# ---- divider_unit_flat ----
### M1 wires, divider_unit_flat

The bar under the picture is 20 um long.
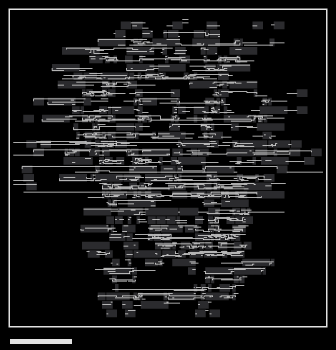
### Met2 routing, divider_unit_flat

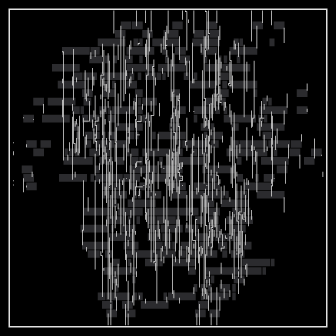
### Signal wires on met3, divider_unit_flat

The bar under the picture is 20 um long.
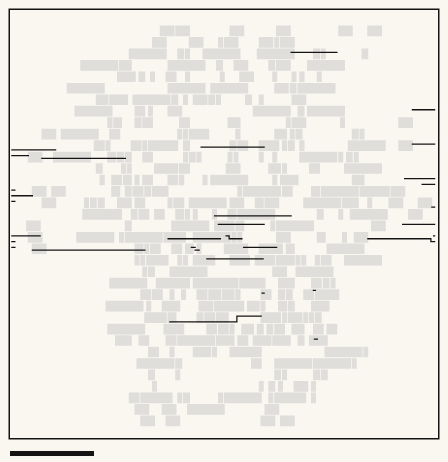
**config.mk**
```make
export PLATFORM = sky130hd
export DESIGN_NAME = divider_unit_flat
export DESIGN_NICKNAME = d
export VERILOG_FILES = /design/src/rtl/divider_unit_if.sv /design/src/rtl/divider_unit.sv /design/src/flat_wrapper.sv
export SDC_FILE = /design/constraint.sdc
export NUM_CORES = 1
export LEC_CHECK = 0
export CORE_MARGIN = 1
export CORE_UTILIZATION = 25
export CTS_CLUSTER_SIZE = 16
export DETAILED_ROUTE_END_ITERATION = 8
export PLACE_DENSITY = 0.5
export SLEW_MARGIN = 5
export SYNTH_ARGS = -nofsm -noshare
export SYNTH_HDL_FRONTEND = slang
export SYNTH_SLANG_ARGS = --single-unit
```
**constraint.sdc**
```tcl
create_clock -name Clk -period 2.19 [get_ports Clk]
set_clock_uncertainty 0.2 [all_clocks]
set_input_delay 0.3285 -clock Clk [delete_from_list [all_inputs] [get_ports Clk]]
set_output_delay 0.3285 -clock Clk [all_outputs]
set_load 0.01 [all_outputs]
```
**src/rtl/divider_unit_if.sv**
```systemverilog
// Operand/result bundle for divider_unit: the start level and operands come in,
// and the registered results and status flags go out.
interface divider_unit_if #(
  parameter int WIDTH = 8
);
  logic             Run;
  logic [WIDTH-1:0] Dividend;
  logic [WIDTH-1:0] Divisor;
  logic [WIDTH-1:0] Quotient;
  logic [WIDTH-1:0] Remainder;
  logic             Busy;
  logic             Done;
  logic             Div_By_Zero;

  modport master (
    output Run, Dividend, Divisor,
    input  Quotient, Remainder, Busy, Done, Div_By_Zero
  );

  modport slave (
    input  Run, Dividend, Divisor,
    output Quotient, Remainder, Busy, Done, Div_By_Zero
  );
endinterface

```
**src/rtl/divider_unit.sv**
```systemverilog
// Sequential restoring divider that produces one quotient bit per clock.
// Define SIGNED_DIV_EN for two's-complement operands; this adds a sign FIXUP state.
module divider_unit #(
  parameter int WIDTH = 8
) (
  input logic           Clk,
  input logic           Reset,
  divider_unit_if.slave bus
);

  localparam int CNT_W = (WIDTH > 2) ? $clog2(WIDTH) : 1;

`ifdef SIGNED_DIV_EN
  typedef enum logic [1:0] {IDLE, CALC, FIXUP, DONE} state_t;
`else
  typedef enum logic [1:0] {IDLE, CALC, DONE} state_t;
`endif

  state_t state, next_state;

  logic [WIDTH-1:0] r, q, m;
  logic [CNT_W-1:0] cnt;
  logic [WIDTH-1:0] quotient_r, remainder_r;
  logic             busy_r, dz_r;

  logic [2*WIDTH-1:0] rq_sh;
  logic [WIDTH:0]     trial;
  logic [WIDTH-1:0]   r_next, q_next;
  logic               last_iter;
  logic               start, div_zero;
  logic [WIDTH-1:0]   dvd_load, dvs_load;

`ifdef SIGNED_DIV_EN
  logic neg_q, neg_r;
  // CALC always works on magnitudes; the signs are reapplied in FIXUP.
  assign dvd_load = bus.Dividend[WIDTH-1] ? WIDTH'(-bus.Dividend) : bus.Dividend;
  assign dvs_load = bus.Divisor[WIDTH-1]  ? WIDTH'(-bus.Divisor)  : bus.Divisor;
`else
  assign dvd_load = bus.Dividend;
  assign dvs_load = bus.Divisor;
`endif

  assign start     = bus.Run;
  assign div_zero  = (bus.Divisor == '0);
  assign last_iter = (cnt == CNT_W'(WIDTH - 1));

  // One restoring step: shift {R,Q}, then keep the trial difference if it did not borrow.
  always_comb begin
    rq_sh  = {r, q} << 1;
    trial  = {1'b0, rq_sh[2*WIDTH-1:WIDTH]} - {1'b0, m};
    r_next = rq_sh[2*WIDTH-1:WIDTH];
    q_next = rq_sh[WIDTH-1:0];
    if (!trial[WIDTH]) begin
      r_next = trial[WIDTH-1:0];
      q_next = rq_sh[WIDTH-1:0] | WIDTH'(1);
    end
  end

  always_ff @(posedge Clk or negedge Reset) begin
    if (!Reset) state <= IDLE;
    else        state <= next_state;
  end

  always_comb begin
    next_state = state;
    case (state)
      IDLE: if (start) next_state = div_zero ? DONE : CALC;
`ifdef SIGNED_DIV_EN
      CALC:  if (last_iter) next_state = FIXUP;
      FIXUP: next_state = DONE;
`else
      CALC: if (last_iter) next_state = DONE;
`endif
      DONE: if (!start) next_state = IDLE;
      default: next_state = IDLE;
    endcase
  end

  always_comb begin
    bus.Done        = (state == DONE);
    bus.Div_By_Zero = (state == DONE) && dz_r;
  end

  assign bus.Quotient  = quotient_r;
  assign bus.Remainder = remainder_r;
  assign bus.Busy      = busy_r;

  always_ff @(posedge Clk or negedge Reset) begin
    if (!Reset) begin
      r           <= '0;
      q           <= '0;
      m           <= '0;
      cnt         <= '0;
      quotient_r  <= '0;
      remainder_r <= '0;
      busy_r      <= 1'b0;
      dz_r        <= 1'b0;
`ifdef SIGNED_DIV_EN
      neg_q       <= 1'b0;
      neg_r       <= 1'b0;
`endif
    end else begin
      case (state)
        IDLE: begin
          if (start) begin
            m   <= dvs_load;
            q   <= dvd_load;
            r   <= '0;
            cnt <= '0;
`ifdef SIGNED_DIV_EN
            neg_q <= bus.Dividend[WIDTH-1] ^ bus.Divisor[WIDTH-1];
            neg_r <= bus.Dividend[WIDTH-1];
`endif
            if (div_zero) begin
              quotient_r  <= '1;
              remainder_r <= bus.Dividend;
              dz_r        <= 1'b1;
            end else begin
              busy_r <= 1'b1;
            end
          end
        end
        CALC: begin
          r   <= r_next;
          q   <= q_next;
          cnt <= cnt + CNT_W'(1);
`ifndef SIGNED_DIV_EN
          if (last_iter) begin
            quotient_r  <= q_next;
            remainder_r <= r_next;
            dz_r        <= 1'b0;
            busy_r      <= 1'b0;
          end
`endif
        end
`ifdef SIGNED_DIV_EN
        FIXUP: begin
          quotient_r  <= neg_q ? WIDTH'(-q) : q;
          remainder_r <= neg_r ? WIDTH'(-r) : r;
          dz_r        <= 1'b0;
          busy_r      <= 1'b0;
        end
`endif
        default: ;
      endcase
    end
  end

endmodule
```
**src/flat_wrapper.sv**
```systemverilog
// flat-port wrapper written by rule: the top's interface ports become plain ports
module divider_unit_flat 
#(
  parameter int WIDTH = 8
)
  (Clk, Reset, bus_Run, bus_Dividend, bus_Divisor, bus_Quotient, bus_Remainder, bus_Busy, bus_Done, bus_Div_By_Zero);
  divider_unit_if #(.WIDTH(WIDTH)) bus_i ();
  input logic Clk;
  input logic Reset;
  input wire logic [$bits(bus_i.Run)-1:0] bus_Run;
  input wire logic [$bits(bus_i.Dividend)-1:0] bus_Dividend;
  input wire logic [$bits(bus_i.Divisor)-1:0] bus_Divisor;
  output wire logic [$bits(bus_i.Quotient)-1:0] bus_Quotient;
  output wire logic [$bits(bus_i.Remainder)-1:0] bus_Remainder;
  output wire logic [$bits(bus_i.Busy)-1:0] bus_Busy;
  output wire logic [$bits(bus_i.Done)-1:0] bus_Done;
  output wire logic [$bits(bus_i.Div_By_Zero)-1:0] bus_Div_By_Zero;
  assign bus_i.Run = bus_Run;
  assign bus_i.Dividend = bus_Dividend;
  assign bus_i.Divisor = bus_Divisor;
  assign bus_Quotient = bus_i.Quotient;
  assign bus_Remainder = bus_i.Remainder;
  assign bus_Busy = bus_i.Busy;
  assign bus_Done = bus_i.Done;
  assign bus_Div_By_Zero = bus_i.Div_By_Zero;
  divider_unit #(.WIDTH(WIDTH)) u_core (.Clk(Clk), .Reset(Reset), .bus(bus_i));
endmodule
```
==> ci_impl_report.md <==
### Metrics collected by this job

| Metric | Value |
|---|---|
| Count of warning messages emitted by the tools | `29` |
| Fraction of layout instances using a drive strength above 1 | `between 20% and 30%` |
| Synthesized netlist cell count | `between 200 and 300` |
| Run status | `complete, but fails checks` |
| Violated checks | `setup timing` |
| Post-CTS setup-driven buffer insertion count | `0` |
| Number of synthesized register bits | `between 40 and 50` |
| Final tally of setup violations | `17` |
| Library cell with the largest summed area after synthesis | `dfrtp_1` |
| Cell area after technology mapping | `2480 um2` |
| CTS tree | `done` |
| Core Density at Floorplan | `between 20% and 30%` |
| Post-DP HPWL | `approximately 5 mm` |
| Power attributed to sequential cells | `approximately 1.5 mW` |
| Met2 global-route usage | `a little under a quarter` |
| Pwr top | `combinational cells` |
| Peak ir drop on the vdd network | `0.436 mV` |
| Number of routed nets with antenna violations | `0` |
| Number of synthesized flops with an enable pin | `0` |
| Initial DRC count | `between 100 and 150` |
| Share of the synthesized area in the top cell type | `between 40% and 50%` |
| Post-route worst setup slack | `-136 ps` |
| Count of hold buffers inserted by post-cts repair | `1` |
| GR Layer Usage met1 | `17.4%` |
About 'M1 wires' of divider_unit_flat:
longest straight run = 43.2 um
share of all routed wire = 47%
main direction = horizontal
nets with wire on the layer = 335
wire length on this layer = 3050 um

About 'Met2 routing' of divider_unit_flat:
main direction = vertical
share of all routed wire = 48%
longest straight run = 44.2 um

About 'Signal wires on met3' of divider_unit_flat:
wire length on this layer = 239 um
nets with wire on the layer = 27
Routed WL: 6.52 mm
routed via count: 2168
met3 Resource Use GR: 2.28%

## layout make-up
type	instances	area share (%)
clock buffer	6	2.08
inverter	16	1.72
sequential	46	33.0
tap	129	4.62
multi-input combinational	197	38.5
timing repair buffer	73	19.1
clock inverter	2	1.07
## critical path: stages, from the launching register on
cell and delay [ps]:
dfrtp_1 380, inv_1 60, ha_2 170, inv_2 40, fa_2 360, a211oi_4 310, o211ai_4 170, a21oi_4 270
and2_1 170, o32a_1 140
## synthesized netlist by cell type (2+ instances only)
master,instances
dfrtp_1,46
a21oi_1,19
nor4_4,2
xor2_1,2
a21o_1,4
o211ai_1,2
a21oi_4,2
a22oi_1,2
o21ai_0,24
nor3_1,2
inv_1,16
mux2i_1,7
nand2b_1,3
o21ai_1,2
buf_2,2
nor2_1,28
a31oi_1,7
nand3_1,5
ha_1,10
nand2_1,47
a22o_1,3
and3_1,2
a2bb2oi_1,6
clkbuf_1,6
## logic make-up after synthesis
family | count (synthesis) | share of synthesized area (%)
flops | 46 | 46.5
simple gates | 93 | 17.0
compound gates | 81 | 21.8
fa+ha+maj | 11 | 5.86
xor+xnor | 3 | 1.06
buf+inv | 26 | 4.50
mux | 8 | 3.28

# ---- pipe_stage_reg_flat ----
$ cat config.mk
export PLATFORM = sky130hd
export DESIGN_NAME = pipe_stage_reg_flat
export DESIGN_NICKNAME = d
export VERILOG_FILES = /design/src/rtl/pipe_stage_reg_if.sv /design/src/rtl/pipe_stage_reg.sv /design/src/flat_wrapper.sv
export SDC_FILE = /design/constraint.sdc
export NUM_CORES = 1
export LEC_CHECK = 0
export ABC_AREA = 1
export CORE_ASPECT_RATIO = 1.2
export CORE_MARGIN = 5
export CORE_UTILIZATION = 38
export DETAILED_ROUTE_END_ITERATION = 10
export GPL_ROUTABILITY_DRIVEN = 1
export PLACE_DENSITY_LB_ADDON = 0.2
export SLEW_MARGIN = 20
export SYNTH_ARGS = -nofsm -noshare
export SYNTH_HDL_FRONTEND = slang
export SYNTH_SLANG_ARGS = --single-unit
$ cat constraint.sdc
create_clock -name clk_50MHz -period 1.45 [get_ports clk_50MHz]
set_input_delay 0.145 -clock clk_50MHz [delete_from_list [all_inputs] [get_ports clk_50MHz]]
set_output_delay 0.145 -clock clk_50MHz [all_outputs]
set_load 0.01 [all_outputs]
$ cat src/rtl/pipe_stage_reg_if.sv
// Handshake/bus bundle for pipe_stage_reg.
// Groups the upstream side (in_*), the downstream side (out_*), flush and the
// stall counter. Clock and reset stay plain ports on the stage itself.
//   master : the environment around the stage (drives in_*, flush, out_ready)
//   slave  : the stage (drives in_ready, out_*, stall_cnt)
// CTRL_W / DATA_W / CNT_W must match the parameters of the attached stage.
interface pipe_stage_reg_if #(
  parameter int unsigned CTRL_W = 32,
  parameter int unsigned DATA_W = 128,
  parameter int unsigned CNT_W  = 16
) ();

  logic              in_valid;
  logic              in_ready;
  logic [CTRL_W-1:0] in_ctrl;
  logic [DATA_W-1:0] in_data;
  logic              flush;
  logic              out_valid;
  logic              out_ready;
  logic [CTRL_W-1:0] out_ctrl;
  logic [DATA_W-1:0] out_data;
  logic [CNT_W-1:0]  stall_cnt;

  modport master (
    output in_valid, in_ctrl, in_data, flush, out_ready,
    input  in_ready, out_valid, out_ctrl, out_data, stall_cnt
  );

  modport slave (
    input  in_valid, in_ctrl, in_data, flush, out_ready,
    output in_ready, out_valid, out_ctrl, out_data, stall_cnt
  );

endinterface

$ cat src/rtl/pipe_stage_reg.sv
// Pipeline stage register with valid/ready handshake, flush-to-NOP and a
// saturating stall-cycle counter.
//
// Optional feature macro: PIPE_STAGE_SKID_EN
//   defined   : two-entry stage (main + skid); in_ready comes from flops only.
//   undefined : single-entry stage; in_ready = (!out_valid || out_ready) && !flush.
//
// Ports:
//   clk_50MHz : clock, rising edge
//   rst       : asynchronous active-low reset
//   pipe_io   : pipe_stage_reg_if.slave
//     in_valid/in_ready/in_ctrl/in_data    upstream entry
//     flush                                kill held and incoming entries
//     out_valid/out_ready/out_ctrl/out_data head entry (out_ctrl = NOP_CTRL when empty)
//     stall_cnt                            saturating count of out_valid && !out_ready
//
// Control fields are forced to NOP_CTRL whenever no valid head exists; data
// fields only change when a new entry is loaded or on reset.
module pipe_stage_reg #(
  parameter int unsigned       CTRL_W   = 32,
  parameter int unsigned       DATA_W   = 128,
  parameter logic [CTRL_W-1:0] NOP_CTRL = '0,
  parameter int unsigned       CNT_W    = 16
) (
  input logic             clk_50MHz,
  input logic             rst,
  pipe_stage_reg_if.slave pipe_io
);

  logic              main_valid_q, main_valid_d;
  logic [CTRL_W-1:0] main_ctrl_q, main_ctrl_d;
  logic [DATA_W-1:0] main_data_q, main_data_d;
  logic [CNT_W-1:0]  stall_cnt_q, stall_cnt_d;

`ifdef PIPE_STAGE_SKID_EN
  logic              skid_valid_q, skid_valid_d;
  logic [CTRL_W-1:0] skid_ctrl_q, skid_ctrl_d;
  logic [DATA_W-1:0] skid_data_q, skid_data_d;
`endif

  logic in_ready;
  logic in_fire;
  logic out_fire;

`ifdef PIPE_STAGE_SKID_EN
  // Registered backpressure: skid absorbs the one entry that arrives while
  // upstream has not yet seen in_ready drop.
  assign in_ready = !skid_valid_q && !pipe_io.flush;
`else
  assign in_ready = (!main_valid_q || pipe_io.out_ready) && !pipe_io.flush;
`endif

  assign in_fire  = pipe_io.in_valid && in_ready;
  assign out_fire = main_valid_q && pipe_io.out_ready;

  always_comb begin
    main_valid_d = main_valid_q;
    main_ctrl_d  = main_ctrl_q;
    main_data_d  = main_data_q;
`ifdef PIPE_STAGE_SKID_EN
    skid_valid_d = skid_valid_q;
    skid_ctrl_d  = skid_ctrl_q;
    skid_data_d  = skid_data_q;
`endif

    if (pipe_io.flush) begin
      // Only valid bits are killed; data registers keep their contents.
      main_valid_d = 1'b0;
`ifdef PIPE_STAGE_SKID_EN
      skid_valid_d = 1'b0;
`endif
    end else if (out_fire) begin
`ifdef PIPE_STAGE_SKID_EN
      // in_ready is low while skid is full, so skid cannot refill here.
      if (skid_valid_q) begin
        main_valid_d = 1'b1;
        main_ctrl_d  = skid_ctrl_q;
        main_data_d  = skid_data_q;
        skid_valid_d = 1'b0;
      end else
`endif
      begin
        // Pass-through when input fires in the same cycle, else drain.
        main_valid_d = in_fire;
        if (in_fire) begin
          main_ctrl_d = pipe_io.in_ctrl;
          main_data_d = pipe_io.in_data;
        end
      end
    end else if (!main_valid_q) begin
      main_valid_d = in_fire;
      if (in_fire) begin
        main_ctrl_d = pipe_io.in_ctrl;
        main_data_d = pipe_io.in_data;
      end
    end
`ifdef PIPE_STAGE_SKID_EN
    else if (in_fire) begin
      // Head is stalled: second entry parks in skid.
      skid_valid_d = 1'b1;
      skid_ctrl_d  = pipe_io.in_ctrl;
      skid_data_d  = pipe_io.in_data;
    end
`endif
  end

  always_comb begin
    stall_cnt_d = stall_cnt_q;
    if (main_valid_q && !pipe_io.out_ready && (stall_cnt_q != {CNT_W{1'b1}})) begin
      stall_cnt_d = stall_cnt_q + CNT_W'(1);
    end
  end

  always_ff @(posedge clk_50MHz or negedge rst) begin
    if (!rst) begin
      main_valid_q <= 1'b0;
      main_ctrl_q  <= NOP_CTRL;
      main_data_q  <= '0;
      stall_cnt_q  <= '0;
    end else begin
      main_valid_q <= main_valid_d;
      main_ctrl_q  <= main_ctrl_d;
      main_data_q  <= main_data_d;
      stall_cnt_q  <= stall_cnt_d;
    end
  end

`ifdef PIPE_STAGE_SKID_EN
  always_ff @(posedge clk_50MHz or negedge rst) begin
    if (!rst) begin
      skid_valid_q <= 1'b0;
      skid_ctrl_q  <= NOP_CTRL;
      skid_data_q  <= '0;
    end else begin
      skid_valid_q <= skid_valid_d;
      skid_ctrl_q  <= skid_ctrl_d;
      skid_data_q  <= skid_data_d;
    end
  end
`endif

  assign pipe_io.in_ready  = in_ready;
  assign pipe_io.out_valid = main_valid_q;
  assign pipe_io.out_ctrl  = main_valid_q ? main_ctrl_q : NOP_CTRL;
  assign pipe_io.out_data  = main_data_q;
  assign pipe_io.stall_cnt = stall_cnt_q;

endmodule

$ cat src/flat_wrapper.sv
// flat-port wrapper written by rule: the top's interface ports become plain ports
module pipe_stage_reg_flat 
#(
  parameter int unsigned       CTRL_W   = 32,
  parameter int unsigned       DATA_W   = 128,
  parameter logic [CTRL_W-1:0] NOP_CTRL = '0,
  parameter int unsigned       CNT_W    = 16
)
  (clk_50MHz, rst, pipe_io_in_valid, pipe_io_in_ctrl, pipe_io_in_data, pipe_io_flush, pipe_io_out_ready, pipe_io_in_ready, pipe_io_out_valid, pipe_io_out_ctrl, pipe_io_out_data, pipe_io_stall_cnt);
  pipe_stage_reg_if #(.CTRL_W(CTRL_W), .DATA_W(DATA_W), .CNT_W(CNT_W)) pipe_io_i ();
  input logic clk_50MHz;
  input logic rst;
  input wire logic [$bits(pipe_io_i.in_valid)-1:0] pipe_io_in_valid;
  input wire logic [$bits(pipe_io_i.in_ctrl)-1:0] pipe_io_in_ctrl;
  input wire logic [$bits(pipe_io_i.in_data)-1:0] pipe_io_in_data;
  input wire logic [$bits(pipe_io_i.flush)-1:0] pipe_io_flush;
  input wire logic [$bits(pipe_io_i.out_ready)-1:0] pipe_io_out_ready;
  output wire logic [$bits(pipe_io_i.in_ready)-1:0] pipe_io_in_ready;
  output wire logic [$bits(pipe_io_i.out_valid)-1:0] pipe_io_out_valid;
  output wire logic [$bits(pipe_io_i.out_ctrl)-1:0] pipe_io_out_ctrl;
  output wire logic [$bits(pipe_io_i.out_data)-1:0] pipe_io_out_data;
  output wire logic [$bits(pipe_io_i.stall_cnt)-1:0] pipe_io_stall_cnt;
  assign pipe_io_i.in_valid = pipe_io_in_valid;
  assign pipe_io_i.in_ctrl = pipe_io_in_ctrl;
  assign pipe_io_i.in_data = pipe_io_in_data;
  assign pipe_io_i.flush = pipe_io_flush;
  assign pipe_io_i.out_ready = pipe_io_out_ready;
  assign pipe_io_in_ready = pipe_io_i.in_ready;
  assign pipe_io_out_valid = pipe_io_i.out_valid;
  assign pipe_io_out_ctrl = pipe_io_i.out_ctrl;
  assign pipe_io_out_data = pipe_io_i.out_data;
  assign pipe_io_stall_cnt = pipe_io_i.stall_cnt;
  pipe_stage_reg #(.CTRL_W(CTRL_W), .DATA_W(DATA_W), .NOP_CTRL(NOP_CTRL), .CNT_W(CNT_W)) u_core (.clk_50MHz(clk_50MHz), .rst(rst), .pipe_io(pipe_io_i));
endmodule
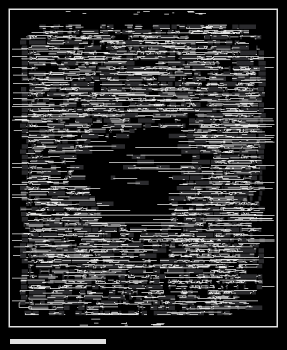
*M1 wires, pipe_stage_reg_flat*
The bar under the picture is 50 um long.
main direction = horizontal
longest straight run = 69.0 um
wire length on this layer = 11000 um
share of all routed wire = 38%
GR Layer Usage met1: 26.0%
Routed WL: 28.9 mm
routed via count: 7782

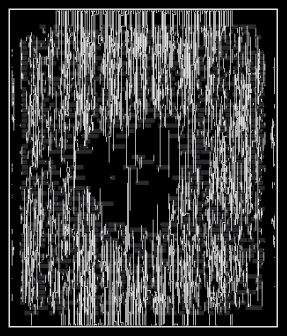
*Met2 routing, pipe_stage_reg_flat*
main direction = vertical
share of all routed wire = 51%
met2 global-route usage: 37.4%

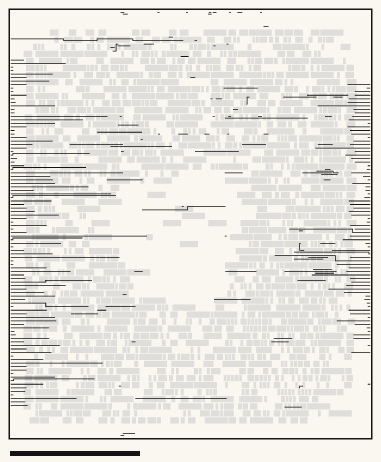
*Signal wires on met3, pipe_stage_reg_flat*
The bar under the picture is 50 um long.
nets with wire on the layer = 222
share of all routed wire = 8.1%
main direction = horizontal
met3 Resource Use GR: 7.34%

==> final timing paths <==
path / slack (ps) / startpoint / to / cells after the start
max reg2reg: -150 / u_core.pipe_io.out_valid / u_core.pipe_io.out_data[22] / 9
min: 220 / rst / u_core.pipe_io.out_data[51] / 2
min in group clk_50MHz: 260 / pipe_io_in_data[31] / u_core.pipe_io.out_data[31] / 3
min reg2reg: 470 / u_core.pipe_io.out_data[26] / u_core.pipe_io.out_data[26] / 2
max: -170 / u_core.pipe_io.out_valid / pipe_io_out_ctrl[27] / 6
max in group asynchronous: 630 / rst / u_core.main_ctrl_q[28] / 3
==> layer usage <==
metal  GRT usage, %  wire, um
met1           26.0     11000
met2           37.4     14800
met5              0        13
met3           7.34      2350
met4           7.92       809
==> cells in the mapped netlist <==
library cell / count
nor2_2: 1
buf_6: 1
nand3_1: 168
buf_2: 26
nand2_1: 423
buf_4: 14
nand4_1: 7
nor2_8: 1
inv_1: 51
nor3_1: 1
xor2_1: 2
dfrtp_1: 177
inv_2: 2
nand3b_1: 2
nor2_1: 19
clkbuf_1: 15
nand2_4: 1
ha_1: 1
o21ai_0: 4
o21ai_1: 2
buf_1: 1
xnor2_1: 1
nand2_2: 3
==> ci_impl_report.md <==
### Metrics collected by this job

| Metric | Value |
|---|---|
| Global route total overflow | `0` |
| Combinational Power | `between 3 and 4 mW` |
| Num tapcells | `roughly 260` |
| Main area contributors | `dfrtp_1 (58%), nand2_1 (21%), nand3_1 (11%), inv_1 (2.5%), buf_2 (1.7%)` |
| Fraction of the mapped netlist area in adder cells | `0.164%` |
| Final core occ | `about two thirds` |
| Final Instance Area | `between 10000 and 15000 um2` |
| Post-synthesis share of cell area spent on xor and xnor gates | `less than 1%` |
| Int Pwr | `10.3 mW` |
| Number of buffers added on ports | `342` |
| Final tally of setup violations | `just under 200` |
| Area taken by flip-flops and latches | `between 4000 and 5000 um2` |
| Cell area after technology mapping | `7620 um2` |
| Run status | `complete, but fails checks` |
| Clk slew on worst S/H paths | `70 ps` |
| Combinational fraction of design power | `around a quarter` |
| Violated checks | `setup timing` |
| Die boundary width | `around 140 um` |
| Share of power burned in registers | `between 40 and 50%` |
| Total track usage | `21.9%` |
| Synthesized netlist net count | `approximately 1100` |
| Data buffer area share | `around a third` |
| Worst-case clock skew | `8.53 ps` |
| Class of the most critical setup path | `register to output pin` |
| Power share of the clock group | `33.2%` |
| Worst hold margin | `between 200 and 250 ps` |
| Post-route worst setup slack | `-171 ps` |
| Net switching share of the total power | `29.8%` |

# ---- uart_pkt_deframer_flat ----
### M1 wires, uart_pkt_deframer_flat

The bar under the picture is 50 um long.
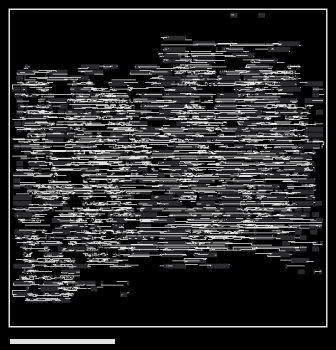
### Met2 routing, uart_pkt_deframer_flat

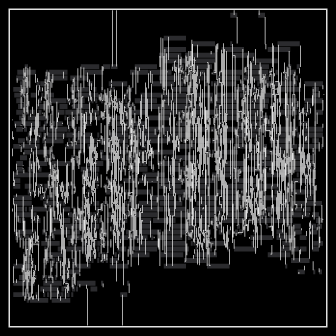
### Signal wires on met3, uart_pkt_deframer_flat

The bar under the picture is 50 um long.
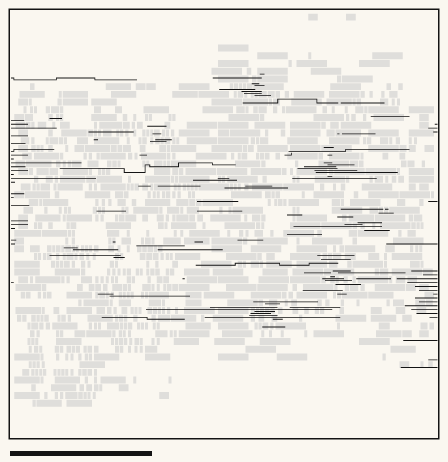
[src/rtl/uart_pkt_deframer_if.sv]
// rtl/uart_pkt_deframer_if.sv - UART core receive-side read bus between core and deframer
interface uart_pkt_deframer_if;
   logic       RXRDY;
   logic [7:0] UART_DATA;
   logic       PARITY_ERR;
   logic       FRAMING_ERR;
   logic       OVERFLOW;
   logic       UART_CSN;
   logic       UART_OEN;

   modport master (
      output UART_CSN, UART_OEN,
      input  RXRDY, UART_DATA, PARITY_ERR, FRAMING_ERR, OVERFLOW
   );

   modport slave (
      input  UART_CSN, UART_OEN,
      output RXRDY, UART_DATA, PARITY_ERR, FRAMING_ERR, OVERFLOW
   );
endinterface

[src/rtl/uart_pkt_deframer.sv]
// rtl/uart_pkt_deframer.sv - drains UART bytes, hunts SOF/LEN/payload/CHK frames, buffers valid packets
module uart_pkt_deframer #(
   parameter logic [7:0] SOF_BYTE    = 8'h7E,
   parameter int         MAX_LEN     = 16,
   parameter int         TIMEOUT_CYC = 50000
) (
   input  logic                CLK,
   input  logic                RESET_N,
   uart_pkt_deframer_if.master uart,
   output logic                PKT_VALID,
   output logic [7:0]          PKT_LEN,
   input  logic                PKT_ACK,
   input  logic [7:0]          RD_ADDR,
   output logic [7:0]          RD_DATA,
   output logic                ERR_PULSE,
   output logic [7:0]          ERR_CNT
);
   localparam int          AW    = (MAX_LEN > 1) ? $clog2(MAX_LEN) : 1;
   localparam logic [7:0]  MAX8  = 8'(MAX_LEN);
   localparam logic [15:0] TMO16 = 16'(TIMEOUT_CYC);

   typedef enum logic [1:0] {R_IDLE, R_RD, R_WAIT} rd_state_t;
   typedef enum logic [2:0] {F_HUNT, F_LEN, F_PAY, F_CHK, F_DONE} fr_state_t;

   rd_state_t   rstate;
   fr_state_t   fstate;
   logic [7:0]  sum;
   logic [7:0]  idx;
   logic [15:0] tcnt;
   logic [7:0]  mem [MAX_LEN];

   logic       byte_stb;
   logic       line_err;
   logic       mid;
   logic       timeout_hit;
   logic       byte_drop;
   logic       drop;
   logic [7:0] din;

   // The byte is consumed on the edge that ends the strobe cycle, straight off the core's bus.
   always_comb begin
      din         = uart.UART_DATA;
      byte_stb    = (rstate == R_RD);
      line_err    = uart.PARITY_ERR | uart.FRAMING_ERR;
      mid         = (fstate == F_LEN) || (fstate == F_PAY) || (fstate == F_CHK);
      timeout_hit = mid && !byte_stb && (tcnt == TMO16 - 16'd1);
      byte_drop   = 1'b0;
      if (byte_stb) begin
         case (fstate)
            F_LEN:   byte_drop = line_err || (din == 8'd0) || (din > MAX8);
            F_PAY:   byte_drop = line_err;
            F_CHK:   byte_drop = line_err || ((sum + din) != 8'd0);
            default: byte_drop = 1'b0;
         endcase
      end
      drop = mid && (uart.OVERFLOW || timeout_hit || byte_drop);
   end

   always_ff @(posedge CLK or negedge RESET_N) begin
      if (!RESET_N) begin
         rstate        <= R_IDLE;
         fstate        <= F_HUNT;
         uart.UART_CSN <= 1'b1;
         uart.UART_OEN <= 1'b1;
         PKT_VALID     <= 1'b0;
         PKT_LEN       <= 8'd0;
         RD_DATA       <= 8'd0;
         ERR_PULSE     <= 1'b0;
         ERR_CNT       <= 8'd0;
         sum           <= 8'd0;
         idx           <= 8'd0;
         tcnt          <= 16'd0;
      end else begin
         ERR_PULSE <= drop;
         if (drop && (ERR_CNT != 8'hFF))
            ERR_CNT <= ERR_CNT + 8'd1;

         case (rstate)
            R_IDLE: begin
               if (uart.RXRDY && (fstate != F_DONE)) begin
                  uart.UART_CSN <= 1'b0;
                  uart.UART_OEN <= 1'b0;
                  rstate        <= R_RD;
               end
            end
            R_RD: begin
               uart.UART_CSN <= 1'b1;
               uart.UART_OEN <= 1'b1;
               rstate        <= R_WAIT;
            end
            R_WAIT:  if (!uart.RXRDY) rstate <= R_IDLE;
            default: rstate <= R_IDLE;
         endcase

         if (!mid || byte_stb) tcnt <= 16'd0;
         else                  tcnt <= tcnt + 16'd1;

         if (drop) begin
            fstate <= F_HUNT;
         end else begin
            case (fstate)
               F_HUNT: if (byte_stb && !line_err && (din == SOF_BYTE)) fstate <= F_LEN;
               F_LEN: begin
                  if (byte_stb) begin
                     PKT_LEN <= din;
                     sum     <= din;
                     idx     <= 8'd0;
                     fstate  <= F_PAY;
                  end
               end
               F_PAY: begin
                  if (byte_stb) begin
                     sum <= sum + din;
                     idx <= idx + 8'd1;
                     if ((idx + 8'd1) == PKT_LEN) fstate <= F_CHK;
                  end
               end
               F_CHK: begin
                  if (byte_stb) begin
                     fstate    <= F_DONE;
                     PKT_VALID <= 1'b1;
                  end
               end
               F_DONE: begin
                  if (PKT_ACK) begin
                     fstate    <= F_HUNT;
                     PKT_VALID <= 1'b0;
                  end
               end
               default: fstate <= F_HUNT;
            endcase
         end

         if (RD_ADDR < MAX8)
            RD_DATA <= mem[RD_ADDR[AW-1:0]];
      end
   end

   always_ff @(posedge CLK) begin
      if (byte_stb && (fstate == F_PAY) && !drop)
         mem[idx[AW-1:0]] <= din;
   end
endmodule

[src/flat_wrapper.sv]
// flat-port wrapper written by rule: the top's interface ports become plain ports
module uart_pkt_deframer_flat 
#(
   parameter logic [7:0] SOF_BYTE    = 8'h7E,
   parameter int         MAX_LEN     = 16,
   parameter int         TIMEOUT_CYC = 50000
)
  (CLK, RESET_N, PKT_VALID, PKT_LEN, PKT_ACK, RD_ADDR, RD_DATA, ERR_PULSE, ERR_CNT, uart_UART_CSN, uart_UART_OEN, uart_RXRDY, uart_UART_DATA, uart_PARITY_ERR, uart_FRAMING_ERR, uart_OVERFLOW);
  uart_pkt_deframer_if uart_i ();
  input  logic CLK;
  input  logic RESET_N;
  output logic PKT_VALID;
  output logic [7:0] PKT_LEN;
  input  logic PKT_ACK;
  input  logic [7:0] RD_ADDR;
  output logic [7:0] RD_DATA;
  output logic ERR_PULSE;
  output logic [7:0] ERR_CNT;
  output wire logic [$bits(uart_i.UART_CSN)-1:0] uart_UART_CSN;
  output wire logic [$bits(uart_i.UART_OEN)-1:0] uart_UART_OEN;
  input wire logic [$bits(uart_i.RXRDY)-1:0] uart_RXRDY;
  input wire logic [$bits(uart_i.UART_DATA)-1:0] uart_UART_DATA;
  input wire logic [$bits(uart_i.PARITY_ERR)-1:0] uart_PARITY_ERR;
  input wire logic [$bits(uart_i.FRAMING_ERR)-1:0] uart_FRAMING_ERR;
  input wire logic [$bits(uart_i.OVERFLOW)-1:0] uart_OVERFLOW;
  assign uart_UART_CSN = uart_i.UART_CSN;
  assign uart_UART_OEN = uart_i.UART_OEN;
  assign uart_i.RXRDY = uart_RXRDY;
  assign uart_i.UART_DATA = uart_UART_DATA;
  assign uart_i.PARITY_ERR = uart_PARITY_ERR;
  assign uart_i.FRAMING_ERR = uart_FRAMING_ERR;
  assign uart_i.OVERFLOW = uart_OVERFLOW;
  uart_pkt_deframer #(.SOF_BYTE(SOF_BYTE), .MAX_LEN(MAX_LEN), .TIMEOUT_CYC(TIMEOUT_CYC)) u_core (.CLK(CLK), .RESET_N(RESET_N), .uart(uart_i), .PKT_VALID(PKT_VALID), .PKT_LEN(PKT_LEN), .PKT_ACK(PKT_ACK), .RD_ADDR(RD_ADDR), .RD_DATA(RD_DATA), .ERR_PULSE(ERR_PULSE), .ERR_CNT(ERR_CNT));
endmodule
[config.mk]
export PLATFORM = sky130hd
export DESIGN_NAME = uart_pkt_deframer_flat
export DESIGN_NICKNAME = d
export VERILOG_FILES = /design/src/rtl/uart_pkt_deframer_if.sv /design/src/rtl/uart_pkt_deframer.sv /design/src/flat_wrapper.sv
export SDC_FILE = /design/constraint.sdc
export NUM_CORES = 1
export LEC_CHECK = 0
export ABC_AREA = 1
export CORE_MARGIN = 1
export CORE_UTILIZATION = 40
export DETAILED_ROUTE_END_ITERATION = 7
export PLACE_DENSITY = 0.68
export RECOVER_POWER = 100
export SKIP_CTS_REPAIR_TIMING = 1
export SLEW_MARGIN = 20
export SYNTH_ARGS = -nofsm -noshare
export SYNTH_HDL_FRONTEND = slang
export SYNTH_SLANG_ARGS = --single-unit
[constraint.sdc]
create_clock -name CLK -period 6.9 [get_ports CLK]
set_input_delay 2.07 -clock CLK [delete_from_list [all_inputs] [get_ports CLK]]
set_output_delay 2.07 -clock CLK [all_outputs]
set_load 0.03 [all_outputs]
==> ci_impl_report.md <==
### Metrics collected by this job

| Metric | Value |
|---|---|
| Yosys warning tally | `0` |
| Number of multi-input combinational cells | `578` |
| Max capacitance violation total | `2` |
| Total inserted antenna cells | `1` |
| Violated checks | `capacitance limit, slew limit` |
| Count of warning messages emitted by the tools | `29` |
| Run status | `complete, but fails checks` |
| Commonest cells after routing, fill and taps aside | `nand2_1 (153), nor2_1 (140), edfxtp_1 (128), o21ai_0 (89), inv_1 (69)` |
| Sinks on the clock net | `around 190` |
| Commonest cells in the netlist | `nand2_1 (152), nor2_1 (139), edfxtp_1 (128), o21ai_0 (89), inv_1 (68)` |
| Library cell with the largest summed area after synthesis | `edfxtp_1` |
| Top Family by Delay on Critical Path | `simple AND/OR/NAND/NOR gates` |
| Cell at the root of the clock tree | `clkbuf_16` |
| Final tally of setup violations | `0` |
| Slew Limit Fails | `between 90 and 100` |
Notes on 'M1 wires' of uart_pkt_deframer_flat above:
share of all routed wire = 45%
nets with wire on the layer = 877
main direction = horizontal
wire length on this layer = 9430 um
Routed WL: 21.1 mm
routed via count: 6546
GR Layer Usage met1: 26.9%

Notes on 'Met2 routing' of uart_pkt_deframer_flat above:
longest straight run = 94.9 um
share of all routed wire = 47%
nets with wire on the layer = 757
wire length on this layer = 10000 um

Notes on 'Signal wires on met3' of uart_pkt_deframer_flat above:
share of all routed wire = 7.1%
wire length on this layer = 1510 um

[state kept, by name (all words and copies together), names as in the netlist]
| signal | flops |
|---|---|
| u_core.ERR_CNT | 8 |
| u_core.ERR_PULSE | 1 |
| u_core.PKT_LEN | 8 |
| u_core.PKT_VALID | 1 |
| u_core.RD_DATA | 8 |
| u_core.fstate | 3 |
| u_core.idx | 8 |
| u_core.mem | 128 |
| u_core.rstate | 2 |
| u_core.sum | 8 |
| u_core.tcnt | 16 |
| u_core.uart.UART_CSN | 1 |
[per-stage QoR]
step	utilization (%)	cell area (um2)	hold slack [ps]	cells	worst slack, ps
6_report	46.7	10200	439	1219	1120
5_1_grt	46.7	10200	463	1218	764
4_1_cts	47.1	10200	444	1218	1750
3_5_place_dp	44.3	9640	433	1186	1280
3_3_place_gp	44.3	9640	427	1186	1330
2_1_floorplan	-	8850	414	877	2330
[kinds of logic after synthesis]
family	share of synthesized area [%]
compound gates	10.0
flops	61.5
fa+ha+maj	2.06
buf+inv	4.92
xor+xnor	1.54
mux	0.509
simple gates	19.4
[where the power goes]
group          internal [mW]  switching (mW)  leakage (nW)
registers               1.32          0.0788          1.99
logic                  0.267           0.571          1.72
clock network          0.494           0.501         0.295

# ---- fetch_sequencer ----
**config.mk**
```make
export PLATFORM = sky130hd
export DESIGN_NAME = fetch_sequencer
export DESIGN_NICKNAME = d
export VERILOG_FILES = /design/src/rtl/cpu_pkg.sv /design/src/rtl/fetch_sequencer_pc_next.sv /design/src/rtl/fetch_sequencer.sv
export SDC_FILE = /design/constraint.sdc
export NUM_CORES = 1
export LEC_CHECK = 0
export CAP_MARGIN = 30
export CORE_MARGIN = 4
export CORE_UTILIZATION = 44
export DETAILED_ROUTE_END_ITERATION = 16
export PLACE_DENSITY = 0.79
export SYNTH_ARGS = -nofsm -noshare
export SYNTH_HDL_FRONTEND = slang
export SYNTH_SLANG_ARGS = --single-unit
```
**constraint.sdc**
```tcl
create_clock -name clk -period 2.1 [get_ports clk]
set_input_delay 0.42 -clock clk [delete_from_list [all_inputs] [get_ports clk]]
set_output_delay 0.42 -clock clk [all_outputs]
set_load 0.02 [all_outputs]
```
**src/rtl/cpu_pkg.sv**
```systemverilog
// Shared CPU definitions: widths, opcode constants, fetch-state encoding.
package cpu_pkg;

    localparam int PC_W    = 5;
    localparam int INSTR_W = 16;
    localparam int OPC_W   = 5;

    localparam logic [OPC_W-1:0] OP_NOP = 5'b00000;
    localparam logic [OPC_W-1:0] OP_ADD = 5'b00001;
    localparam logic [OPC_W-1:0] OP_SUB = 5'b00010;
    localparam logic [OPC_W-1:0] OP_LD  = 5'b01000;
    localparam logic [OPC_W-1:0] OP_ST  = 5'b01001;
    localparam logic [OPC_W-1:0] OP_CMP = 5'b11001;
    localparam logic [OPC_W-1:0] OP_BEQ = 5'b11010;
    localparam logic [OPC_W-1:0] OP_JMP = 5'b11100;

    typedef enum logic [1:0] {
        FS_IDLE  = 2'd0,
        FS_FETCH = 2'd1,
        FS_ISSUE = 2'd2,
        FS_HALT  = 2'd3
    } fetch_state_e;

    function automatic logic [OPC_W-1:0] opcode_of(input logic [INSTR_W-1:0] word);
        return word[INSTR_W-1 -: OPC_W];
    endfunction

endpackage

```
**src/rtl/fetch_sequencer_pc_next.sv**
```systemverilog
// Combinational next-PC adder: pc + 1, plus the signed branch offset when taken.
module pc_next
    import cpu_pkg::*;
#(
    parameter int W = PC_W
) (
    input  logic [W-1:0] pc,
    input  logic         branch_taken,
    input  logic [W-1:0] branch_off,
    output logic [W-1:0] pc_nxt
);

    // Offset is already W bits wide, so its sign extension to W bits is the
    // value itself; the sum wraps naturally modulo 2^W.
    always_comb begin
        pc_nxt = pc + W'(1) + (branch_taken ? branch_off : '0);
    end

endmodule

```
**src/rtl/fetch_sequencer.sv**
```systemverilog
// Instruction fetch sequencer: IDLE/FETCH/ISSUE/HALT with valid/ready handoff to decode.
// Build option FETCH_HALT_ON_ZERO_EN: a fetched 16'h0000 word halts instead of issuing.
module fetch_sequencer
    import cpu_pkg::*;
#(
    parameter int PM_DEPTH = 32,
    parameter int CNT_W    = 8
) (
    input  logic                         clk,
    input  logic                         reset,
    input  logic                         start,
    output logic [$clog2(PM_DEPTH)-1:0]  pm_addr,
    input  logic [INSTR_W-1:0]           pm_data,
    output logic [INSTR_W-1:0]           instr,
    output logic                         instr_valid,
    input  logic                         instr_ready,
    input  logic                         branch_taken,
    input  logic [$clog2(PM_DEPTH)-1:0]  branch_off,
    output logic [$clog2(PM_DEPTH)-1:0]  pc,
    output logic                         halted,
    output logic [CNT_W-1:0]             retired
);

    localparam int AW = $clog2(PM_DEPTH);

    localparam logic [1:0] ST_IDLE  = FS_IDLE;
    localparam logic [1:0] ST_FETCH = FS_FETCH;
    localparam logic [1:0] ST_ISSUE = FS_ISSUE;
    localparam logic [1:0] ST_HALT  = FS_HALT;

    logic [1:0]         state_q, state_d;
    logic [AW-1:0]      pc_q, pc_d;
    logic [INSTR_W-1:0] instr_q, instr_d;
    logic               valid_q, valid_d;
    logic [CNT_W-1:0]   retired_q, retired_d;
    logic [AW-1:0]      pc_nxt;
    logic               accept;

    assign accept = (state_q == ST_ISSUE) && valid_q && instr_ready;

    pc_next #(.W(AW)) u_pc_next (
        .pc           (pc_q),
        .branch_taken (branch_taken),
        .branch_off   (branch_off),
        .pc_nxt       (pc_nxt)
    );

    always_comb begin
        state_d   = state_q;
        pc_d      = pc_q;
        instr_d   = instr_q;
        valid_d   = valid_q;
        retired_d = retired_q;
        case (state_q)
            ST_IDLE, ST_HALT: begin
                if (start) begin
                    state_d   = ST_FETCH;
                    pc_d      = '0;
                    retired_d = '0;
                end
            end
            ST_FETCH: begin
`ifdef FETCH_HALT_ON_ZERO_EN
                if (pm_data == '0) begin
                    state_d = ST_HALT;
                end else
`endif
                begin
                    instr_d = pm_data;
                    valid_d = 1'b1;
                    state_d = ST_ISSUE;
                end
            end
            ST_ISSUE: begin
                if (accept) begin
                    valid_d   = 1'b0;
                    pc_d      = pc_nxt;
                    state_d   = ST_FETCH;
                    // Saturate rather than wrap so a long run never reads as a short one.
                    retired_d = (retired_q == '1) ? retired_q : retired_q + 1'b1;
                end
            end
            default: state_d = ST_IDLE;
        endcase
    end

    always_ff @(posedge clk or posedge reset) begin
        if (reset) begin
            state_q   <= ST_IDLE;
            pc_q      <= '0;
            instr_q   <= '0;
            valid_q   <= 1'b0;
            retired_q <= '0;
        end else begin
            state_q   <= state_d;
            pc_q      <= pc_d;
            instr_q   <= instr_d;
            valid_q   <= valid_d;
            retired_q <= retired_d;
        end
    end

    assign pm_addr     = pc_q;
    assign pc          = pc_q;
    assign instr       = instr_q;
    assign instr_valid = valid_q;
    assign retired     = retired_q;

`ifdef FETCH_HALT_ON_ZERO_EN
    assign halted = (state_q == ST_HALT);
`else
    assign halted = 1'b0;
`endif

endmodule

```
==> ci_impl_report.md <==
### Metrics collected by this job

| Metric | Value |
|---|---|
| Global-route wire length before repair | `7.01 mm` |
| Met2 WL | `2.11 mm` |
| Worst-case clock skew | `approximately 3.8 ps` |
| Slew Limit Fails | `0` |
| Yosys warning tally | `0` |
| Largest logic family | `AND-OR/OR-AND gates` |
| Main area contributors | `dfrtp_1 (47%), mux2_2 (11%), ha_1 (5.2%), buf_4 (2.7%), nand2_1 (2.2%)` |
| Number of synthesized register bits | `32` |
| Final critical path time including I/O delays and setup | `about 2000 ps` |
| Run status | `completed` |
| Proportion of synthesized flip-flops having asynchronous set or reset | `100%` |
| Share of power burned in registers | `29.9%` |
| Dominant register cell in the synthesized netlist | `dfrtp_1` |
| Critical path launch point type | `primary input` |
| Fmax | `about 0.50 GHz` |
| Setup repair after global routing missed its margin | `no` |
| Depth of the worst register-to-register path | `6` |
| Fraction of layout instances using a drive strength above 1 | `roughly a fifth` |
| Slowest cell delay on critical path | `410 ps` |
| WP depth | `7` |
| Global route total overflow | `0` |
| Endpoint class of the critical path | `register` |
| Post-CTS setup-driven buffer insertion count | `0` |
| Insertion delay at the late pin of the worst-skew pair | `about 280 ps` |
| Final net count | `244` |
| Sequential area share after synthesis | `roughly 47%` |
| Final routed wire length divided by cell count | `between 15 and 20 um` |
| Cell area after technology mapping | `~1700 um2` |
| Library cell with the largest summed area after synthesis | `dfrtp_1` |
| Area growth, synth to finish | `45.5%` |
## layout make-up
| class | instances | area [um2] | share of cell area [%] |
|---|---|---|---|
| well taps | 48 | 60.1 | 2.44 |
| flip-flops and latches | 32 | 801 | 32.5 |
| repair buffers | 66 | 661 | 26.8 |
| clock inverters | 1 | 30.0 | 1.22 |
| inverters | 7 | 26.3 | 1.07 |
| multi-input cells | 98 | 792 | 32.1 |
| clock buffers | 7 | 96.3 | 3.91 |
## placed cells by master, fill, tap and decap left out, types with 5 or more instances in the layout
cell type        netlist  layout
o21ai_1                5       5
dfrtp_1               32      32
nand2_1               10      10
buf_4                  6       5
mux2_2                17      17
inv_1                  6       6
clkdlybuf4s50_1        0      59
clkbuf_8               0       7
ha_1                   7       7
nand3_1                7       7
## metrics by stage
stage / std cells / hold WS, ps / cell area (um2) / setup slack [ps] / util [%]
after floorplan: 148 / 510 / 1700 / 260 / -
after global placement: 251 / 488 / 2330 / -169 / 63.2
after detailed placement: 251 / 496 / 2330 / -298 / 63.2
after CTS: 259 / 443 / 2460 / 41.2 / 66.7
after global routing: 259 / 490 / 2470 / 25.2 / 66.9
final: 259 / 432 / 2470 / 101 / 66.9
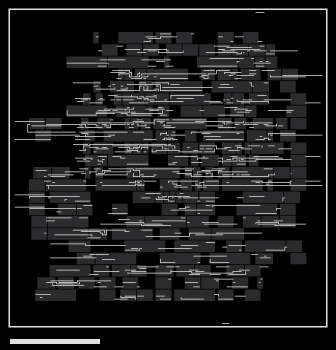
*M1 wires, fetch_sequencer*
The bar under the picture is 20 um long.
wire length on this layer = 1600 um
longest straight run = 26.2 um
GR Layer Usage met1: 21.1%
Routed WL: 3.97 mm

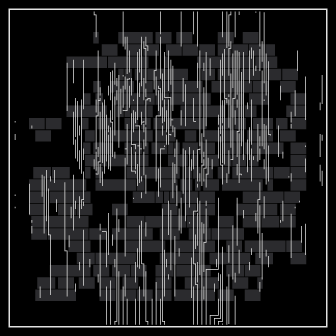
*Met2 routing, fetch_sequencer*
share of all routed wire = 53%
main direction = vertical


# ---- damage_bcd_converter ----
### M1 wires, damage_bcd_converter

The bar under the picture is 20 um long.
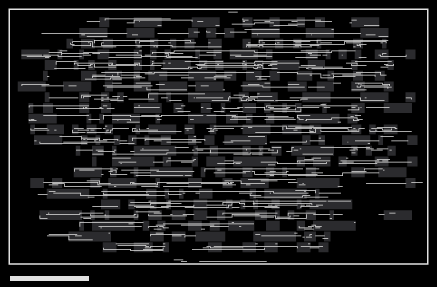
### Met2 routing, damage_bcd_converter

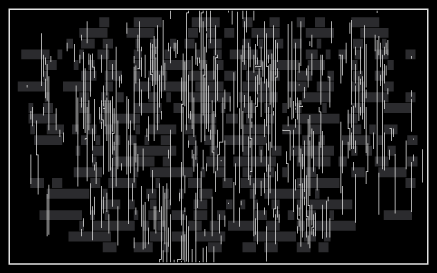
<file path="config.mk">
export PLATFORM = sky130hd
export DESIGN_NAME = damage_bcd_converter
export DESIGN_NICKNAME = d
export VERILOG_FILES = /design/src/rtl/damage_bcd_converter.sv
export SDC_FILE = /design/constraint.sdc
export NUM_CORES = 1
export LEC_CHECK = 0
export CAP_MARGIN = 25
export CELL_PAD_IN_SITES_DETAIL_PLACEMENT = 2
export CELL_PAD_IN_SITES_GLOBAL_PLACEMENT = 2
export CORE_ASPECT_RATIO = 0.6
export CORE_UTILIZATION = 33
export CTS_CLUSTER_SIZE = 12
export DETAILED_ROUTE_END_ITERATION = 16
export PLACE_DENSITY = 0.82
export SLEW_MARGIN = 20
export SYNTH_ARGS = -nofsm -noshare
export SYNTH_HDL_FRONTEND = slang
export SYNTH_SLANG_ARGS = --single-unit
</file>
<file path="constraint.sdc">
create_clock -name clock -period 1.9 [get_ports clock]
set_clock_uncertainty 0.1 [all_clocks]
set_input_delay 0.38 -clock clock [delete_from_list [all_inputs] [get_ports clock]]
set_output_delay 0.38 -clock clock [all_outputs]
set_load 0.05 [all_outputs]
</file>
<file path="src/rtl/damage_bcd_converter.sv">
// damage_bcd_converter: sequential binary-to-BCD converter for the damage display.
// Converts a saturated damage value into three BCD digits by shift-add-3 (double dabble),
// one bit per clock. Optional feature macro: DMG_SEG_MASK_EN adds registered 7-segment
// masks (bit0=a .. bit6=g, active-high) alongside the digits.
`timescale 1ns/1ps
module damage_bcd_converter #(
    parameter int DATA_W  = 16,
    parameter int MAX_VAL = 999
) (
    input  logic              clock,
    input  logic              resetn,
    input  logic              start,
    input  logic [DATA_W-1:0] damage_in,
    output logic              busy,
    output logic              done,
    output logic [3:0]        digit100,
    output logic [3:0]        digit10,
    output logic [3:0]        digit1,
    output logic              overflow
`ifdef DMG_SEG_MASK_EN
    ,
    output logic [6:0]        seg100,
    output logic [6:0]        seg10,
    output logic [6:0]        seg1
`endif
);

    localparam int                CNT_W = (DATA_W > 1) ? $clog2(DATA_W) : 1;
    localparam logic [CNT_W-1:0]  LAST  = CNT_W'(DATA_W - 1);
    localparam logic [DATA_W-1:0] MAX_W = DATA_W'(MAX_VAL);

    typedef enum logic [1:0] {IDLE, CONV, DONE} state_t;

    state_t            state;
    state_t            next_state;
    logic [DATA_W-1:0] val;
    logic [11:0]       scratch;
    logic [11:0]       scratch_step;
    logic [CNT_W-1:0]  cnt;
    logic              ovf_pend;
    logic              accept;
    logic              last_step;

    // Clamp to the largest value three digits can show.
    function automatic logic [DATA_W-1:0] sat_val(input logic [DATA_W-1:0] v);
        return (v > MAX_W) ? MAX_W : v;
    endfunction

    // One double-dabble step: add 3 to every nibble >= 5, then shift in the next binary bit.
    function automatic logic [11:0] dabble(input logic [11:0] s, input logic b);
        logic [11:0] adj;
        adj = s;
        for (int i = 0; i < 3; i++) begin
            if (adj[i*4 +: 4] >= 4'd5) begin
                adj[i*4 +: 4] = adj[i*4 +: 4] + 4'd3;
            end
        end
        return {adj[10:0], b};
    endfunction

`ifdef DMG_SEG_MASK_EN
    // BCD digit to segment mask, bit0=a .. bit6=g.
    function automatic logic [6:0] seg_code(input logic [3:0] d);
        case (d)
            4'd0:    return 7'h3F;
            4'd1:    return 7'h06;
            4'd2:    return 7'h5B;
            4'd3:    return 7'h4F;
            4'd4:    return 7'h66;
            4'd5:    return 7'h6D;
            4'd6:    return 7'h7D;
            4'd7:    return 7'h07;
            4'd8:    return 7'h7F;
            4'd9:    return 7'h6F;
            default: return 7'h00;
        endcase
    endfunction
`endif

    assign accept       = start && (state != CONV);
    assign last_step    = (state == CONV) && (cnt == LAST);
    assign scratch_step = dabble(scratch, val[DATA_W-1]);
    assign busy         = (state == CONV);
    assign done         = (state == DONE);

    // State register; reset wins over a simultaneous start.
    always_ff @(posedge clock) begin
        if (!resetn) begin
            state <= IDLE;
        end else begin
            state <= next_state;
        end
    end

    // Next-state logic: start is honoured from IDLE and DONE, ignored while converting.
    always_comb begin
        next_state = state;
        case (state)
            IDLE:    if (start) next_state = CONV;
            CONV:    if (cnt == LAST) next_state = DONE;
            DONE:    next_state = start ? CONV : IDLE;
            default: next_state = IDLE;
        endcase
    end

    // Conversion datapath: capture on accept, one shift-add-3 step per CONV cycle.
    always_ff @(posedge clock) begin
        if (accept) begin
            val      <= sat_val(damage_in);
            ovf_pend <= (damage_in > MAX_W);
            scratch  <= '0;
            cnt      <= '0;
        end else if (state == CONV) begin
            val      <= val << 1;
            scratch  <= scratch_step;
            cnt      <= cnt + 1'b1;
        end
    end

    // Result registers: load only on the final step so they never move mid-conversion.
    always_ff @(posedge clock) begin
        if (!resetn) begin
            digit100 <= '0;
            digit10  <= '0;
            digit1   <= '0;
            overflow <= 1'b0;
`ifdef DMG_SEG_MASK_EN
            seg100   <= 7'h3F;
            seg10    <= 7'h3F;
            seg1     <= 7'h3F;
`endif
        end else if (last_step) begin
            digit100 <= scratch_step[11:8];
            digit10  <= scratch_step[7:4];
            digit1   <= scratch_step[3:0];
            overflow <= ovf_pend;
`ifdef DMG_SEG_MASK_EN
            seg100   <= seg_code(scratch_step[11:8]);
            seg10    <= seg_code(scratch_step[7:4]);
            seg1     <= seg_code(scratch_step[3:0]);
`endif
        end
    end

endmodule

</file>
==> ci_impl_report.md <==
### Metrics collected by this job

| Metric | Value |
|---|---|
| Run status | `completed` |
| Vias per cell | `approximately 5.0` |
| GR Layer Usage met1 | `roughly a quarter` |
| Slowest cell delay on critical path | `310 ps` |
| Commonest cells after routing, fill and taps aside | `dfxtp_1 (31), buf_4 (31), nand2_1 (23), o21ai_0 (18), clkdlybuf4s50_1 (18)` |
| Final tally of setup violations | `0` |
| DRT Pass-1 Iters | `6` |
| Endpoint of the worst hold path | `digit1[1]` |
| Synthesized chip area reported by yosys | `between 2000 and 2500 um2` |
| Die outline height | `between 60 and 70 um` |
| Synthesized netlist net count | `around 230` |
| Leakage power | `roughly 1.1 nW` |
| Worst slew margin relative to its limit | `just under 80%` |
| Critical path launch point type | `register` |
| Count of warning messages emitted by the tools | `29` |
| Core Density at Floorplan | `between 30% and 40%` |
| Distinct lib cells | `39` |
| Measured slew at the worst slew-check pin | `between 300 and 400 ps` |
| Routed wire length on met3 | `about 140 um` |
| Cell at the root of the clock tree | `clkbuf_8` |
| Die boundary width | `~110 um` |
| Power density of the placed cells | `756 nW/um2` |
| Psw | `between 500 and 600 uW` |
| Std cell rows | `22` |
| Global-route wire length before repair | `between 10 and 15 mm` |
| CP Data Required Time | `about 1400 ps` |
| Post-CTS setup-driven buffer insertion count | `0` |
| CP max stage cell | `dfxtp_1` |
About 'M1 wires' of damage_bcd_converter:
longest straight run = 43.7 um
nets with wire on the layer = 259
main direction = horizontal

About 'Met2 routing' of damage_bcd_converter:
main direction = vertical
nets with wire on the layer = 259
longest straight run = 35.4 um
wire length on this layer = 2940 um
met2 global-route usage: 33.4%
Routed WL: 6.20 mm
routed via count: 1711

state kept, by name (all words and copies together) (netlist names):
name	cells
val	16
scratch	12
cnt	4
digit100	4
digit10	4
digit1	4
state	2
overflow	1
ovf_pend	1
cell type report:
type	count	area, um2
fillers	669	3420
well taps	84	105
clock buffers	8	90.1
multi-input cells	143	928
inverters	10	37.5
repair buffers	51	453
flip-flops and latches	48	1130
logic make-up (layout without fill, tap and decap cells):
logic type	after synthesis	in the layout	synth area share [%]
flip-flops	48	48	53.0
adder cells (fa/ha/maj)	7	7	4.10
AND/OR/NAND/NOR	79	79	20.2
AND-OR/OR-AND	48	48	14.6
buffers and inverters	17	69	3.93
multiplexers	5	5	2.52
XOR/XNOR	4	4	1.64
through the flow:
stage          instance area (um2)  std cells
3_3_place_gp                  2650        336
4_1_cts                       2740        344
6_report                      2750        344
3_5_place_dp                  2650        336
5_1_grt                       2750        344
2_1_floorplan                 2130        208
power by group through the flow:
stage / sequential, mW / combinational [mW] / clock [mW]
floorplan: 1.17 / 0.140 / 0
global placement: 1.17 / 0.258 / 0
detailed placement: 1.18 / 0.274 / 0
CTS: 1.16 / 0.278 / 0.675
global route: 1.16 / 0.307 / 0.712
finish: 1.16 / 0.276 / 0.641

# ---- pipeline_scheduler_flat ----
### M1 wires, pipeline_scheduler_flat

The bar under the picture is 20 um long.
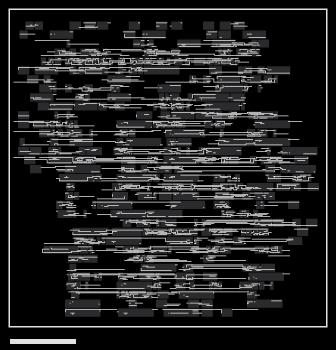
### Sequential cells grouped by signal name, pipeline_scheduler_flat

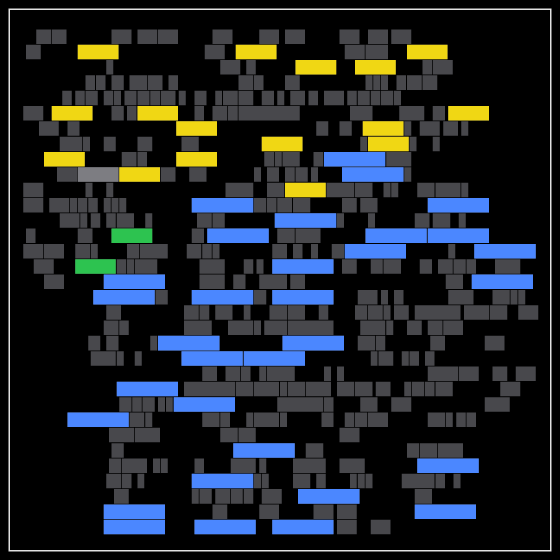
$ cat config.mk
export PLATFORM = sky130hd
export DESIGN_NAME = pipeline_scheduler_flat
export DESIGN_NICKNAME = d
export VERILOG_FILES = /design/src/rtl/pipeline_scheduler_if.sv /design/src/rtl/pipeline_scheduler.sv /design/src/flat_wrapper.sv
export SDC_FILE = /design/constraint.sdc
export NUM_CORES = 1
export LEC_CHECK = 0
export ABC_CLOCK_PERIOD_IN_PS = 4350
export CORE_MARGIN = 2
export CORE_UTILIZATION = 40
export CTS_CLUSTER_SIZE = 40
export DETAILED_ROUTE_END_ITERATION = 8
export PLACE_DENSITY_LB_ADDON = 0.12
export SLEW_MARGIN = 30
export SYNTH_ARGS = -nofsm -noshare
export SYNTH_HDL_FRONTEND = slang
export SYNTH_SLANG_ARGS = --single-unit
$ cat constraint.sdc
create_clock -name clk -period 4.35 [get_ports clk]
set_clock_uncertainty 0.2 [all_clocks]
set_input_delay 0.87 -clock clk [delete_from_list [all_inputs] [get_ports clk]]
set_output_delay 0.87 -clock clk [all_outputs]
set_load 0.05 [all_outputs]
$ cat src/rtl/pipeline_scheduler_if.sv
// Decode-to-scheduler signal bundle for pipeline_scheduler.
// Handshake: decode presents an instruction with d_valid=1. The scheduler
// accepts it on any rising edge where stall_d=0; while stall_d=1 decode must
// hold every d_* field stable. stall_d acts as the inverted ready. A taken
// branch (br_taken) squashes the instruction in flight (flush_d and flush_ex),
// whatever the state of that handshake.
interface pipeline_scheduler_if #(
  parameter int regSelBits = 4
);
  logic                  d_valid;
  logic [regSelBits-1:0] d_rs1;
  logic                  d_rs1_used;
  logic [regSelBits-1:0] d_rs2;
  logic                  d_rs2_used;
  logic [regSelBits-1:0] d_rd;
  logic                  d_wr_en;
  logic                  br_taken;
  logic                  stall_f;
  logic                  stall_d;
  logic                  bubble_ex;
  logic                  flush_d;
  logic                  flush_ex;
  logic [1:0]            state;
  logic [15:0]           stall_cnt;

  // Pipeline side: drives the decode fields and the branch, and sees the controls.
  modport master (
    output d_valid, d_rs1, d_rs1_used, d_rs2, d_rs2_used, d_rd, d_wr_en, br_taken,
    input  stall_f, stall_d, bubble_ex, flush_d, flush_ex, state, stall_cnt
  );

  // Scheduler side.
  modport slave (
    input  d_valid, d_rs1, d_rs1_used, d_rs2, d_rs2_used, d_rd, d_wr_en, br_taken,
    output stall_f, stall_d, bubble_ex, flush_d, flush_ex, state, stall_cnt
  );
endinterface

$ cat src/rtl/pipeline_scheduler.sv
// Hazard scheduler. A register scoreboard of write-back down-counters finds
// RAW hazards. A RUN/STALL/FLUSH FSM tracks the squash window that follows a
// taken branch. A saturating counter counts the stall cycles.
module pipeline_scheduler #(
  parameter int regSelBits = 4,
  parameter int wbLatency  = 2,
  parameter int flushLen   = 2
) (
  input  logic                clk,
  input  logic                rst,
  pipeline_scheduler_if.slave bus
);
  typedef enum logic [1:0] {
    RUN   = 2'b00,
    STALL = 2'b01,
    FLUSH = 2'b10
  } state_t;

  localparam int numRegs = 1 << regSelBits;
  localparam int sbW     = (wbLatency > 0) ? $clog2(wbLatency + 1) : 1;
  localparam int fcW     = (flushLen > 1) ? $clog2(flushLen) : 1;
  localparam logic [sbW-1:0] sbLoad = sbW'(wbLatency);
  localparam logic [fcW-1:0] fcLoad = fcW'(flushLen - 1);

  state_t         stateQ, stateD;
  logic [fcW-1:0] flushCntQ, flushCntD;
  logic [sbW-1:0] sb [numRegs];
  logic [15:0]    stallCntQ;

  logic hazard;
  logic flushD;
  logic stallD;
  logic issue;

  // A source is pending while its destination counter has not yet drained to zero.
  always_comb begin
    hazard = bus.d_valid &
             ((bus.d_rs1_used & (sb[bus.d_rs1] != '0)) |
              (bus.d_rs2_used & (sb[bus.d_rs2] != '0)));
    flushD = bus.br_taken | (stateQ == FLUSH);
    // A flush has priority: a squashed instruction is never held.
    stallD = hazard & ~flushD;
    issue  = bus.d_valid & bus.d_wr_en & ~stallD & ~flushD;
  end

  assign bus.flush_ex  = bus.br_taken;
  assign bus.flush_d   = flushD;
  assign bus.stall_d   = stallD;
  assign bus.stall_f   = stallD;
  assign bus.bubble_ex = stallD;
  assign bus.state     = stateQ;
  assign bus.stall_cnt = stallCntQ;

  // State register and flush-window counter.
  always_ff @(posedge clk) begin
    if (rst) begin
      stateQ    <= RUN;
      flushCntQ <= '0;
    end else begin
      stateQ    <= stateD;
      flushCntQ <= flushCntD;
    end
  end

  // Next-state logic. A new branch always restarts the squash window.
  always_comb begin
    stateD    = stateQ;
    flushCntD = flushCntQ;
    case (stateQ)
      RUN: begin
        if (bus.br_taken) begin
          stateD    = FLUSH;
          flushCntD = fcLoad;
        end else if (hazard) begin
          stateD = STALL;
        end
      end
      STALL: begin
        if (bus.br_taken) begin
          stateD    = FLUSH;
          flushCntD = fcLoad;
        end else if (!hazard) begin
          stateD = RUN;
        end
      end
      FLUSH: begin
        if (bus.br_taken) begin
          flushCntD = fcLoad;
        end else if (flushCntQ != '0) begin
          flushCntD = flushCntQ - 1'b1;
        end else if (hazard) begin
          stateD = STALL;
        end else begin
          stateD = RUN;
        end
      end
      default: begin
        stateD    = RUN;
        flushCntD = '0;
      end
    endcase
  end

  // Scoreboard: an issue reloads its destination (WAW included), and every other entry drains.
  // Branches leave the scoreboard alone. Writers that were killed only cost extra stalls.
  always_ff @(posedge clk) begin
    if (rst) begin
      for (int i = 0; i < numRegs; i++) sb[i] <= '0;
    end else begin
      for (int i = 0; i < numRegs; i++) begin
        if (issue && (bus.d_rd == regSelBits'(i))) sb[i] <= sbLoad;
        else if (sb[i] != '0)                      sb[i] <= sb[i] - 1'b1;
      end
    end
  end

  // Stall-cycle performance counter, which saturates at all ones.
  always_ff @(posedge clk) begin
    if (rst)                                  stallCntQ <= '0;
    else if (stallD && stallCntQ != 16'hFFFF) stallCntQ <= stallCntQ + 16'd1;
  end
endmodule

$ cat src/flat_wrapper.sv
// flat-port wrapper written by rule: the top's interface ports become plain ports
module pipeline_scheduler_flat 
#(
  parameter int regSelBits = 4,
  parameter int wbLatency  = 2,
  parameter int flushLen   = 2
)
  (clk, rst, bus_d_valid, bus_d_rs1, bus_d_rs1_used, bus_d_rs2, bus_d_rs2_used, bus_d_rd, bus_d_wr_en, bus_br_taken, bus_stall_f, bus_stall_d, bus_bubble_ex, bus_flush_d, bus_flush_ex, bus_state, bus_stall_cnt);
  pipeline_scheduler_if #(.regSelBits(regSelBits)) bus_i ();
  input  logic clk;
  input  logic rst;
  input wire logic [$bits(bus_i.d_valid)-1:0] bus_d_valid;
  input wire logic [$bits(bus_i.d_rs1)-1:0] bus_d_rs1;
  input wire logic [$bits(bus_i.d_rs1_used)-1:0] bus_d_rs1_used;
  input wire logic [$bits(bus_i.d_rs2)-1:0] bus_d_rs2;
  input wire logic [$bits(bus_i.d_rs2_used)-1:0] bus_d_rs2_used;
  input wire logic [$bits(bus_i.d_rd)-1:0] bus_d_rd;
  input wire logic [$bits(bus_i.d_wr_en)-1:0] bus_d_wr_en;
  input wire logic [$bits(bus_i.br_taken)-1:0] bus_br_taken;
  output wire logic [$bits(bus_i.stall_f)-1:0] bus_stall_f;
  output wire logic [$bits(bus_i.stall_d)-1:0] bus_stall_d;
  output wire logic [$bits(bus_i.bubble_ex)-1:0] bus_bubble_ex;
  output wire logic [$bits(bus_i.flush_d)-1:0] bus_flush_d;
  output wire logic [$bits(bus_i.flush_ex)-1:0] bus_flush_ex;
  output wire logic [$bits(bus_i.state)-1:0] bus_state;
  output wire logic [$bits(bus_i.stall_cnt)-1:0] bus_stall_cnt;
  assign bus_i.d_valid = bus_d_valid;
  assign bus_i.d_rs1 = bus_d_rs1;
  assign bus_i.d_rs1_used = bus_d_rs1_used;
  assign bus_i.d_rs2 = bus_d_rs2;
  assign bus_i.d_rs2_used = bus_d_rs2_used;
  assign bus_i.d_rd = bus_d_rd;
  assign bus_i.d_wr_en = bus_d_wr_en;
  assign bus_i.br_taken = bus_br_taken;
  assign bus_stall_f = bus_i.stall_f;
  assign bus_stall_d = bus_i.stall_d;
  assign bus_bubble_ex = bus_i.bubble_ex;
  assign bus_flush_d = bus_i.flush_d;
  assign bus_flush_ex = bus_i.flush_ex;
  assign bus_state = bus_i.state;
  assign bus_stall_cnt = bus_i.stall_cnt;
  pipeline_scheduler #(.regSelBits(regSelBits), .wbLatency(wbLatency), .flushLen(flushLen)) u_core (.clk(clk), .rst(rst), .bus(bus_i));
endmodule
==> ci_impl_report.md <==
### Metrics collected by this job

| Metric | Value |
|---|---|
| Proportion of synthesized flip-flops having asynchronous set or reset | `0%` |
| Hold Crit Start | `u_core.bus.stall_cnt[10]` |
| Measured slew at the worst slew-check pin | `867 ps` |
| Share of the synthesized area in the top cell type | `between 20% and 30%` |
| Count of warning messages emitted by the tools | `26` |
| Most popular library cell in the synthesized design by count | `inv_1` |
| Cell area after technology mapping | `approximately 3400 um2` |
| Sequential area share after synthesis | `about two fifths` |
| Total negative slack for setup checks | `0 ps` |
| Depth of the worst register-to-register path | `7` |
| Run status | `completed` |
| Uppermost layer routed | `met4` |
| Count of hold buffers inserted by post-cts repair | `0` |
| Initial DRC count | `approximately 180` |
| Endpoint class of the critical path | `output pin` |
| DRT Pass-1 Iters | `4` |
| Most Used Layer, Global Route | `met2` |
| Average cell area after synthesis | `roughly 9.6 um2` |
| Core Density at Floorplan | `slightly above 40%` |
Notes on 'M1 wires' of pipeline_scheduler_flat above:
longest straight run = 30.8 um
nets with wire on the layer = 386
wire length on this layer = 4030 um
share of all routed wire = 50%
main direction = horizontal

Notes on 'Sequential cells grouped by signal name' of pipeline_scheduler_flat above:
`u_core.sb` -> blue  # flops 32
`u_core.bus.state` -> green  # flops 2
`u_core.bus.stall_cnt` -> yellow  # flops 16
not colored = 1
power attributed to sequential cells: 860 uW
share of cell area taken by flip-flops and latches: 34.3%

==> where the power goes <==
group	internal [mW]	total (mW)	switching [mW]
combinational	0.338	0.732	0.394
clock	0.211	0.388	0.177
sequential	0.729	0.860	0.131
==> critical path, stage by stage <==
cell	delay [ps]
clkdlybuf4s50_1	430
buf_4	200
nor4b_1	340
a311o_1	170
nor4_1	40
o311a_1	400
o21bai_1	290
inv_1	130
buf_4	210
==> cell type report <==
class	count	area (um2)
fill	786	4310
multi-input combinational	234	1710
inverter	41	154
clock buffer	6	93.8
tap	105	131
timing repair buffer	45	430
clock inverter	2	41.3
sequential	51	1340
==> registers in the layout (all words and copies together), names as in the netlist <==
name and cells:
u_core.sb 32, u_core.bus.stall_cnt 16, u_core.bus.state 2, u_core.flushCntQ 1
==> cell families (layout without fill, tap and decap cells) <==
family	count (synthesis)	after routing	synth area share (%)
DFF	51	51	39.7
AOI/OAI and AO/OA	93	93	21.0
muxes	7	7	3.30
and+or+nand+nor	117	117	20.1
buffers and inverters	67	94	9.49
adders and majority gates	17	17	6.30
==> what timing repair did <==
item,in CTS,in global routing
buffers inserted,0,0
gates resized,0,1
hold endpoints to repair,0,0
endpoints found under the setup margin,0,3

# ---- instruction_issue_queue ----
[config.mk]
export PLATFORM = sky130hd
export DESIGN_NAME = instruction_issue_queue
export DESIGN_NICKNAME = d
export VERILOG_FILES = /design/src/rtl/instruction_issue_queue.sv
export SDC_FILE = /design/constraint.sdc
export NUM_CORES = 1
export LEC_CHECK = 0
export CAP_MARGIN = 20
export CORE_ASPECT_RATIO = 1.5
export CORE_MARGIN = 1
export CORE_UTILIZATION = 59
export CTS_CLUSTER_DIAMETER = 30
export DETAILED_ROUTE_END_ITERATION = 10
export HOLD_SLACK_MARGIN = 0.06
export PLACE_DENSITY = 0.81
export SYNTH_ARGS = -nofsm -noshare
export SYNTH_HDL_FRONTEND = slang
export SYNTH_SLANG_ARGS = --single-unit
[constraint.sdc]
create_clock -name clock -period 18 [get_ports clock]
set_input_delay 3.6 -clock clock [delete_from_list [all_inputs] [get_ports clock]]
set_output_delay 3.6 -clock clock [all_outputs]
set_load 0.03 [all_outputs]
[src/rtl/instruction_issue_queue.sv]
// In-order instruction issue queue: accepts fetched instructions, issues the oldest unissued
// entry to its execution unit, tracks each entry by reservation-station tag and retires
// completed entries strictly in program order.
module instruction_issue_queue #(
  parameter int unsigned DEPTH     = 8,
  parameter int unsigned UNIT_BITS = 3,
  parameter int unsigned NUM_UNITS = 8,
  parameter int unsigned TAG_W     = 6,
  localparam int unsigned PTR_W    = $clog2(DEPTH)
) (
  input  logic                       clock,
  input  logic                       reset,
  input  logic                       flush,
  input  logic                       fetch_valid,
  input  logic [31:0]                fetch_instr,
  output logic                       fetch_ready,
  input  logic [NUM_UNITS-1:0]       unit_ready,
  input  logic [NUM_UNITS*TAG_W-1:0] unit_rs_tag,
  output logic                       issue_valid,
  output logic [5:0]                 issue_opcode,
  output logic [UNIT_BITS-1:0]       issue_unit,
  output logic [4:0]                 issue_dest,
  output logic [4:0]                 issue_a,
  output logic [4:0]                 issue_b,
  output logic [TAG_W-1:0]           issue_tag,
  input  logic                       exec_valid,
  input  logic [TAG_W-1:0]           exec_tag,
  input  logic                       wb_valid,
  input  logic [TAG_W-1:0]           wb_tag,
  output logic                       retire_valid,
  output logic [31:0]                retire_instr,
  output logic [PTR_W:0]             count,
  output logic                       full,
  output logic                       empty
);

  localparam int unsigned CntW = PTR_W + 1;

  typedef enum logic [2:0] {
    StFree,
    StFetched,
    StIssued,
    StExecuting,
    StDone
  } entry_state_e;

  entry_state_e            state_q [DEPTH];
  entry_state_e            state_d [DEPTH];
  logic [31:0]             instr_q [DEPTH];
  logic [31:0]             instr_d [DEPTH];
  logic [TAG_W-1:0]        tag_q   [DEPTH];
  logic [TAG_W-1:0]        tag_d   [DEPTH];

  logic [PTR_W-1:0]        head_q, head_d;
  logic [PTR_W-1:0]        iptr_q, iptr_d;
  logic [PTR_W-1:0]        tail_q, tail_d;
  logic [CntW-1:0]         count_q, count_d;

  logic                    issue_valid_q, issue_valid_d;
  logic [5:0]              issue_opcode_q, issue_opcode_d;
  logic [UNIT_BITS-1:0]    issue_unit_q, issue_unit_d;
  logic [4:0]              issue_dest_q, issue_dest_d;
  logic [4:0]              issue_a_q, issue_a_d;
  logic [4:0]              issue_b_q, issue_b_d;
  logic [TAG_W-1:0]        issue_tag_q, issue_tag_d;
  logic                    retire_valid_q, retire_valid_d;
  logic [31:0]             retire_instr_q, retire_instr_d;

  logic [31:0]             cand_instr;
  logic [UNIT_BITS-1:0]    cand_unit;
  logic [TAG_W-1:0]        cand_tag;
  logic                    do_enq, do_issue, do_retire;

  // Status derived from the registered count so a same-cycle retire never frees a slot early.
  assign full        = (count_q == CntW'(DEPTH));
  assign empty       = (count_q == '0);
  assign fetch_ready = ~full;
  assign count       = count_q;

  assign issue_valid  = issue_valid_q;
  assign issue_opcode = issue_opcode_q;
  assign issue_unit   = issue_unit_q;
  assign issue_dest   = issue_dest_q;
  assign issue_a      = issue_a_q;
  assign issue_b      = issue_b_q;
  assign issue_tag    = issue_tag_q;
  assign retire_valid = retire_valid_q;
  assign retire_instr = retire_instr_q;

  // Oldest unissued entry and the unit/tag it would bind to.
  always_comb begin
    cand_instr = instr_q[iptr_q];
    cand_unit  = cand_instr[31 -: UNIT_BITS];
    cand_tag   = unit_rs_tag[int'(cand_unit)*TAG_W +: TAG_W];
    // A FETCHED entry at issue_ptr is unambiguous even when the queue is full.
    do_issue   = ~flush && (state_q[iptr_q] == StFetched) && unit_ready[cand_unit];
    do_retire  = ~flush && (state_q[head_q] == StDone);
    do_enq     = ~flush && fetch_valid && ~full;
  end

  // Next-state for entries, pointers, count and the registered issue/retire outputs.
  always_comb begin
    state_d        = state_q;
    instr_d        = instr_q;
    tag_d          = tag_q;
    head_d         = head_q;
    iptr_d         = iptr_q;
    tail_d         = tail_q;
    count_d        = count_q;
    issue_valid_d  = 1'b0;
    issue_opcode_d = issue_opcode_q;
    issue_unit_d   = issue_unit_q;
    issue_dest_d   = issue_dest_q;
    issue_a_d      = issue_a_q;
    issue_b_d      = issue_b_q;
    issue_tag_d    = issue_tag_q;
    retire_valid_d = 1'b0;
    retire_instr_d = retire_instr_q;

    if (flush) begin
      for (int unsigned i = 0; i < DEPTH; i++) begin
        state_d[PTR_W'(i)] = StFree;
      end
      head_d         = '0;
      iptr_d         = '0;
      tail_d         = '0;
      count_d        = '0;
      issue_opcode_d = '0;
      issue_unit_d   = '0;
      issue_dest_d   = '0;
      issue_a_d      = '0;
      issue_b_d      = '0;
      issue_tag_d    = '0;
      retire_instr_d = '0;
    end else begin
      // Tag matching looks only at start-of-cycle state; wb overrides exec on the same entry.
      for (int unsigned i = 0; i < DEPTH; i++) begin
        if (wb_valid && tag_q[PTR_W'(i)] == wb_tag &&
            (state_q[PTR_W'(i)] == StIssued || state_q[PTR_W'(i)] == StExecuting)) begin
          state_d[PTR_W'(i)] = StDone;
        end else if (exec_valid && tag_q[PTR_W'(i)] == exec_tag &&
                     state_q[PTR_W'(i)] == StIssued) begin
          state_d[PTR_W'(i)] = StExecuting;
        end
      end

      if (do_retire) begin
        state_d[head_q] = StFree;
        head_d          = head_q + PTR_W'(1);
        retire_valid_d  = 1'b1;
        retire_instr_d  = instr_q[head_q];
      end

      if (do_issue) begin
        state_d[iptr_q] = StIssued;
        tag_d[iptr_q]   = cand_tag;
        iptr_d          = iptr_q + PTR_W'(1);
        issue_valid_d   = 1'b1;
        issue_opcode_d  = cand_instr[31:26];
        issue_unit_d    = cand_unit;
        issue_dest_d    = cand_instr[15:11];
        issue_a_d       = cand_instr[25:21];
        issue_b_d       = cand_instr[20:16];
        issue_tag_d     = cand_tag;
      end

      if (do_enq) begin
        state_d[tail_q] = StFetched;
        instr_d[tail_q] = fetch_instr;
        tail_d          = tail_q + PTR_W'(1);
      end

      count_d = count_q + CntW'(do_enq) - CntW'(do_retire);
    end
  end

  // State registers with asynchronous clear.
  always_ff @(posedge clock or posedge reset) begin
    if (reset) begin
      for (int unsigned i = 0; i < DEPTH; i++) begin
        state_q[PTR_W'(i)] <= StFree;
        instr_q[PTR_W'(i)] <= '0;
        tag_q[PTR_W'(i)]   <= '0;
      end
      head_q         <= '0;
      iptr_q         <= '0;
      tail_q         <= '0;
      count_q        <= '0;
      issue_valid_q  <= 1'b0;
      issue_opcode_q <= '0;
      issue_unit_q   <= '0;
      issue_dest_q   <= '0;
      issue_a_q      <= '0;
      issue_b_q      <= '0;
      issue_tag_q    <= '0;
      retire_valid_q <= 1'b0;
      retire_instr_q <= '0;
    end else begin
      state_q        <= state_d;
      instr_q        <= instr_d;
      tag_q          <= tag_d;
      head_q         <= head_d;
      iptr_q         <= iptr_d;
      tail_q         <= tail_d;
      count_q        <= count_d;
      issue_valid_q  <= issue_valid_d;
      issue_opcode_q <= issue_opcode_d;
      issue_unit_q   <= issue_unit_d;
      issue_dest_q   <= issue_dest_d;
      issue_a_q      <= issue_a_d;
      issue_b_q      <= issue_b_d;
      issue_tag_q    <= issue_tag_d;
      retire_valid_q <= retire_valid_d;
      retire_instr_q <= retire_instr_d;
    end
  end

endmodule

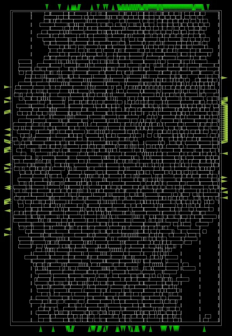
*Cell outlines without signal wires, instruction_issue_queue*
share of cell area taken by flip-flops and latches: 40.4%
Core Footprint: 34900 um2
final std cells w/o fill: 2370

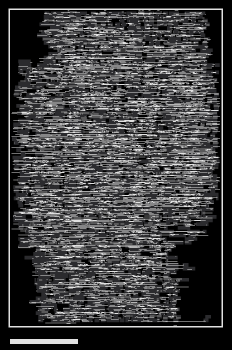
*M1 wires, instruction_issue_queue*
The bar under the picture is 50 um long.
share of all routed wire = 37%
wire length on this layer = 21.8 mm
main direction = horizontal
longest straight run = 42.3 um
nets with wire on the layer = 1837
GR Layer Usage met1: 40.4%
Routed WL: 58.4 mm

==> ci_impl_report.md <==
### Metrics collected by this job

| Metric | Value |
|---|---|
| Run status | `completed` |
| Max capacitance violation total | `0` |
| Footprint of the multi-input gates | `between 10000 and 15000 um2` |
| Commonest cells after routing, fill and taps aside | `dfrtp_1 (397), mux2_2 (237), nand2_1 (233), clkdlybuf4s50_1 (175), mux2i_1 (111)` |
| Leakage power | `around 11 nW` |
| Core Density at Floorplan | `around 60%` |
| Fraction of standard cell area in multi-input logic | `about two fifths` |
| Share of the clock period used by the worst path after layout | `between 30% and 40%` |
| Post-detailed-placement cell area | `22900 um2` |
| Compound Share, Synth | `between 5 and 6%` |
| Initial DRC count | `about 1300` |
| Final core occ | `between 70% and 80%` |
| Measured slew at the worst slew-check pin | `about 1200 ps` |
| Fraction of layout instances using a drive strength above 1 | `26.7%` |
| Setup repair after global routing missed its margin | `no` |
| Uppermost layer routed | `met4` |
| CTS tree | `done` |
| Std cell rows | `roughly 84` |
-- Yosys cell counts, types with 25 or more instances --
master    count  share of area (%)
mux2_2      237                 13
clkbuf_1     86                1.5
dfrtp_1     402                 48
mux2i_1     112                5.4
a221oi_1     26                1.1
nand2_1     233                4.2
mux4_2       72                7.8
a21oi_1      25               0.60
xnor2_1      60                2.5
a211oi_1     36                1.3
mux2_4       25                1.8
nor2_1       68                1.2
xor2_1       42                1.8
-- state kept, by name (all words and copies together) (netlist names) --
name	cells
state_q	24
tag_q	48
head_q	3
retire_valid	1
issue_a	5
issue_b	5
issue_dest	5
issue_opcode	6
count	4
issue_valid	1
instr_q	256
tail_q	3
issue_tag	6
retire_instr	32
iptr_q	3
-- worst paths after layout --
kind,from,end,slack (ps),cells after the start
setup / recovery,reset,iptr_q[2],11700,7
min in group asynchronous,reset,retire_instr[0],3530,2
setup reg to reg,iptr_q[0],tag_q[37],13370,7
hold / removal,instr_q[230],instr_q[230],480,2
hold reg to reg,instr_q[230],instr_q[230],480,2
max in group clock,count[2],full,11880,5
-- worst min-delay path: stages (launching register included) --
cell and delay, ps:
dfrtp_1 340, nand2_1 50, nand2_1 50

# ---- sr_latch_driver ----
## src/rtl/sr_latch_driver.sv

```systemverilog
// Command-side driver for a NOR SR latch: turns set/clear requests into timed,
// non-overlapping s/r pulses and verifies the latch feedback after settling.
module sr_latch_driver #(
  parameter int unsigned GAP_W    = 1,
  parameter int unsigned PULSE_W  = 2,
  parameter int unsigned SETTLE_W = 2,
  parameter int unsigned CNT_W    = 4
) (
  input  logic clk,
  input  logic rst_n,
  input  logic cmd_valid,
  output logic cmd_ready,
  input  logic cmd_set,
  output logic s,
  output logic r,
  input  logic q_fb,
  input  logic qb_fb,
  output logic done,
  output logic fail,
  output logic level,
  output logic fault
);

  // A zero-length phase is treated as one cycle.
  localparam int unsigned GAP_EFF    = (GAP_W == 0) ? 1 : GAP_W;
  localparam int unsigned PULSE_EFF  = (PULSE_W == 0) ? 1 : PULSE_W;
  localparam int unsigned SETTLE_EFF = (SETTLE_W == 0) ? 1 : SETTLE_W;

  localparam logic [CNT_W-1:0] GAP_LOAD    = CNT_W'(GAP_EFF - 1);
  localparam logic [CNT_W-1:0] PULSE_LOAD  = CNT_W'(PULSE_EFF - 1);
  localparam logic [CNT_W-1:0] SETTLE_LOAD = CNT_W'(SETTLE_EFF - 1);

  typedef enum logic [2:0] {
    ST_IDLE   = 3'd0,
    ST_GUARD  = 3'd1,
    ST_PULSE  = 3'd2,
    ST_SETTLE = 3'd3,
    ST_CHECK  = 3'd4
  } state_e;

  state_e           state_q, state_d;
  logic [CNT_W-1:0] cnt_q, cnt_d;
  logic             dir_q, dir_d;
  logic [1:0]       q_sync_q, qb_sync_q;
  logic             s_q, s_d;
  logic             r_q, r_d;
  logic             ready_q, ready_d;
  logic             done_q, done_d;
  logic             fail_q, fail_d;
  logic             level_q, level_d;
  logic             fault_q, fault_d;
  logic             pulse_d;
  logic             fb_ok;

  // Two-flop synchronisers for the asynchronous latch feedback.
  always_ff @(posedge clk or negedge rst_n) begin
    if (!rst_n) begin
      q_sync_q  <= 2'b00;
      qb_sync_q <= 2'b00;
    end else begin
      q_sync_q  <= {q_sync_q[0], q_fb};
      qb_sync_q <= {qb_sync_q[0], qb_fb};
    end
  end

  // State, phase counter and all registered outputs.
  always_ff @(posedge clk or negedge rst_n) begin
    if (!rst_n) begin
      state_q <= ST_IDLE;
      cnt_q   <= '0;
      dir_q   <= 1'b0;
      s_q     <= 1'b0;
      r_q     <= 1'b0;
      ready_q <= 1'b1;
      done_q  <= 1'b0;
      fail_q  <= 1'b0;
      level_q <= 1'b0;
      fault_q <= 1'b0;
    end else begin
      state_q <= state_d;
      cnt_q   <= cnt_d;
      dir_q   <= dir_d;
      s_q     <= s_d;
      r_q     <= r_d;
      ready_q <= ready_d;
      done_q  <= done_d;
      fail_q  <= fail_d;
      level_q <= level_d;
      fault_q <= fault_d;
    end
  end

  // Next-state: each timed phase counts down from its load value to zero.
  always_comb begin
    state_d = state_q;
    cnt_d   = cnt_q;
    dir_d   = dir_q;
    case (state_q)
      ST_IDLE: begin
        if (cmd_valid && ready_q) begin
          dir_d   = cmd_set;
          cnt_d   = GAP_LOAD;
          state_d = ST_GUARD;
        end
      end
      ST_GUARD: begin
        if (cnt_q == '0) begin
          cnt_d   = PULSE_LOAD;
          state_d = ST_PULSE;
        end else begin
          cnt_d = cnt_q - CNT_W'(1);
        end
      end
      ST_PULSE: begin
        if (cnt_q == '0) begin
          cnt_d   = SETTLE_LOAD;
          state_d = ST_SETTLE;
        end else begin
          cnt_d = cnt_q - CNT_W'(1);
        end
      end
      ST_SETTLE: begin
        if (cnt_q == '0) begin
          cnt_d   = '0;
          state_d = ST_CHECK;
        end else begin
          cnt_d = cnt_q - CNT_W'(1);
        end
      end
      ST_CHECK: begin
        state_d = ST_IDLE;
      end
      default: begin
        cnt_d   = '0;
        state_d = ST_IDLE;
      end
    endcase
  end

  // Outputs are decoded from the next state so they align with the state register.
  always_comb begin
    pulse_d = 1'b0;
    s_d     = 1'b0;
    r_d     = 1'b0;
    ready_d = 1'b0;
    done_d  = 1'b0;
    fail_d  = 1'b0;
    fb_ok   = 1'b0;
    level_d = level_q;
    fault_d = fault_q;

    pulse_d = (state_d == ST_PULSE);
    s_d     = pulse_d && dir_d;
    r_d     = pulse_d && !dir_d;
    ready_d = (state_d == ST_IDLE);
    done_d  = (state_d == ST_CHECK);

    // q == qb can never satisfy both terms, so it always reports a failure.
    fb_ok   = (q_sync_q[1] == dir_q) && (qb_sync_q[1] == !dir_q);
    fail_d  = done_d && !fb_ok;
    if (done_d && fb_ok) begin
      level_d = dir_q;
    end
    fault_d = fault_q || fail_d;
  end

  assign s         = s_q;
  assign r         = r_q;
  assign cmd_ready = ready_q;
  assign done      = done_q;
  assign fail      = fail_q;
  assign level     = level_q;
  assign fault     = fault_q;

`ifndef SYNTHESIS
  a_no_forbidden_drive: assert property (@(posedge clk) disable iff (!rst_n) !(s_q && r_q));
  a_done_with_ready_low: assert property (@(posedge clk) disable iff (!rst_n) done_q |-> !ready_q);
`endif

endmodule

```

## config.mk

```make
export PLATFORM = sky130hd
export DESIGN_NAME = sr_latch_driver
export DESIGN_NICKNAME = d
export VERILOG_FILES = /design/src/rtl/sr_latch_driver.sv
export SDC_FILE = /design/constraint.sdc
export NUM_CORES = 1
export LEC_CHECK = 0
export CORE_MARGIN = 4
export CORE_UTILIZATION = 45
export CTS_CLUSTER_DIAMETER = 100
export DETAILED_ROUTE_END_ITERATION = 16
export GPL_TIMING_DRIVEN = 1
export PLACE_DENSITY = 0.74
export REMOVE_ABC_BUFFERS = 1
export SLEW_MARGIN = 20
export SYNTH_ARGS = -nofsm -noshare
export SYNTH_HDL_FRONTEND = slang
export SYNTH_SLANG_ARGS = --single-unit
```

## constraint.sdc

```tcl
create_clock -name clk -period 2.4 [get_ports clk]
set_input_delay 0.6 -clock clk [delete_from_list [all_inputs] [get_ports clk]]
set_output_delay 0.6 -clock clk [all_outputs]
set_load 0.1 [all_outputs]
```

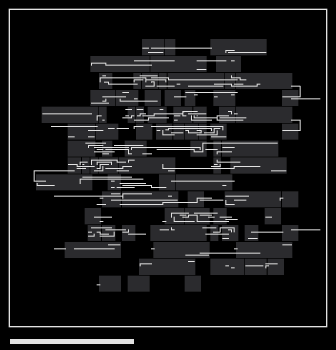
*M1 wires, sr_latch_driver*
The bar under the picture is 20 um long.
wire length on this layer = 605 um
share of all routed wire = 43%
main direction = horizontal
longest straight run = 12.0 um
Routed WL: 1.40 mm
GR Layer Usage met1: 13.0%
routed via count: 558

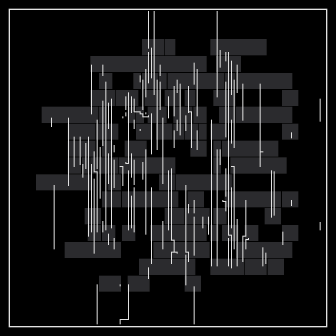
*Met2 routing, sr_latch_driver*
nets with wire on the layer = 73
wire length on this layer = 708 um
longest straight run = 29.4 um
main direction = vertical
met2 global-route usage: 20.7%

==> ci_impl_report.md <==
### Metrics collected by this job

| Metric | Value |
|---|---|
| Run status | `completed` |
| Core Density at Floorplan | `between 40% and 50%` |
| Distinct lib cells | `29` |
| Final critical path time including I/O delays and setup | `approximately 2000 ps` |
| Worst R2R Setup Slack | `400 ps` |
| Number of buffers added on ports | `12` |
| Met3 Resource Use GR | `under 10%` |
| Yosys cell count | `about 70` |
| Endpoint of the worst hold path | `qb_sync_q[1]` |
| Number of synthesized register bits | `19` |
| Main area contributors | `dfrtp_1 (54%), nand3b_1 (3.6%), dfstp_2 (3.2%), a31oi_1 (3.0%), ha_1 (3.0%)` |
| Fraction of layout instances using a drive strength above 1 | `19.3%` |
| Area growth, synth to finish | `18.2%` |
| I/O pin cnt | `13` |
| Arr. time, crit path | `2180 ps` |
| Insertion delay at the late pin of the worst-skew pair | `slightly below 300 ps` |
| Yosys warning tally | `0` |
| Post-CTS setup-driven buffer insertion count | `0` |
| Peak ir drop on the vdd network | `between 0.7 and 0.8 mV` |
| Final routed wire length divided by cell count | `13.0 um` |
| Power density of the placed cells | `1370 nW/um2` |
==> cell type report <==
cell class	count	area, um2
tap	25	31.3
timing repair buffer	13	110
inverter	4	15.0
multi-input combinational	43	317
sequential	19	477
fill	155	749
clock inverter	1	5.00
clock buffer	3	22.5
==> power by group <==
| part | internal, mW | total (mW) | switching [mW] | leakage, nW |
|---|---|---|---|---|
| Clock | 0.0619 | 0.156 | 0.0936 | 0.0177 |
| Combinational | 0.220 | 0.651 | 0.431 | 0.184 |
| Sequential | 0.424 | 0.531 | 0.107 | 0.234 |
| Total | 0.706 | 1.34 | 0.632 | 0.436 |
==> cell families after synthesis <==
| group | synth area share, % |
|---|---|
| xor+xnor | 1.06 |
| compound gates | 14.1 |
| flops | 57.6 |
| buf+inv | 4.08 |
| mux | 2.72 |
| fa+ha+maj | 3.03 |
| simple gates | 17.4 |
==> flip-flops by register name (all words and copies together) (netlist names) <==
register	flops
cmd_ready	1
cnt_q	4
dir_q	1
done	1
fail	1
fault	1
level	1
q_sync_q	2
qb_sync_q	2
r	1
s	1
state_q	3
==> per-stage QoR <==
step	cells	power (mW)
after floorplan	66	1.04
after global placement	104	1.17
after detailed placement	104	1.19
after CTS	108	1.35
after global routing	108	1.43
final	108	1.34

# ---- mips_mc_control_flat ----
### config.mk
export PLATFORM = sky130hd
export DESIGN_NAME = mips_mc_control_flat
export DESIGN_NICKNAME = d
export VERILOG_FILES = /design/src/rtl/mips_mc_control_pkg.sv /design/src/rtl/mips_mc_control_if.sv /design/src/rtl/mips_mc_control_alu_decoder.sv /design/src/rtl/mips_mc_control.sv /design/src/flat_wrapper.sv
export SDC_FILE = /design/constraint.sdc
export NUM_CORES = 1
export LEC_CHECK = 0
export CORE_MARGIN = 4
export CORE_UTILIZATION = 45
export CTS_CLUSTER_SIZE = 16
export DETAILED_ROUTE_END_ITERATION = 8
export PLACE_DENSITY = 0.75
export SLEW_MARGIN = 20
export SYNTH_ARGS = -nofsm -noshare
export SYNTH_HDL_FRONTEND = slang
export SYNTH_HIERARCHICAL = 1
export SYNTH_SLANG_ARGS = --single-unit
### constraint.sdc
create_clock -name clk -period 5 [get_ports clk]
set_input_delay 1.5 -clock clk [delete_from_list [all_inputs] [get_ports clk]]
set_output_delay 1.5 -clock clk [all_outputs]
set_load 0.1 [all_outputs]
### src/rtl/mips_mc_control_pkg.sv
// ---------------------------------------------------------------------------
// mips_ctrl_pkg
// Shared definitions for the multicycle MIPS control unit: FSM state enum,
// opcode/funct field values, datapath mux selector enums, the ALU-decoder
// operation selector and the ALU control code values driven to the ALU.
// ---------------------------------------------------------------------------
package mips_ctrl_pkg;

    // ALU control codes understood by the shared ALU
    localparam logic [2:0] ALU_AND = 3'b000;
    localparam logic [2:0] ALU_OR  = 3'b001;
    localparam logic [2:0] ALU_ADD = 3'b010;
    localparam logic [2:0] ALU_SUB = 3'b110;
    localparam logic [2:0] ALU_SLT = 3'b111;

    // Opcodes
    localparam logic [5:0] OP_RTYPE = 6'b000000;
    localparam logic [5:0] OP_J     = 6'b000010;
    localparam logic [5:0] OP_BEQ   = 6'b000100;
    localparam logic [5:0] OP_BNE   = 6'b000101;
    localparam logic [5:0] OP_ADDI  = 6'b001000;
    localparam logic [5:0] OP_LW    = 6'b100011;
    localparam logic [5:0] OP_SW    = 6'b101011;

    // R-type function codes
    localparam logic [5:0] FN_ADD = 6'b100000;
    localparam logic [5:0] FN_SUB = 6'b100010;
    localparam logic [5:0] FN_AND = 6'b100100;
    localparam logic [5:0] FN_OR  = 6'b100101;
    localparam logic [5:0] FN_SLT = 6'b101010;

    typedef enum logic [3:0] {
        S_FETCH, S_DECODE, S_MEMADR, S_MEMRD, S_MEMWB, S_MEMWR,
        S_EXEC, S_ALUWB, S_BRANCH, S_ADDIEX, S_ADDIWB, S_JUMP
    } state_t;

    typedef enum logic [1:0] {
        SRCB_REGB  = 2'd0,
        SRCB_FOUR  = 2'd1,
        SRCB_IMM   = 2'd2,
        SRCB_IMMSH = 2'd3
    } alu_src_b_t;

    typedef enum logic [1:0] {
        PCS_ALU    = 2'd0,
        PCS_ALUOUT = 2'd1,
        PCS_JUMP   = 2'd2
    } pc_src_t;

    typedef enum logic [1:0] {
        AOP_ADD   = 2'd0,
        AOP_SUB   = 2'd1,
        AOP_FUNCT = 2'd2
    } alu_op_t;

endpackage

### src/rtl/mips_mc_control_if.sv
// ---------------------------------------------------------------------------
// mips_mc_control_if
// Bundle between the control unit and the multicycle datapath.
//   master : control unit (consumes op/funct/zero, drives enables and muxes)
//   slave  : datapath side (drives op/funct/zero, consumes controls)
// ---------------------------------------------------------------------------
interface mips_mc_control_if #(
    parameter int CNT_W = 32
);
    logic [5:0]       op;
    logic [5:0]       funct;
    logic             zero;
    logic [2:0]       alu_cont;
    logic             alu_src_a;
    logic [1:0]       alu_src_b;
    logic [1:0]       pc_src;
    logic             pc_en;
    logic             iord;
    logic             mem_write;
    logic             ir_write;
    logic             reg_dst;
    logic             mem_to_reg;
    logic             reg_write;
    logic             illegal;
    logic [CNT_W-1:0] retired;

    modport master (
        input  op, funct, zero,
        output alu_cont, alu_src_a, alu_src_b, pc_src, pc_en, iord,
               mem_write, ir_write, reg_dst, mem_to_reg, reg_write,
               illegal, retired
    );

    modport slave (
        output op, funct, zero,
        input  alu_cont, alu_src_a, alu_src_b, pc_src, pc_en, iord,
               mem_write, ir_write, reg_dst, mem_to_reg, reg_write,
               illegal, retired
    );
endinterface

### src/rtl/mips_mc_control_alu_decoder.sv
// ---------------------------------------------------------------------------
// alu_decoder
// Combinational ALU control generation.
//   i_alu_op    : add / sub / decode from funct
//   i_funct     : R-type function field
//   o_alu_cont  : ALU control code
//   o_funct_bad : funct not supported (only meaningful for AOP_FUNCT)
// ---------------------------------------------------------------------------
module alu_decoder
    import mips_ctrl_pkg::*;
#(
    parameter int W_ALUC = 3
) (
    input  alu_op_t           i_alu_op,
    input  logic [5:0]        i_funct,
    output logic [W_ALUC-1:0] o_alu_cont,
    output logic              o_funct_bad
);
    always_comb begin
        o_alu_cont  = ALU_ADD;
        o_funct_bad = 1'b0;
        case (i_alu_op)
            AOP_SUB: o_alu_cont = ALU_SUB;
            AOP_FUNCT: begin
                case (i_funct)
                    FN_ADD:  o_alu_cont = ALU_ADD;
                    FN_SUB:  o_alu_cont = ALU_SUB;
                    FN_AND:  o_alu_cont = ALU_AND;
                    FN_OR:   o_alu_cont = ALU_OR;
                    FN_SLT:  o_alu_cont = ALU_SLT;
                    default: o_funct_bad = 1'b1;   // falls back to ADD
                endcase
            end
            default: o_alu_cont = ALU_ADD;
        endcase
    end
endmodule

### src/rtl/mips_mc_control.sv
// ---------------------------------------------------------------------------
// mips_mc_control
// Multicycle MIPS control unit (Moore FSM). Sequences each instruction
// through FETCH/DECODE/... and drives the datapath enables and muxes.
//   clk   : clock
//   rst_n : synchronous active-low reset; also gates all write enables and
//           the illegal pulse to 0 combinationally while low
//   bus   : master side of mips_mc_control_if (op/funct/zero in, controls,
//           illegal pulse and retired-instruction count out)
// ---------------------------------------------------------------------------
module mips_mc_control
    import mips_ctrl_pkg::*;
#(
    parameter int W_ALUC = 3,
    parameter int CNT_W  = 32
) (
    input  logic               clk,
    input  logic               rst_n,
    mips_mc_control_if.master  bus
);
    state_t             r_state;
    logic               r_funct_bad;
    logic [CNT_W-1:0]   r_retired;

    state_t             w_next;
    alu_op_t            w_alu_op;
    logic [W_ALUC-1:0]  w_alu_cont;
    logic               w_funct_bad;
    logic               w_op_ok;
    logic               w_completing;
    alu_src_b_t         w_src_b;
    pc_src_t            w_pc_src;
    logic               w_src_a, w_pc_en, w_iord, w_mem_write, w_ir_write;
    logic               w_reg_dst, w_mem_to_reg, w_reg_write, w_illegal;

    alu_decoder #(.W_ALUC(W_ALUC)) u_alu_decoder (
        .i_alu_op    (w_alu_op),
        .i_funct     (bus.funct),
        .o_alu_cont  (w_alu_cont),
        .o_funct_bad (w_funct_bad)
    );

    assign w_op_ok = (bus.op == OP_LW)   || (bus.op == OP_SW)  ||
                     (bus.op == OP_RTYPE)|| (bus.op == OP_BEQ) ||
                     (bus.op == OP_BNE)  || (bus.op == OP_ADDI)||
                     (bus.op == OP_J);

    // States whose exit into FETCH retires an instruction
    assign w_completing = (r_state == S_MEMWB)  || (r_state == S_MEMWR)  ||
                          (r_state == S_ALUWB)  || (r_state == S_BRANCH) ||
                          (r_state == S_ADDIWB) || (r_state == S_JUMP);

    always_comb begin
        w_next = S_FETCH;
        case (r_state)
            S_FETCH:  w_next = S_DECODE;
            S_DECODE: begin
                case (bus.op)
                    OP_LW, OP_SW:   w_next = S_MEMADR;
                    OP_RTYPE:       w_next = S_EXEC;
                    OP_BEQ, OP_BNE: w_next = S_BRANCH;
                    OP_ADDI:        w_next = S_ADDIEX;
                    OP_J:           w_next = S_JUMP;
                    default:        w_next = S_FETCH;
                endcase
            end
            S_MEMADR: w_next = (bus.op == OP_LW) ? S_MEMRD : S_MEMWR;
            S_MEMRD:  w_next = S_MEMWB;
            S_EXEC:   w_next = S_ALUWB;
            S_ADDIEX: w_next = S_ADDIWB;
            default:  w_next = S_FETCH;
        endcase
    end

    always_ff @(posedge clk) begin
        if (!rst_n) begin
            r_state     <= S_FETCH;
            r_retired   <= '0;
            r_funct_bad <= 1'b0;
        end else begin
            r_state <= w_next;
            if (w_completing)
                r_retired <= r_retired + CNT_W'(1);
            // IR is stable through ALUWB, so the EXEC-cycle verdict holds
            if (r_state == S_EXEC)
                r_funct_bad <= w_funct_bad;
        end
    end

    always_comb begin
        w_alu_op     = AOP_ADD;
        w_src_a      = 1'b0;
        w_src_b      = SRCB_REGB;
        w_pc_src     = PCS_ALU;
        w_pc_en      = 1'b0;
        w_iord       = 1'b0;
        w_mem_write  = 1'b0;
        w_ir_write   = 1'b0;
        w_reg_dst    = 1'b0;
        w_mem_to_reg = 1'b0;
        w_reg_write  = 1'b0;
        w_illegal    = 1'b0;
        case (r_state)
            S_FETCH: begin
                w_ir_write = 1'b1;
                w_src_b    = SRCB_FOUR;
                w_pc_en    = 1'b1;
            end
            S_DECODE: begin
                w_src_b   = SRCB_IMMSH;        // branch target into ALUOut
                w_illegal = !w_op_ok;
            end
            S_MEMADR, S_ADDIEX: begin
                w_src_a = 1'b1;
                w_src_b = SRCB_IMM;
            end
            S_MEMRD:  w_iord = 1'b1;
            S_MEMWB: begin
                w_mem_to_reg = 1'b1;
                w_reg_write  = 1'b1;
            end
            S_MEMWR: begin
                w_iord      = 1'b1;
                w_mem_write = 1'b1;
            end
            S_EXEC: begin
                w_src_a  = 1'b1;
                w_alu_op = AOP_FUNCT;
            end
            S_ALUWB: begin
                w_reg_dst   = 1'b1;
                w_reg_write = !r_funct_bad;
                w_illegal   = r_funct_bad;
            end
            S_BRANCH: begin
                w_src_a  = 1'b1;
                w_alu_op = AOP_SUB;
                w_pc_src = PCS_ALUOUT;
                // zero arrives in the same cycle; bne takes on non-equal
                w_pc_en  = bus.zero ^ (bus.op == OP_BNE);
            end
            S_ADDIWB: w_reg_write = 1'b1;
            S_JUMP: begin
                w_pc_src = PCS_JUMP;
                w_pc_en  = 1'b1;
            end
            default: ;
        endcase
    end

    assign bus.alu_cont   = w_alu_cont;
    assign bus.alu_src_a  = w_src_a;
    assign bus.alu_src_b  = w_src_b;
    assign bus.pc_src     = w_pc_src;
    assign bus.iord       = w_iord;
    assign bus.reg_dst    = w_reg_dst;
    assign bus.mem_to_reg = w_mem_to_reg;
    assign bus.pc_en      = w_pc_en     & rst_n;
    assign bus.mem_write  = w_mem_write & rst_n;
    assign bus.ir_write   = w_ir_write  & rst_n;
    assign bus.reg_write  = w_reg_write & rst_n;
    assign bus.illegal    = w_illegal   & rst_n;
    assign bus.retired    = r_retired;
endmodule

### src/flat_wrapper.sv
// flat-port wrapper written by rule: the top's interface ports become plain ports
module mips_mc_control_flat import mips_ctrl_pkg::*;
#(
    parameter int W_ALUC = 3,
    parameter int CNT_W  = 32
)
  (clk, rst_n, bus_op, bus_funct, bus_zero, bus_alu_cont, bus_alu_src_a, bus_alu_src_b, bus_pc_src, bus_pc_en, bus_iord, bus_mem_write, bus_ir_write, bus_reg_dst, bus_mem_to_reg, bus_reg_write, bus_illegal, bus_retired);
  mips_mc_control_if #(.CNT_W(CNT_W)) bus_i ();
  input  logic clk;
  input  logic rst_n;
  input wire logic [$bits(bus_i.op)-1:0] bus_op;
  input wire logic [$bits(bus_i.funct)-1:0] bus_funct;
  input wire logic [$bits(bus_i.zero)-1:0] bus_zero;
  output wire logic [$bits(bus_i.alu_cont)-1:0] bus_alu_cont;
  output wire logic [$bits(bus_i.alu_src_a)-1:0] bus_alu_src_a;
  output wire logic [$bits(bus_i.alu_src_b)-1:0] bus_alu_src_b;
  output wire logic [$bits(bus_i.pc_src)-1:0] bus_pc_src;
  output wire logic [$bits(bus_i.pc_en)-1:0] bus_pc_en;
  output wire logic [$bits(bus_i.iord)-1:0] bus_iord;
  output wire logic [$bits(bus_i.mem_write)-1:0] bus_mem_write;
  output wire logic [$bits(bus_i.ir_write)-1:0] bus_ir_write;
  output wire logic [$bits(bus_i.reg_dst)-1:0] bus_reg_dst;
  output wire logic [$bits(bus_i.mem_to_reg)-1:0] bus_mem_to_reg;
  output wire logic [$bits(bus_i.reg_write)-1:0] bus_reg_write;
  output wire logic [$bits(bus_i.illegal)-1:0] bus_illegal;
  output wire logic [$bits(bus_i.retired)-1:0] bus_retired;
  assign bus_i.op = bus_op;
  assign bus_i.funct = bus_funct;
  assign bus_i.zero = bus_zero;
  assign bus_alu_cont = bus_i.alu_cont;
  assign bus_alu_src_a = bus_i.alu_src_a;
  assign bus_alu_src_b = bus_i.alu_src_b;
  assign bus_pc_src = bus_i.pc_src;
  assign bus_pc_en = bus_i.pc_en;
  assign bus_iord = bus_i.iord;
  assign bus_mem_write = bus_i.mem_write;
  assign bus_ir_write = bus_i.ir_write;
  assign bus_reg_dst = bus_i.reg_dst;
  assign bus_mem_to_reg = bus_i.mem_to_reg;
  assign bus_reg_write = bus_i.reg_write;
  assign bus_illegal = bus_i.illegal;
  assign bus_retired = bus_i.retired;
  mips_mc_control #(.W_ALUC(W_ALUC), .CNT_W(CNT_W)) u_core (.clk(clk), .rst_n(rst_n), .bus(bus_i));
endmodule
==> ci_impl_report.md <==
### Metrics collected by this job

| Metric | Value |
|---|---|
| Leakage power | `roughly 1.1 nW` |
| Count of hold buffers inserted by post-cts repair | `0` |
| Arr. time, crit path | `approximately 3300 ps` |
| Global-route wire length before repair | `approximately 10 mm` |
| Number of buffers added on ports | `a little over 60` |
| Number of synthesized flops with an enable pin | `0` |
| Setup repair after global routing missed its margin | `no` |
| Total power | `approximately 650 uW` |
| Peak ir drop on the vdd network | `about 0.15 mV` |
| Routed WL | `roughly 5.6 mm` |
| Number of filler cells placed in the layout | `around 460` |
| Run status | `completed` |
| Worst-case clock skew | `9.39 ps` |
| Distinct lib cells | `roughly 50` |
| Most popular library cell in the synthesized design by count | `dfxtp_1` |
| Number of buffers created by CTS | `5` |
| Std cell rows | `26` |
| Endpoint class of the critical path | `output pin` |
| Final clock-cell share | `about 3.6%` |
| Cell area after technology mapping | `2380 um2` |
| Vias in the first global route | `approximately 2200` |
| Measured slew at the worst slew-check pin | `~990 ps` |
| Maximum number of pins on one net before global-route repair | `around 50` |
| Synthesized netlist cell count | `slightly below 300` |
==> power by group <==
part           switching [mW]  internal [mW]  total (mW)
Sequential            0.00345          0.295       0.299
Combinational          0.0523         0.0335      0.0858
Clock                   0.106          0.163       0.269
Total                   0.162          0.492       0.653
==> worst paths after layout <==
kind / startpoint / endpoint / slack, ps / cells after the start
max: bus_op[2] / bus_pc_en / 230 / 6
min: u_core/bus.retired[31] / u_core/bus.retired[31] / 470 / 2
min reg2reg: u_core/bus.retired[31] / u_core/bus.retired[31] / 470 / 2
max reg2reg: u_core/r_state[0] / u_core/bus.retired[23] / 2840 / 5
==> per-layer routing <==
layer,track usage [%],vias up,routed length [um]
li1,-,1210,-
met1,23.9,1116,2620
met2,31.8,46,2770
met3,3.70,5,183
met4,4.56,0,59
met5,0,-,0
==> flip-flops by register name, indices dropped and copies added (netlist names) <==
register	flops
u_core/bus.retired	32
u_core/r_state	4
u_core/r_funct_bad	1
==> cell families after synthesis <==
logic type | count (synthesis) | synth area share (%)
muxes | 15 | 6.31
AOI/OAI and AO/OA | 62 | 17.4
and+or+nand+nor | 143 | 36.3
buffers and inverters | 35 | 6.20
xor gates and xnor gates | 3 | 1.10
adders and majority gates | 3 | 1.58
DFF | 37 | 31.1
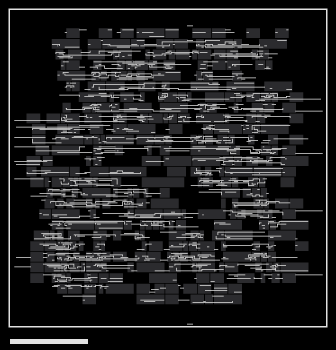
*M1 wires, mips_mc_control_flat*
The bar under the picture is 20 um long.
share of all routed wire = 46%
longest straight run = 18.9 um
wire length on this layer = 2620 um
main direction = horizontal

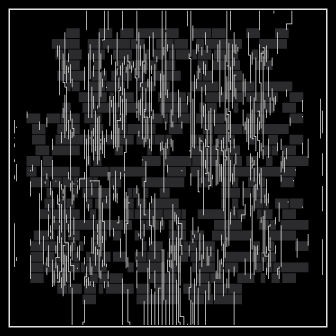
*Met2 routing, mips_mc_control_flat*
wire length on this layer = 2770 um
main direction = vertical
longest straight run = 30.8 um
nets with wire on the layer = 316
share of all routed wire = 49%


# ---- multicycle_cpu ----
--- config.mk ---
export PLATFORM = sky130hd
export DESIGN_NAME = multicycle_cpu
export DESIGN_NICKNAME = d
export VERILOG_FILES = /design/src/rtl/cpu_pkg.sv /design/src/rtl/cpu_alu.sv /design/src/rtl/multicycle_cpu.sv
export SDC_FILE = /design/constraint.sdc
export NUM_CORES = 1
export LEC_CHECK = 0
export ABC_CLOCK_PERIOD_IN_PS = 10500
export CAP_MARGIN = 20
export CELL_PAD_IN_SITES_DETAIL_PLACEMENT = 1
export CELL_PAD_IN_SITES_GLOBAL_PLACEMENT = 1
export CORE_MARGIN = 5
export CORE_UTILIZATION = 40
export DETAILED_ROUTE_END_ITERATION = 7
export PLACE_DENSITY_LB_ADDON = 0.1
export SLEW_MARGIN = 30
export SYNTH_ARGS = -nofsm -noshare
export SYNTH_HDL_FRONTEND = slang
export SYNTH_SLANG_ARGS = --single-unit
--- constraint.sdc ---
create_clock -name clock -period 10.5 [get_ports clock]
set_input_delay 1.05 -clock clock [delete_from_list [all_inputs] [get_ports clock]]
set_output_delay 1.05 -clock clock [all_outputs]
set_load 0.02 [all_outputs]
--- src/rtl/cpu_pkg.sv ---
// Shared encodings for the multicycle core: opcode/funct values, FSM states, ALU ops.
package cpu_pkg;

  localparam logic [5:0] OP_RTYPE = 6'b000000;
  localparam logic [5:0] OP_J     = 6'b000010;
  localparam logic [5:0] OP_BEQ   = 6'b000100;
  localparam logic [5:0] OP_ADDI  = 6'b001000;
  localparam logic [5:0] OP_LW    = 6'b100011;
  localparam logic [5:0] OP_SW    = 6'b101011;

  localparam logic [5:0] FN_ADD = 6'b100000;
  localparam logic [5:0] FN_SUB = 6'b100010;
  localparam logic [5:0] FN_AND = 6'b100100;
  localparam logic [5:0] FN_OR  = 6'b100101;
  localparam logic [5:0] FN_SLT = 6'b101010;

  typedef enum logic [2:0] {
    S_IDLE, S_FETCH, S_DECODE, S_EXEC, S_MEM, S_WB, S_HALT
  } state_t;

  typedef enum logic [2:0] {
    ALU_ADD, ALU_SUB, ALU_AND, ALU_OR, ALU_SLT
  } alu_op_t;

endpackage

--- src/rtl/cpu_alu.sv ---
// Combinational 32-bit ALU: add/sub/and/or/signed slt, plus a zero flag on the result.
module cpu_alu
  import cpu_pkg::*;
(
  input  logic [2:0]  op,
  input  logic [31:0] a,
  input  logic [31:0] b,
  output logic [31:0] y,
  output logic        zero
);

  always_comb begin
    y = 32'h0;
    case (alu_op_t'(op))
      ALU_ADD: y = a + b;
      ALU_SUB: y = a - b;
      ALU_AND: y = a & b;
      ALU_OR:  y = a | b;
      ALU_SLT: y = {31'h0, $signed(a) < $signed(b)};
      default: y = 32'h0;
    endcase
  end

  assign zero = (y == 32'h0);

endmodule

--- src/rtl/multicycle_cpu.sv ---
// Multicycle MIPS-subset core: FETCH/DECODE/EXEC/MEM/WB sequencer over a small register file.
// 3-5 cycles per instruction plus one per ready=0 wait cycle; requests are held until accepted.
module multicycle_cpu
  import cpu_pkg::*;
#(
  parameter int          NREGS    = 8,
  parameter logic [31:0] RESET_PC = 32'h0000_0000
) (
  input  logic        clock,
  input  logic        reset_n,
  input  logic        start,
  output logic        i_req,
  output logic [31:0] i_addr,
  input  logic        i_ready,
  input  logic [31:0] i_datain,
  output logic        d_req,
  output logic        d_we,
  output logic [31:0] d_addr,
  output logic [31:0] d_dataout,
  input  logic        d_ready,
  input  logic [31:0] d_datain,
  output logic [31:0] pc,
  output logic        retire,
  output logic        halted,
  output logic        illegal
);

  localparam int IW = (NREGS > 1) ? $clog2(NREGS) : 1;

  state_t      state;
  logic [31:0] ir, reg_a, reg_b, reg_c, reg_c1;
  logic [31:0] regs [NREGS];

  logic [5:0]  opcode, funct;
  logic [4:0]  rs, rt, rd, dst;
  logic [31:0] simm, pc_plus4, br_target, j_target;
  logic [31:0] rs_val, rt_val, alu_b, alu_y;
  logic        alu_zero, legal, dst_ok;
  alu_op_t     alu_op;
  logic        unused_bits;

  assign opcode      = ir[31:26];
  assign rs          = ir[25:21];
  assign rt          = ir[20:16];
  assign rd          = ir[15:11];
  assign funct       = ir[5:0];
  assign unused_bits = ^ir[10:6];
  assign simm        = {{16{ir[15]}}, ir[15:0]};
  assign pc_plus4    = pc + 32'd4;
  assign br_target   = pc_plus4 + {simm[29:0], 2'b00};
  assign j_target    = {pc_plus4[31:28], ir[25:0], 2'b00};

  assign i_addr    = pc;
  assign d_addr    = reg_c;
  assign d_dataout = reg_b;

  // Register 0 and any field beyond the implemented file read as zero.
  always_comb begin
    rs_val = 32'h0;
    rt_val = 32'h0;
    if (rs != 5'd0 && int'(rs) < NREGS) rs_val = regs[rs[IW-1:0]];
    if (rt != 5'd0 && int'(rt) < NREGS) rt_val = regs[rt[IW-1:0]];
  end

  assign dst    = (opcode == OP_RTYPE) ? rd : rt;
  assign dst_ok = (dst != 5'd0) && (int'(dst) < NREGS);

  always_comb begin
    legal  = 1'b0;
    alu_op = ALU_ADD;
    case (opcode)
      OP_RTYPE: begin
        case (funct)
          FN_ADD: begin legal = 1'b1; alu_op = ALU_ADD; end
          FN_SUB: begin legal = 1'b1; alu_op = ALU_SUB; end
          FN_AND: begin legal = 1'b1; alu_op = ALU_AND; end
          FN_OR:  begin legal = 1'b1; alu_op = ALU_OR;  end
          FN_SLT: begin legal = 1'b1; alu_op = ALU_SLT; end
          default: legal = 1'b0;
        endcase
      end
      OP_BEQ:                    begin legal = 1'b1; alu_op = ALU_SUB; end
      OP_LW, OP_SW, OP_ADDI, OP_J: legal = 1'b1;
      default:                   legal = 1'b0;
    endcase
  end

  assign alu_b = (opcode == OP_RTYPE || opcode == OP_BEQ) ? reg_b : simm;

  cpu_alu u_alu (
    .op   (alu_op),
    .a    (reg_a),
    .b    (alu_b),
    .y    (alu_y),
    .zero (alu_zero)
  );

  always_ff @(posedge clock or negedge reset_n) begin
    if (!reset_n) begin
      state   <= S_IDLE;
      pc      <= RESET_PC;
      ir      <= 32'h0;
      reg_a   <= 32'h0;
      reg_b   <= 32'h0;
      reg_c   <= 32'h0;
      reg_c1  <= 32'h0;
      i_req   <= 1'b0;
      d_req   <= 1'b0;
      d_we    <= 1'b0;
      retire  <= 1'b0;
      halted  <= 1'b0;
      illegal <= 1'b0;
      for (int i = 0; i < NREGS; i++) regs[i] <= 32'h0;
    end else begin
      retire <= 1'b0;
      case (state)
        S_IDLE: begin
          if (start) begin
            state <= S_FETCH;
            i_req <= 1'b1;
          end
        end
        S_FETCH: begin
          if (i_ready) begin
            ir    <= i_datain;
            i_req <= 1'b0;
            state <= S_DECODE;
          end
        end
        S_DECODE: begin
          reg_a <= rs_val;
          reg_b <= rt_val;
          if (!legal) begin
            state   <= S_HALT;
            halted  <= 1'b1;
            illegal <= 1'b1;
          end else begin
            state <= S_EXEC;
          end
        end
        S_EXEC: begin
          reg_c <= alu_y;
          case (opcode)
            OP_LW, OP_SW: begin
              state <= S_MEM;
              d_req <= 1'b1;
              d_we  <= (opcode == OP_SW);
            end
            OP_BEQ, OP_J: begin
              if (opcode == OP_J)  pc <= j_target;
              else if (alu_zero)   pc <= br_target;
              else                 pc <= pc_plus4;
              retire <= 1'b1;
              i_req  <= 1'b1;
              state  <= S_FETCH;
            end
            default: state <= S_WB;
          endcase
        end
        S_MEM: begin
          if (d_ready) begin
            d_req <= 1'b0;
            d_we  <= 1'b0;
            if (opcode == OP_SW) begin
              retire <= 1'b1;
              pc     <= pc_plus4;
              i_req  <= 1'b1;
              state  <= S_FETCH;
            end else begin
              reg_c1 <= d_datain;
              state  <= S_WB;
            end
          end
        end
        S_WB: begin
          if (dst_ok) regs[dst[IW-1:0]] <= (opcode == OP_LW) ? reg_c1 : reg_c;
          retire <= 1'b1;
          pc     <= pc_plus4;
          i_req  <= 1'b1;
          state  <= S_FETCH;
        end
        S_HALT:  state <= S_HALT;
        default: state <= S_IDLE;
      endcase
    end
  end

endmodule

==> ci_impl_report.md <==
### Metrics collected by this job

| Metric | Value |
|---|---|
| Sequential area share after synthesis | `a little under two fifths` |
| Final tally of setup violations | `0` |
| Synthesized netlist cell count | `~3200` |
| Total negative slack for setup checks | `0 ps` |
| Average cell area after synthesis | `roughly 8.7 um2` |
| Main area contributors | `dfrtp_1 (38%), o21ai_0 (6.0%), mux2_2 (5.9%), ha_1 (5.7%), a21oi_1 (5.1%)` |
| Most common logic cell in the routed design | `dfrtp_1` |
| Post-DP HPWL | `around 80 mm` |
| I/O pin cnt | `just over 200` |
| Routed wire length on met3 | `roughly 6.5 mm` |
| Reg-to-Reg Start | `ir[27]` |
| Cell area after technology mapping | `between 20000 and 30000 um2` |
| Slew Limit Fails | `0` |
| Run status | `completed` |
| DRT Pass-1 Iters | `5` |
==> where the power goes <==
part           leakage, nW  internal [mW]  switching (mW)
clock                0.864           1.08           0.784
combinational         7.46           2.17            3.77
sequential            5.60           2.25           0.778
==> synth_stat cells (all sizes together), types with 6 or more instances <==
| master | count |
|---|---|
| inv | 107 |
| a221oi | 60 |
| nand2b | 18 |
| and2 | 15 |
| nand4 | 17 |
| a2bb2oi | 7 |
| o21ai | 344 |
| nor4 | 18 |
| o22ai | 12 |
| o2111ai | 33 |
| o211ai | 58 |
| or3 | 19 |
| o31ai | 18 |
| a211oi | 42 |
| a221o | 17 |
| buf | 102 |
| or2 | 10 |
| nand3 | 52 |
| a21o | 45 |
| xnor2 | 40 |
| xor2 | 16 |
| mux2 | 148 |
| o21a | 12 |
| a21oi | 290 |
| nor2 | 244 |
| a211o | 10 |
| mux4 | 6 |
| mux2i | 107 |
| o221ai | 18 |
| and3 | 20 |
| clkbuf | 165 |
| dfrtp | 422 |
| ha | 127 |
| a31oi | 31 |
| nand2 | 383 |
| o311ai | 9 |
| o21bai | 14 |
| nor3 | 39 |
| a2111oi | 8 |
| nor2b | 24 |
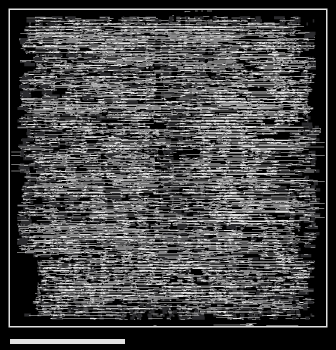
*M1 wires, multicycle_cpu*
The bar under the picture is 100 um long.
longest straight run = 132 um
wire length on this layer = 55.2 mm
routed via count: 26000
GR Layer Usage met1: 44.6%

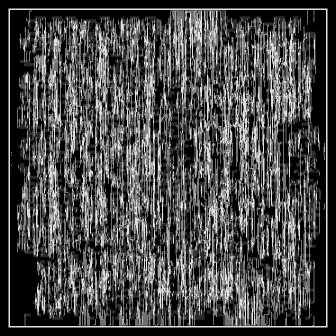
*Met2 routing, multicycle_cpu*
wire length on this layer = 50.3 mm
main direction = vertical
longest straight run = 108 um
nets with wire on the layer = 2969



==> screenshots <==
Cell outlines without signal wires.
image #1
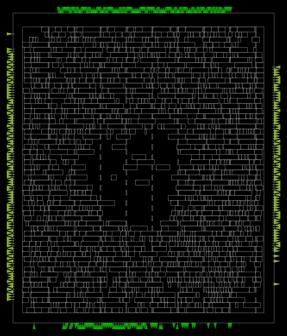
image #2
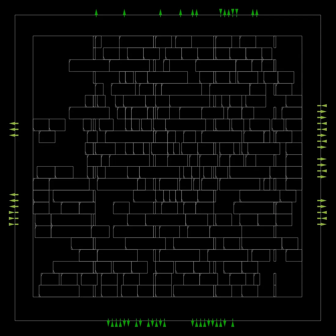
image #3
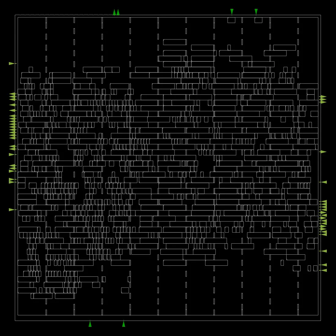
image #4
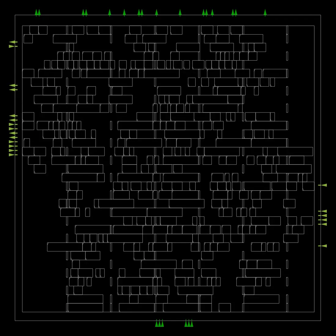
image #5
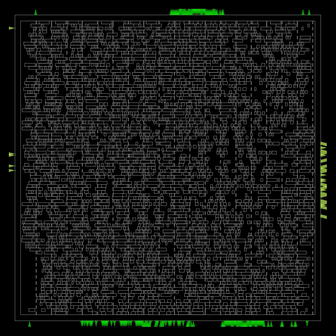
image #6
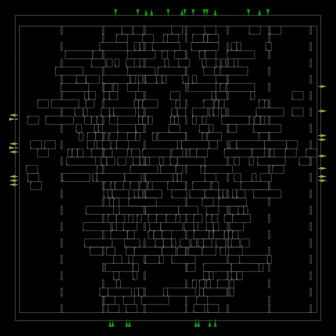
image #6 -> divider_unit_flat
image #1 -> pipe_stage_reg_flat
image #4 -> pipeline_scheduler_flat
image #5 -> multicycle_cpu
image #2 -> fetch_sequencer
image #3 -> uart_pkt_deframer_flat
- fewest sequential cells: image #2


## Gallery

Sequential cells grouped by signal name.
(a)
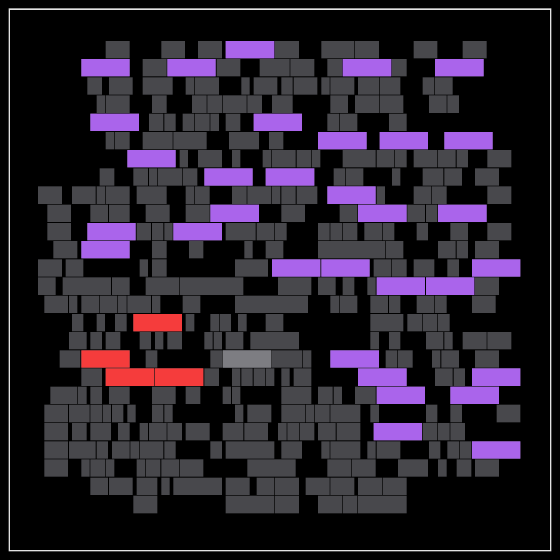
(b)
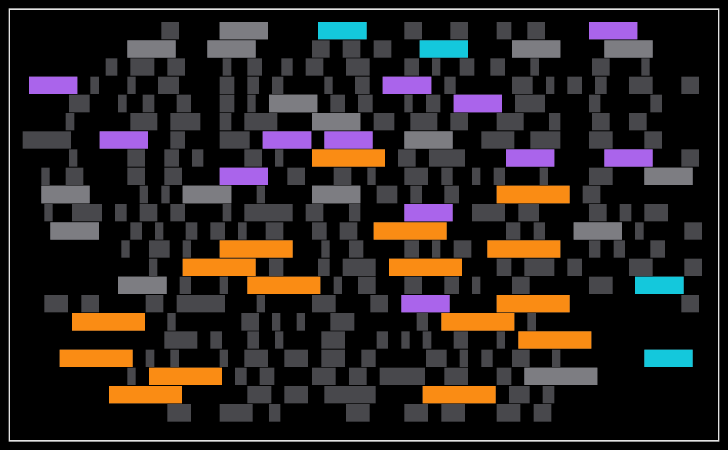
(c)
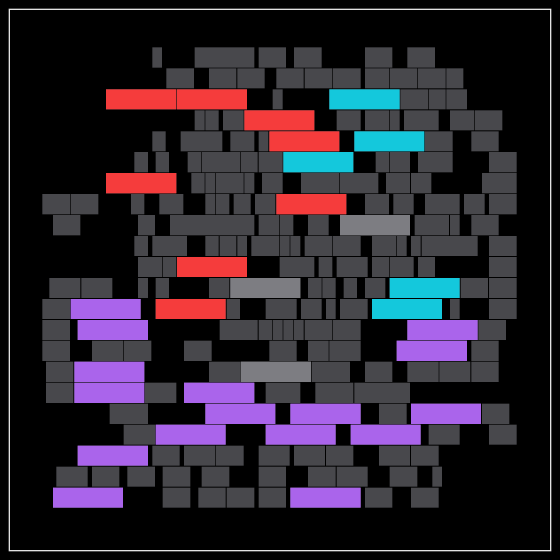
(d)
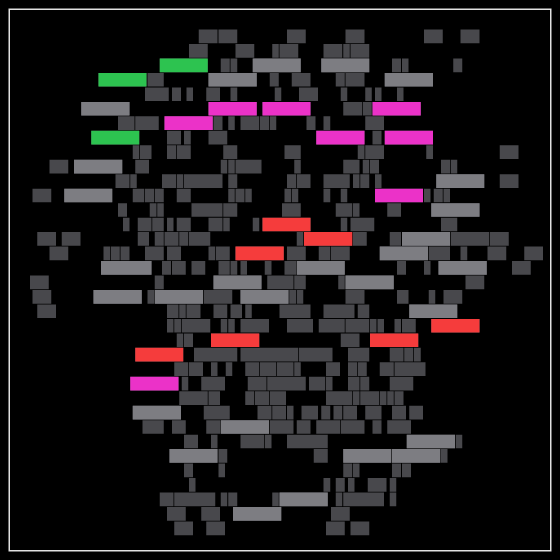
(e)
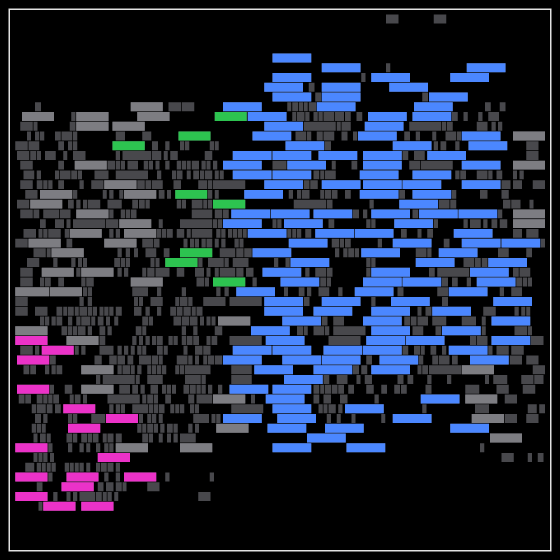
(f)
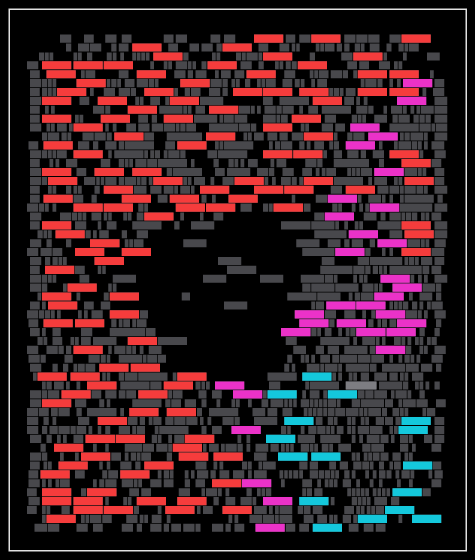
uart_pkt_deframer_flat: (e)
fetch_sequencer: (c)
pipe_stage_reg_flat: (f)
damage_bcd_converter: (b)
mips_mc_control_flat: (a)
divider_unit_flat: (d)

No activity file was given, so power comes from the tool's default toggle rates.
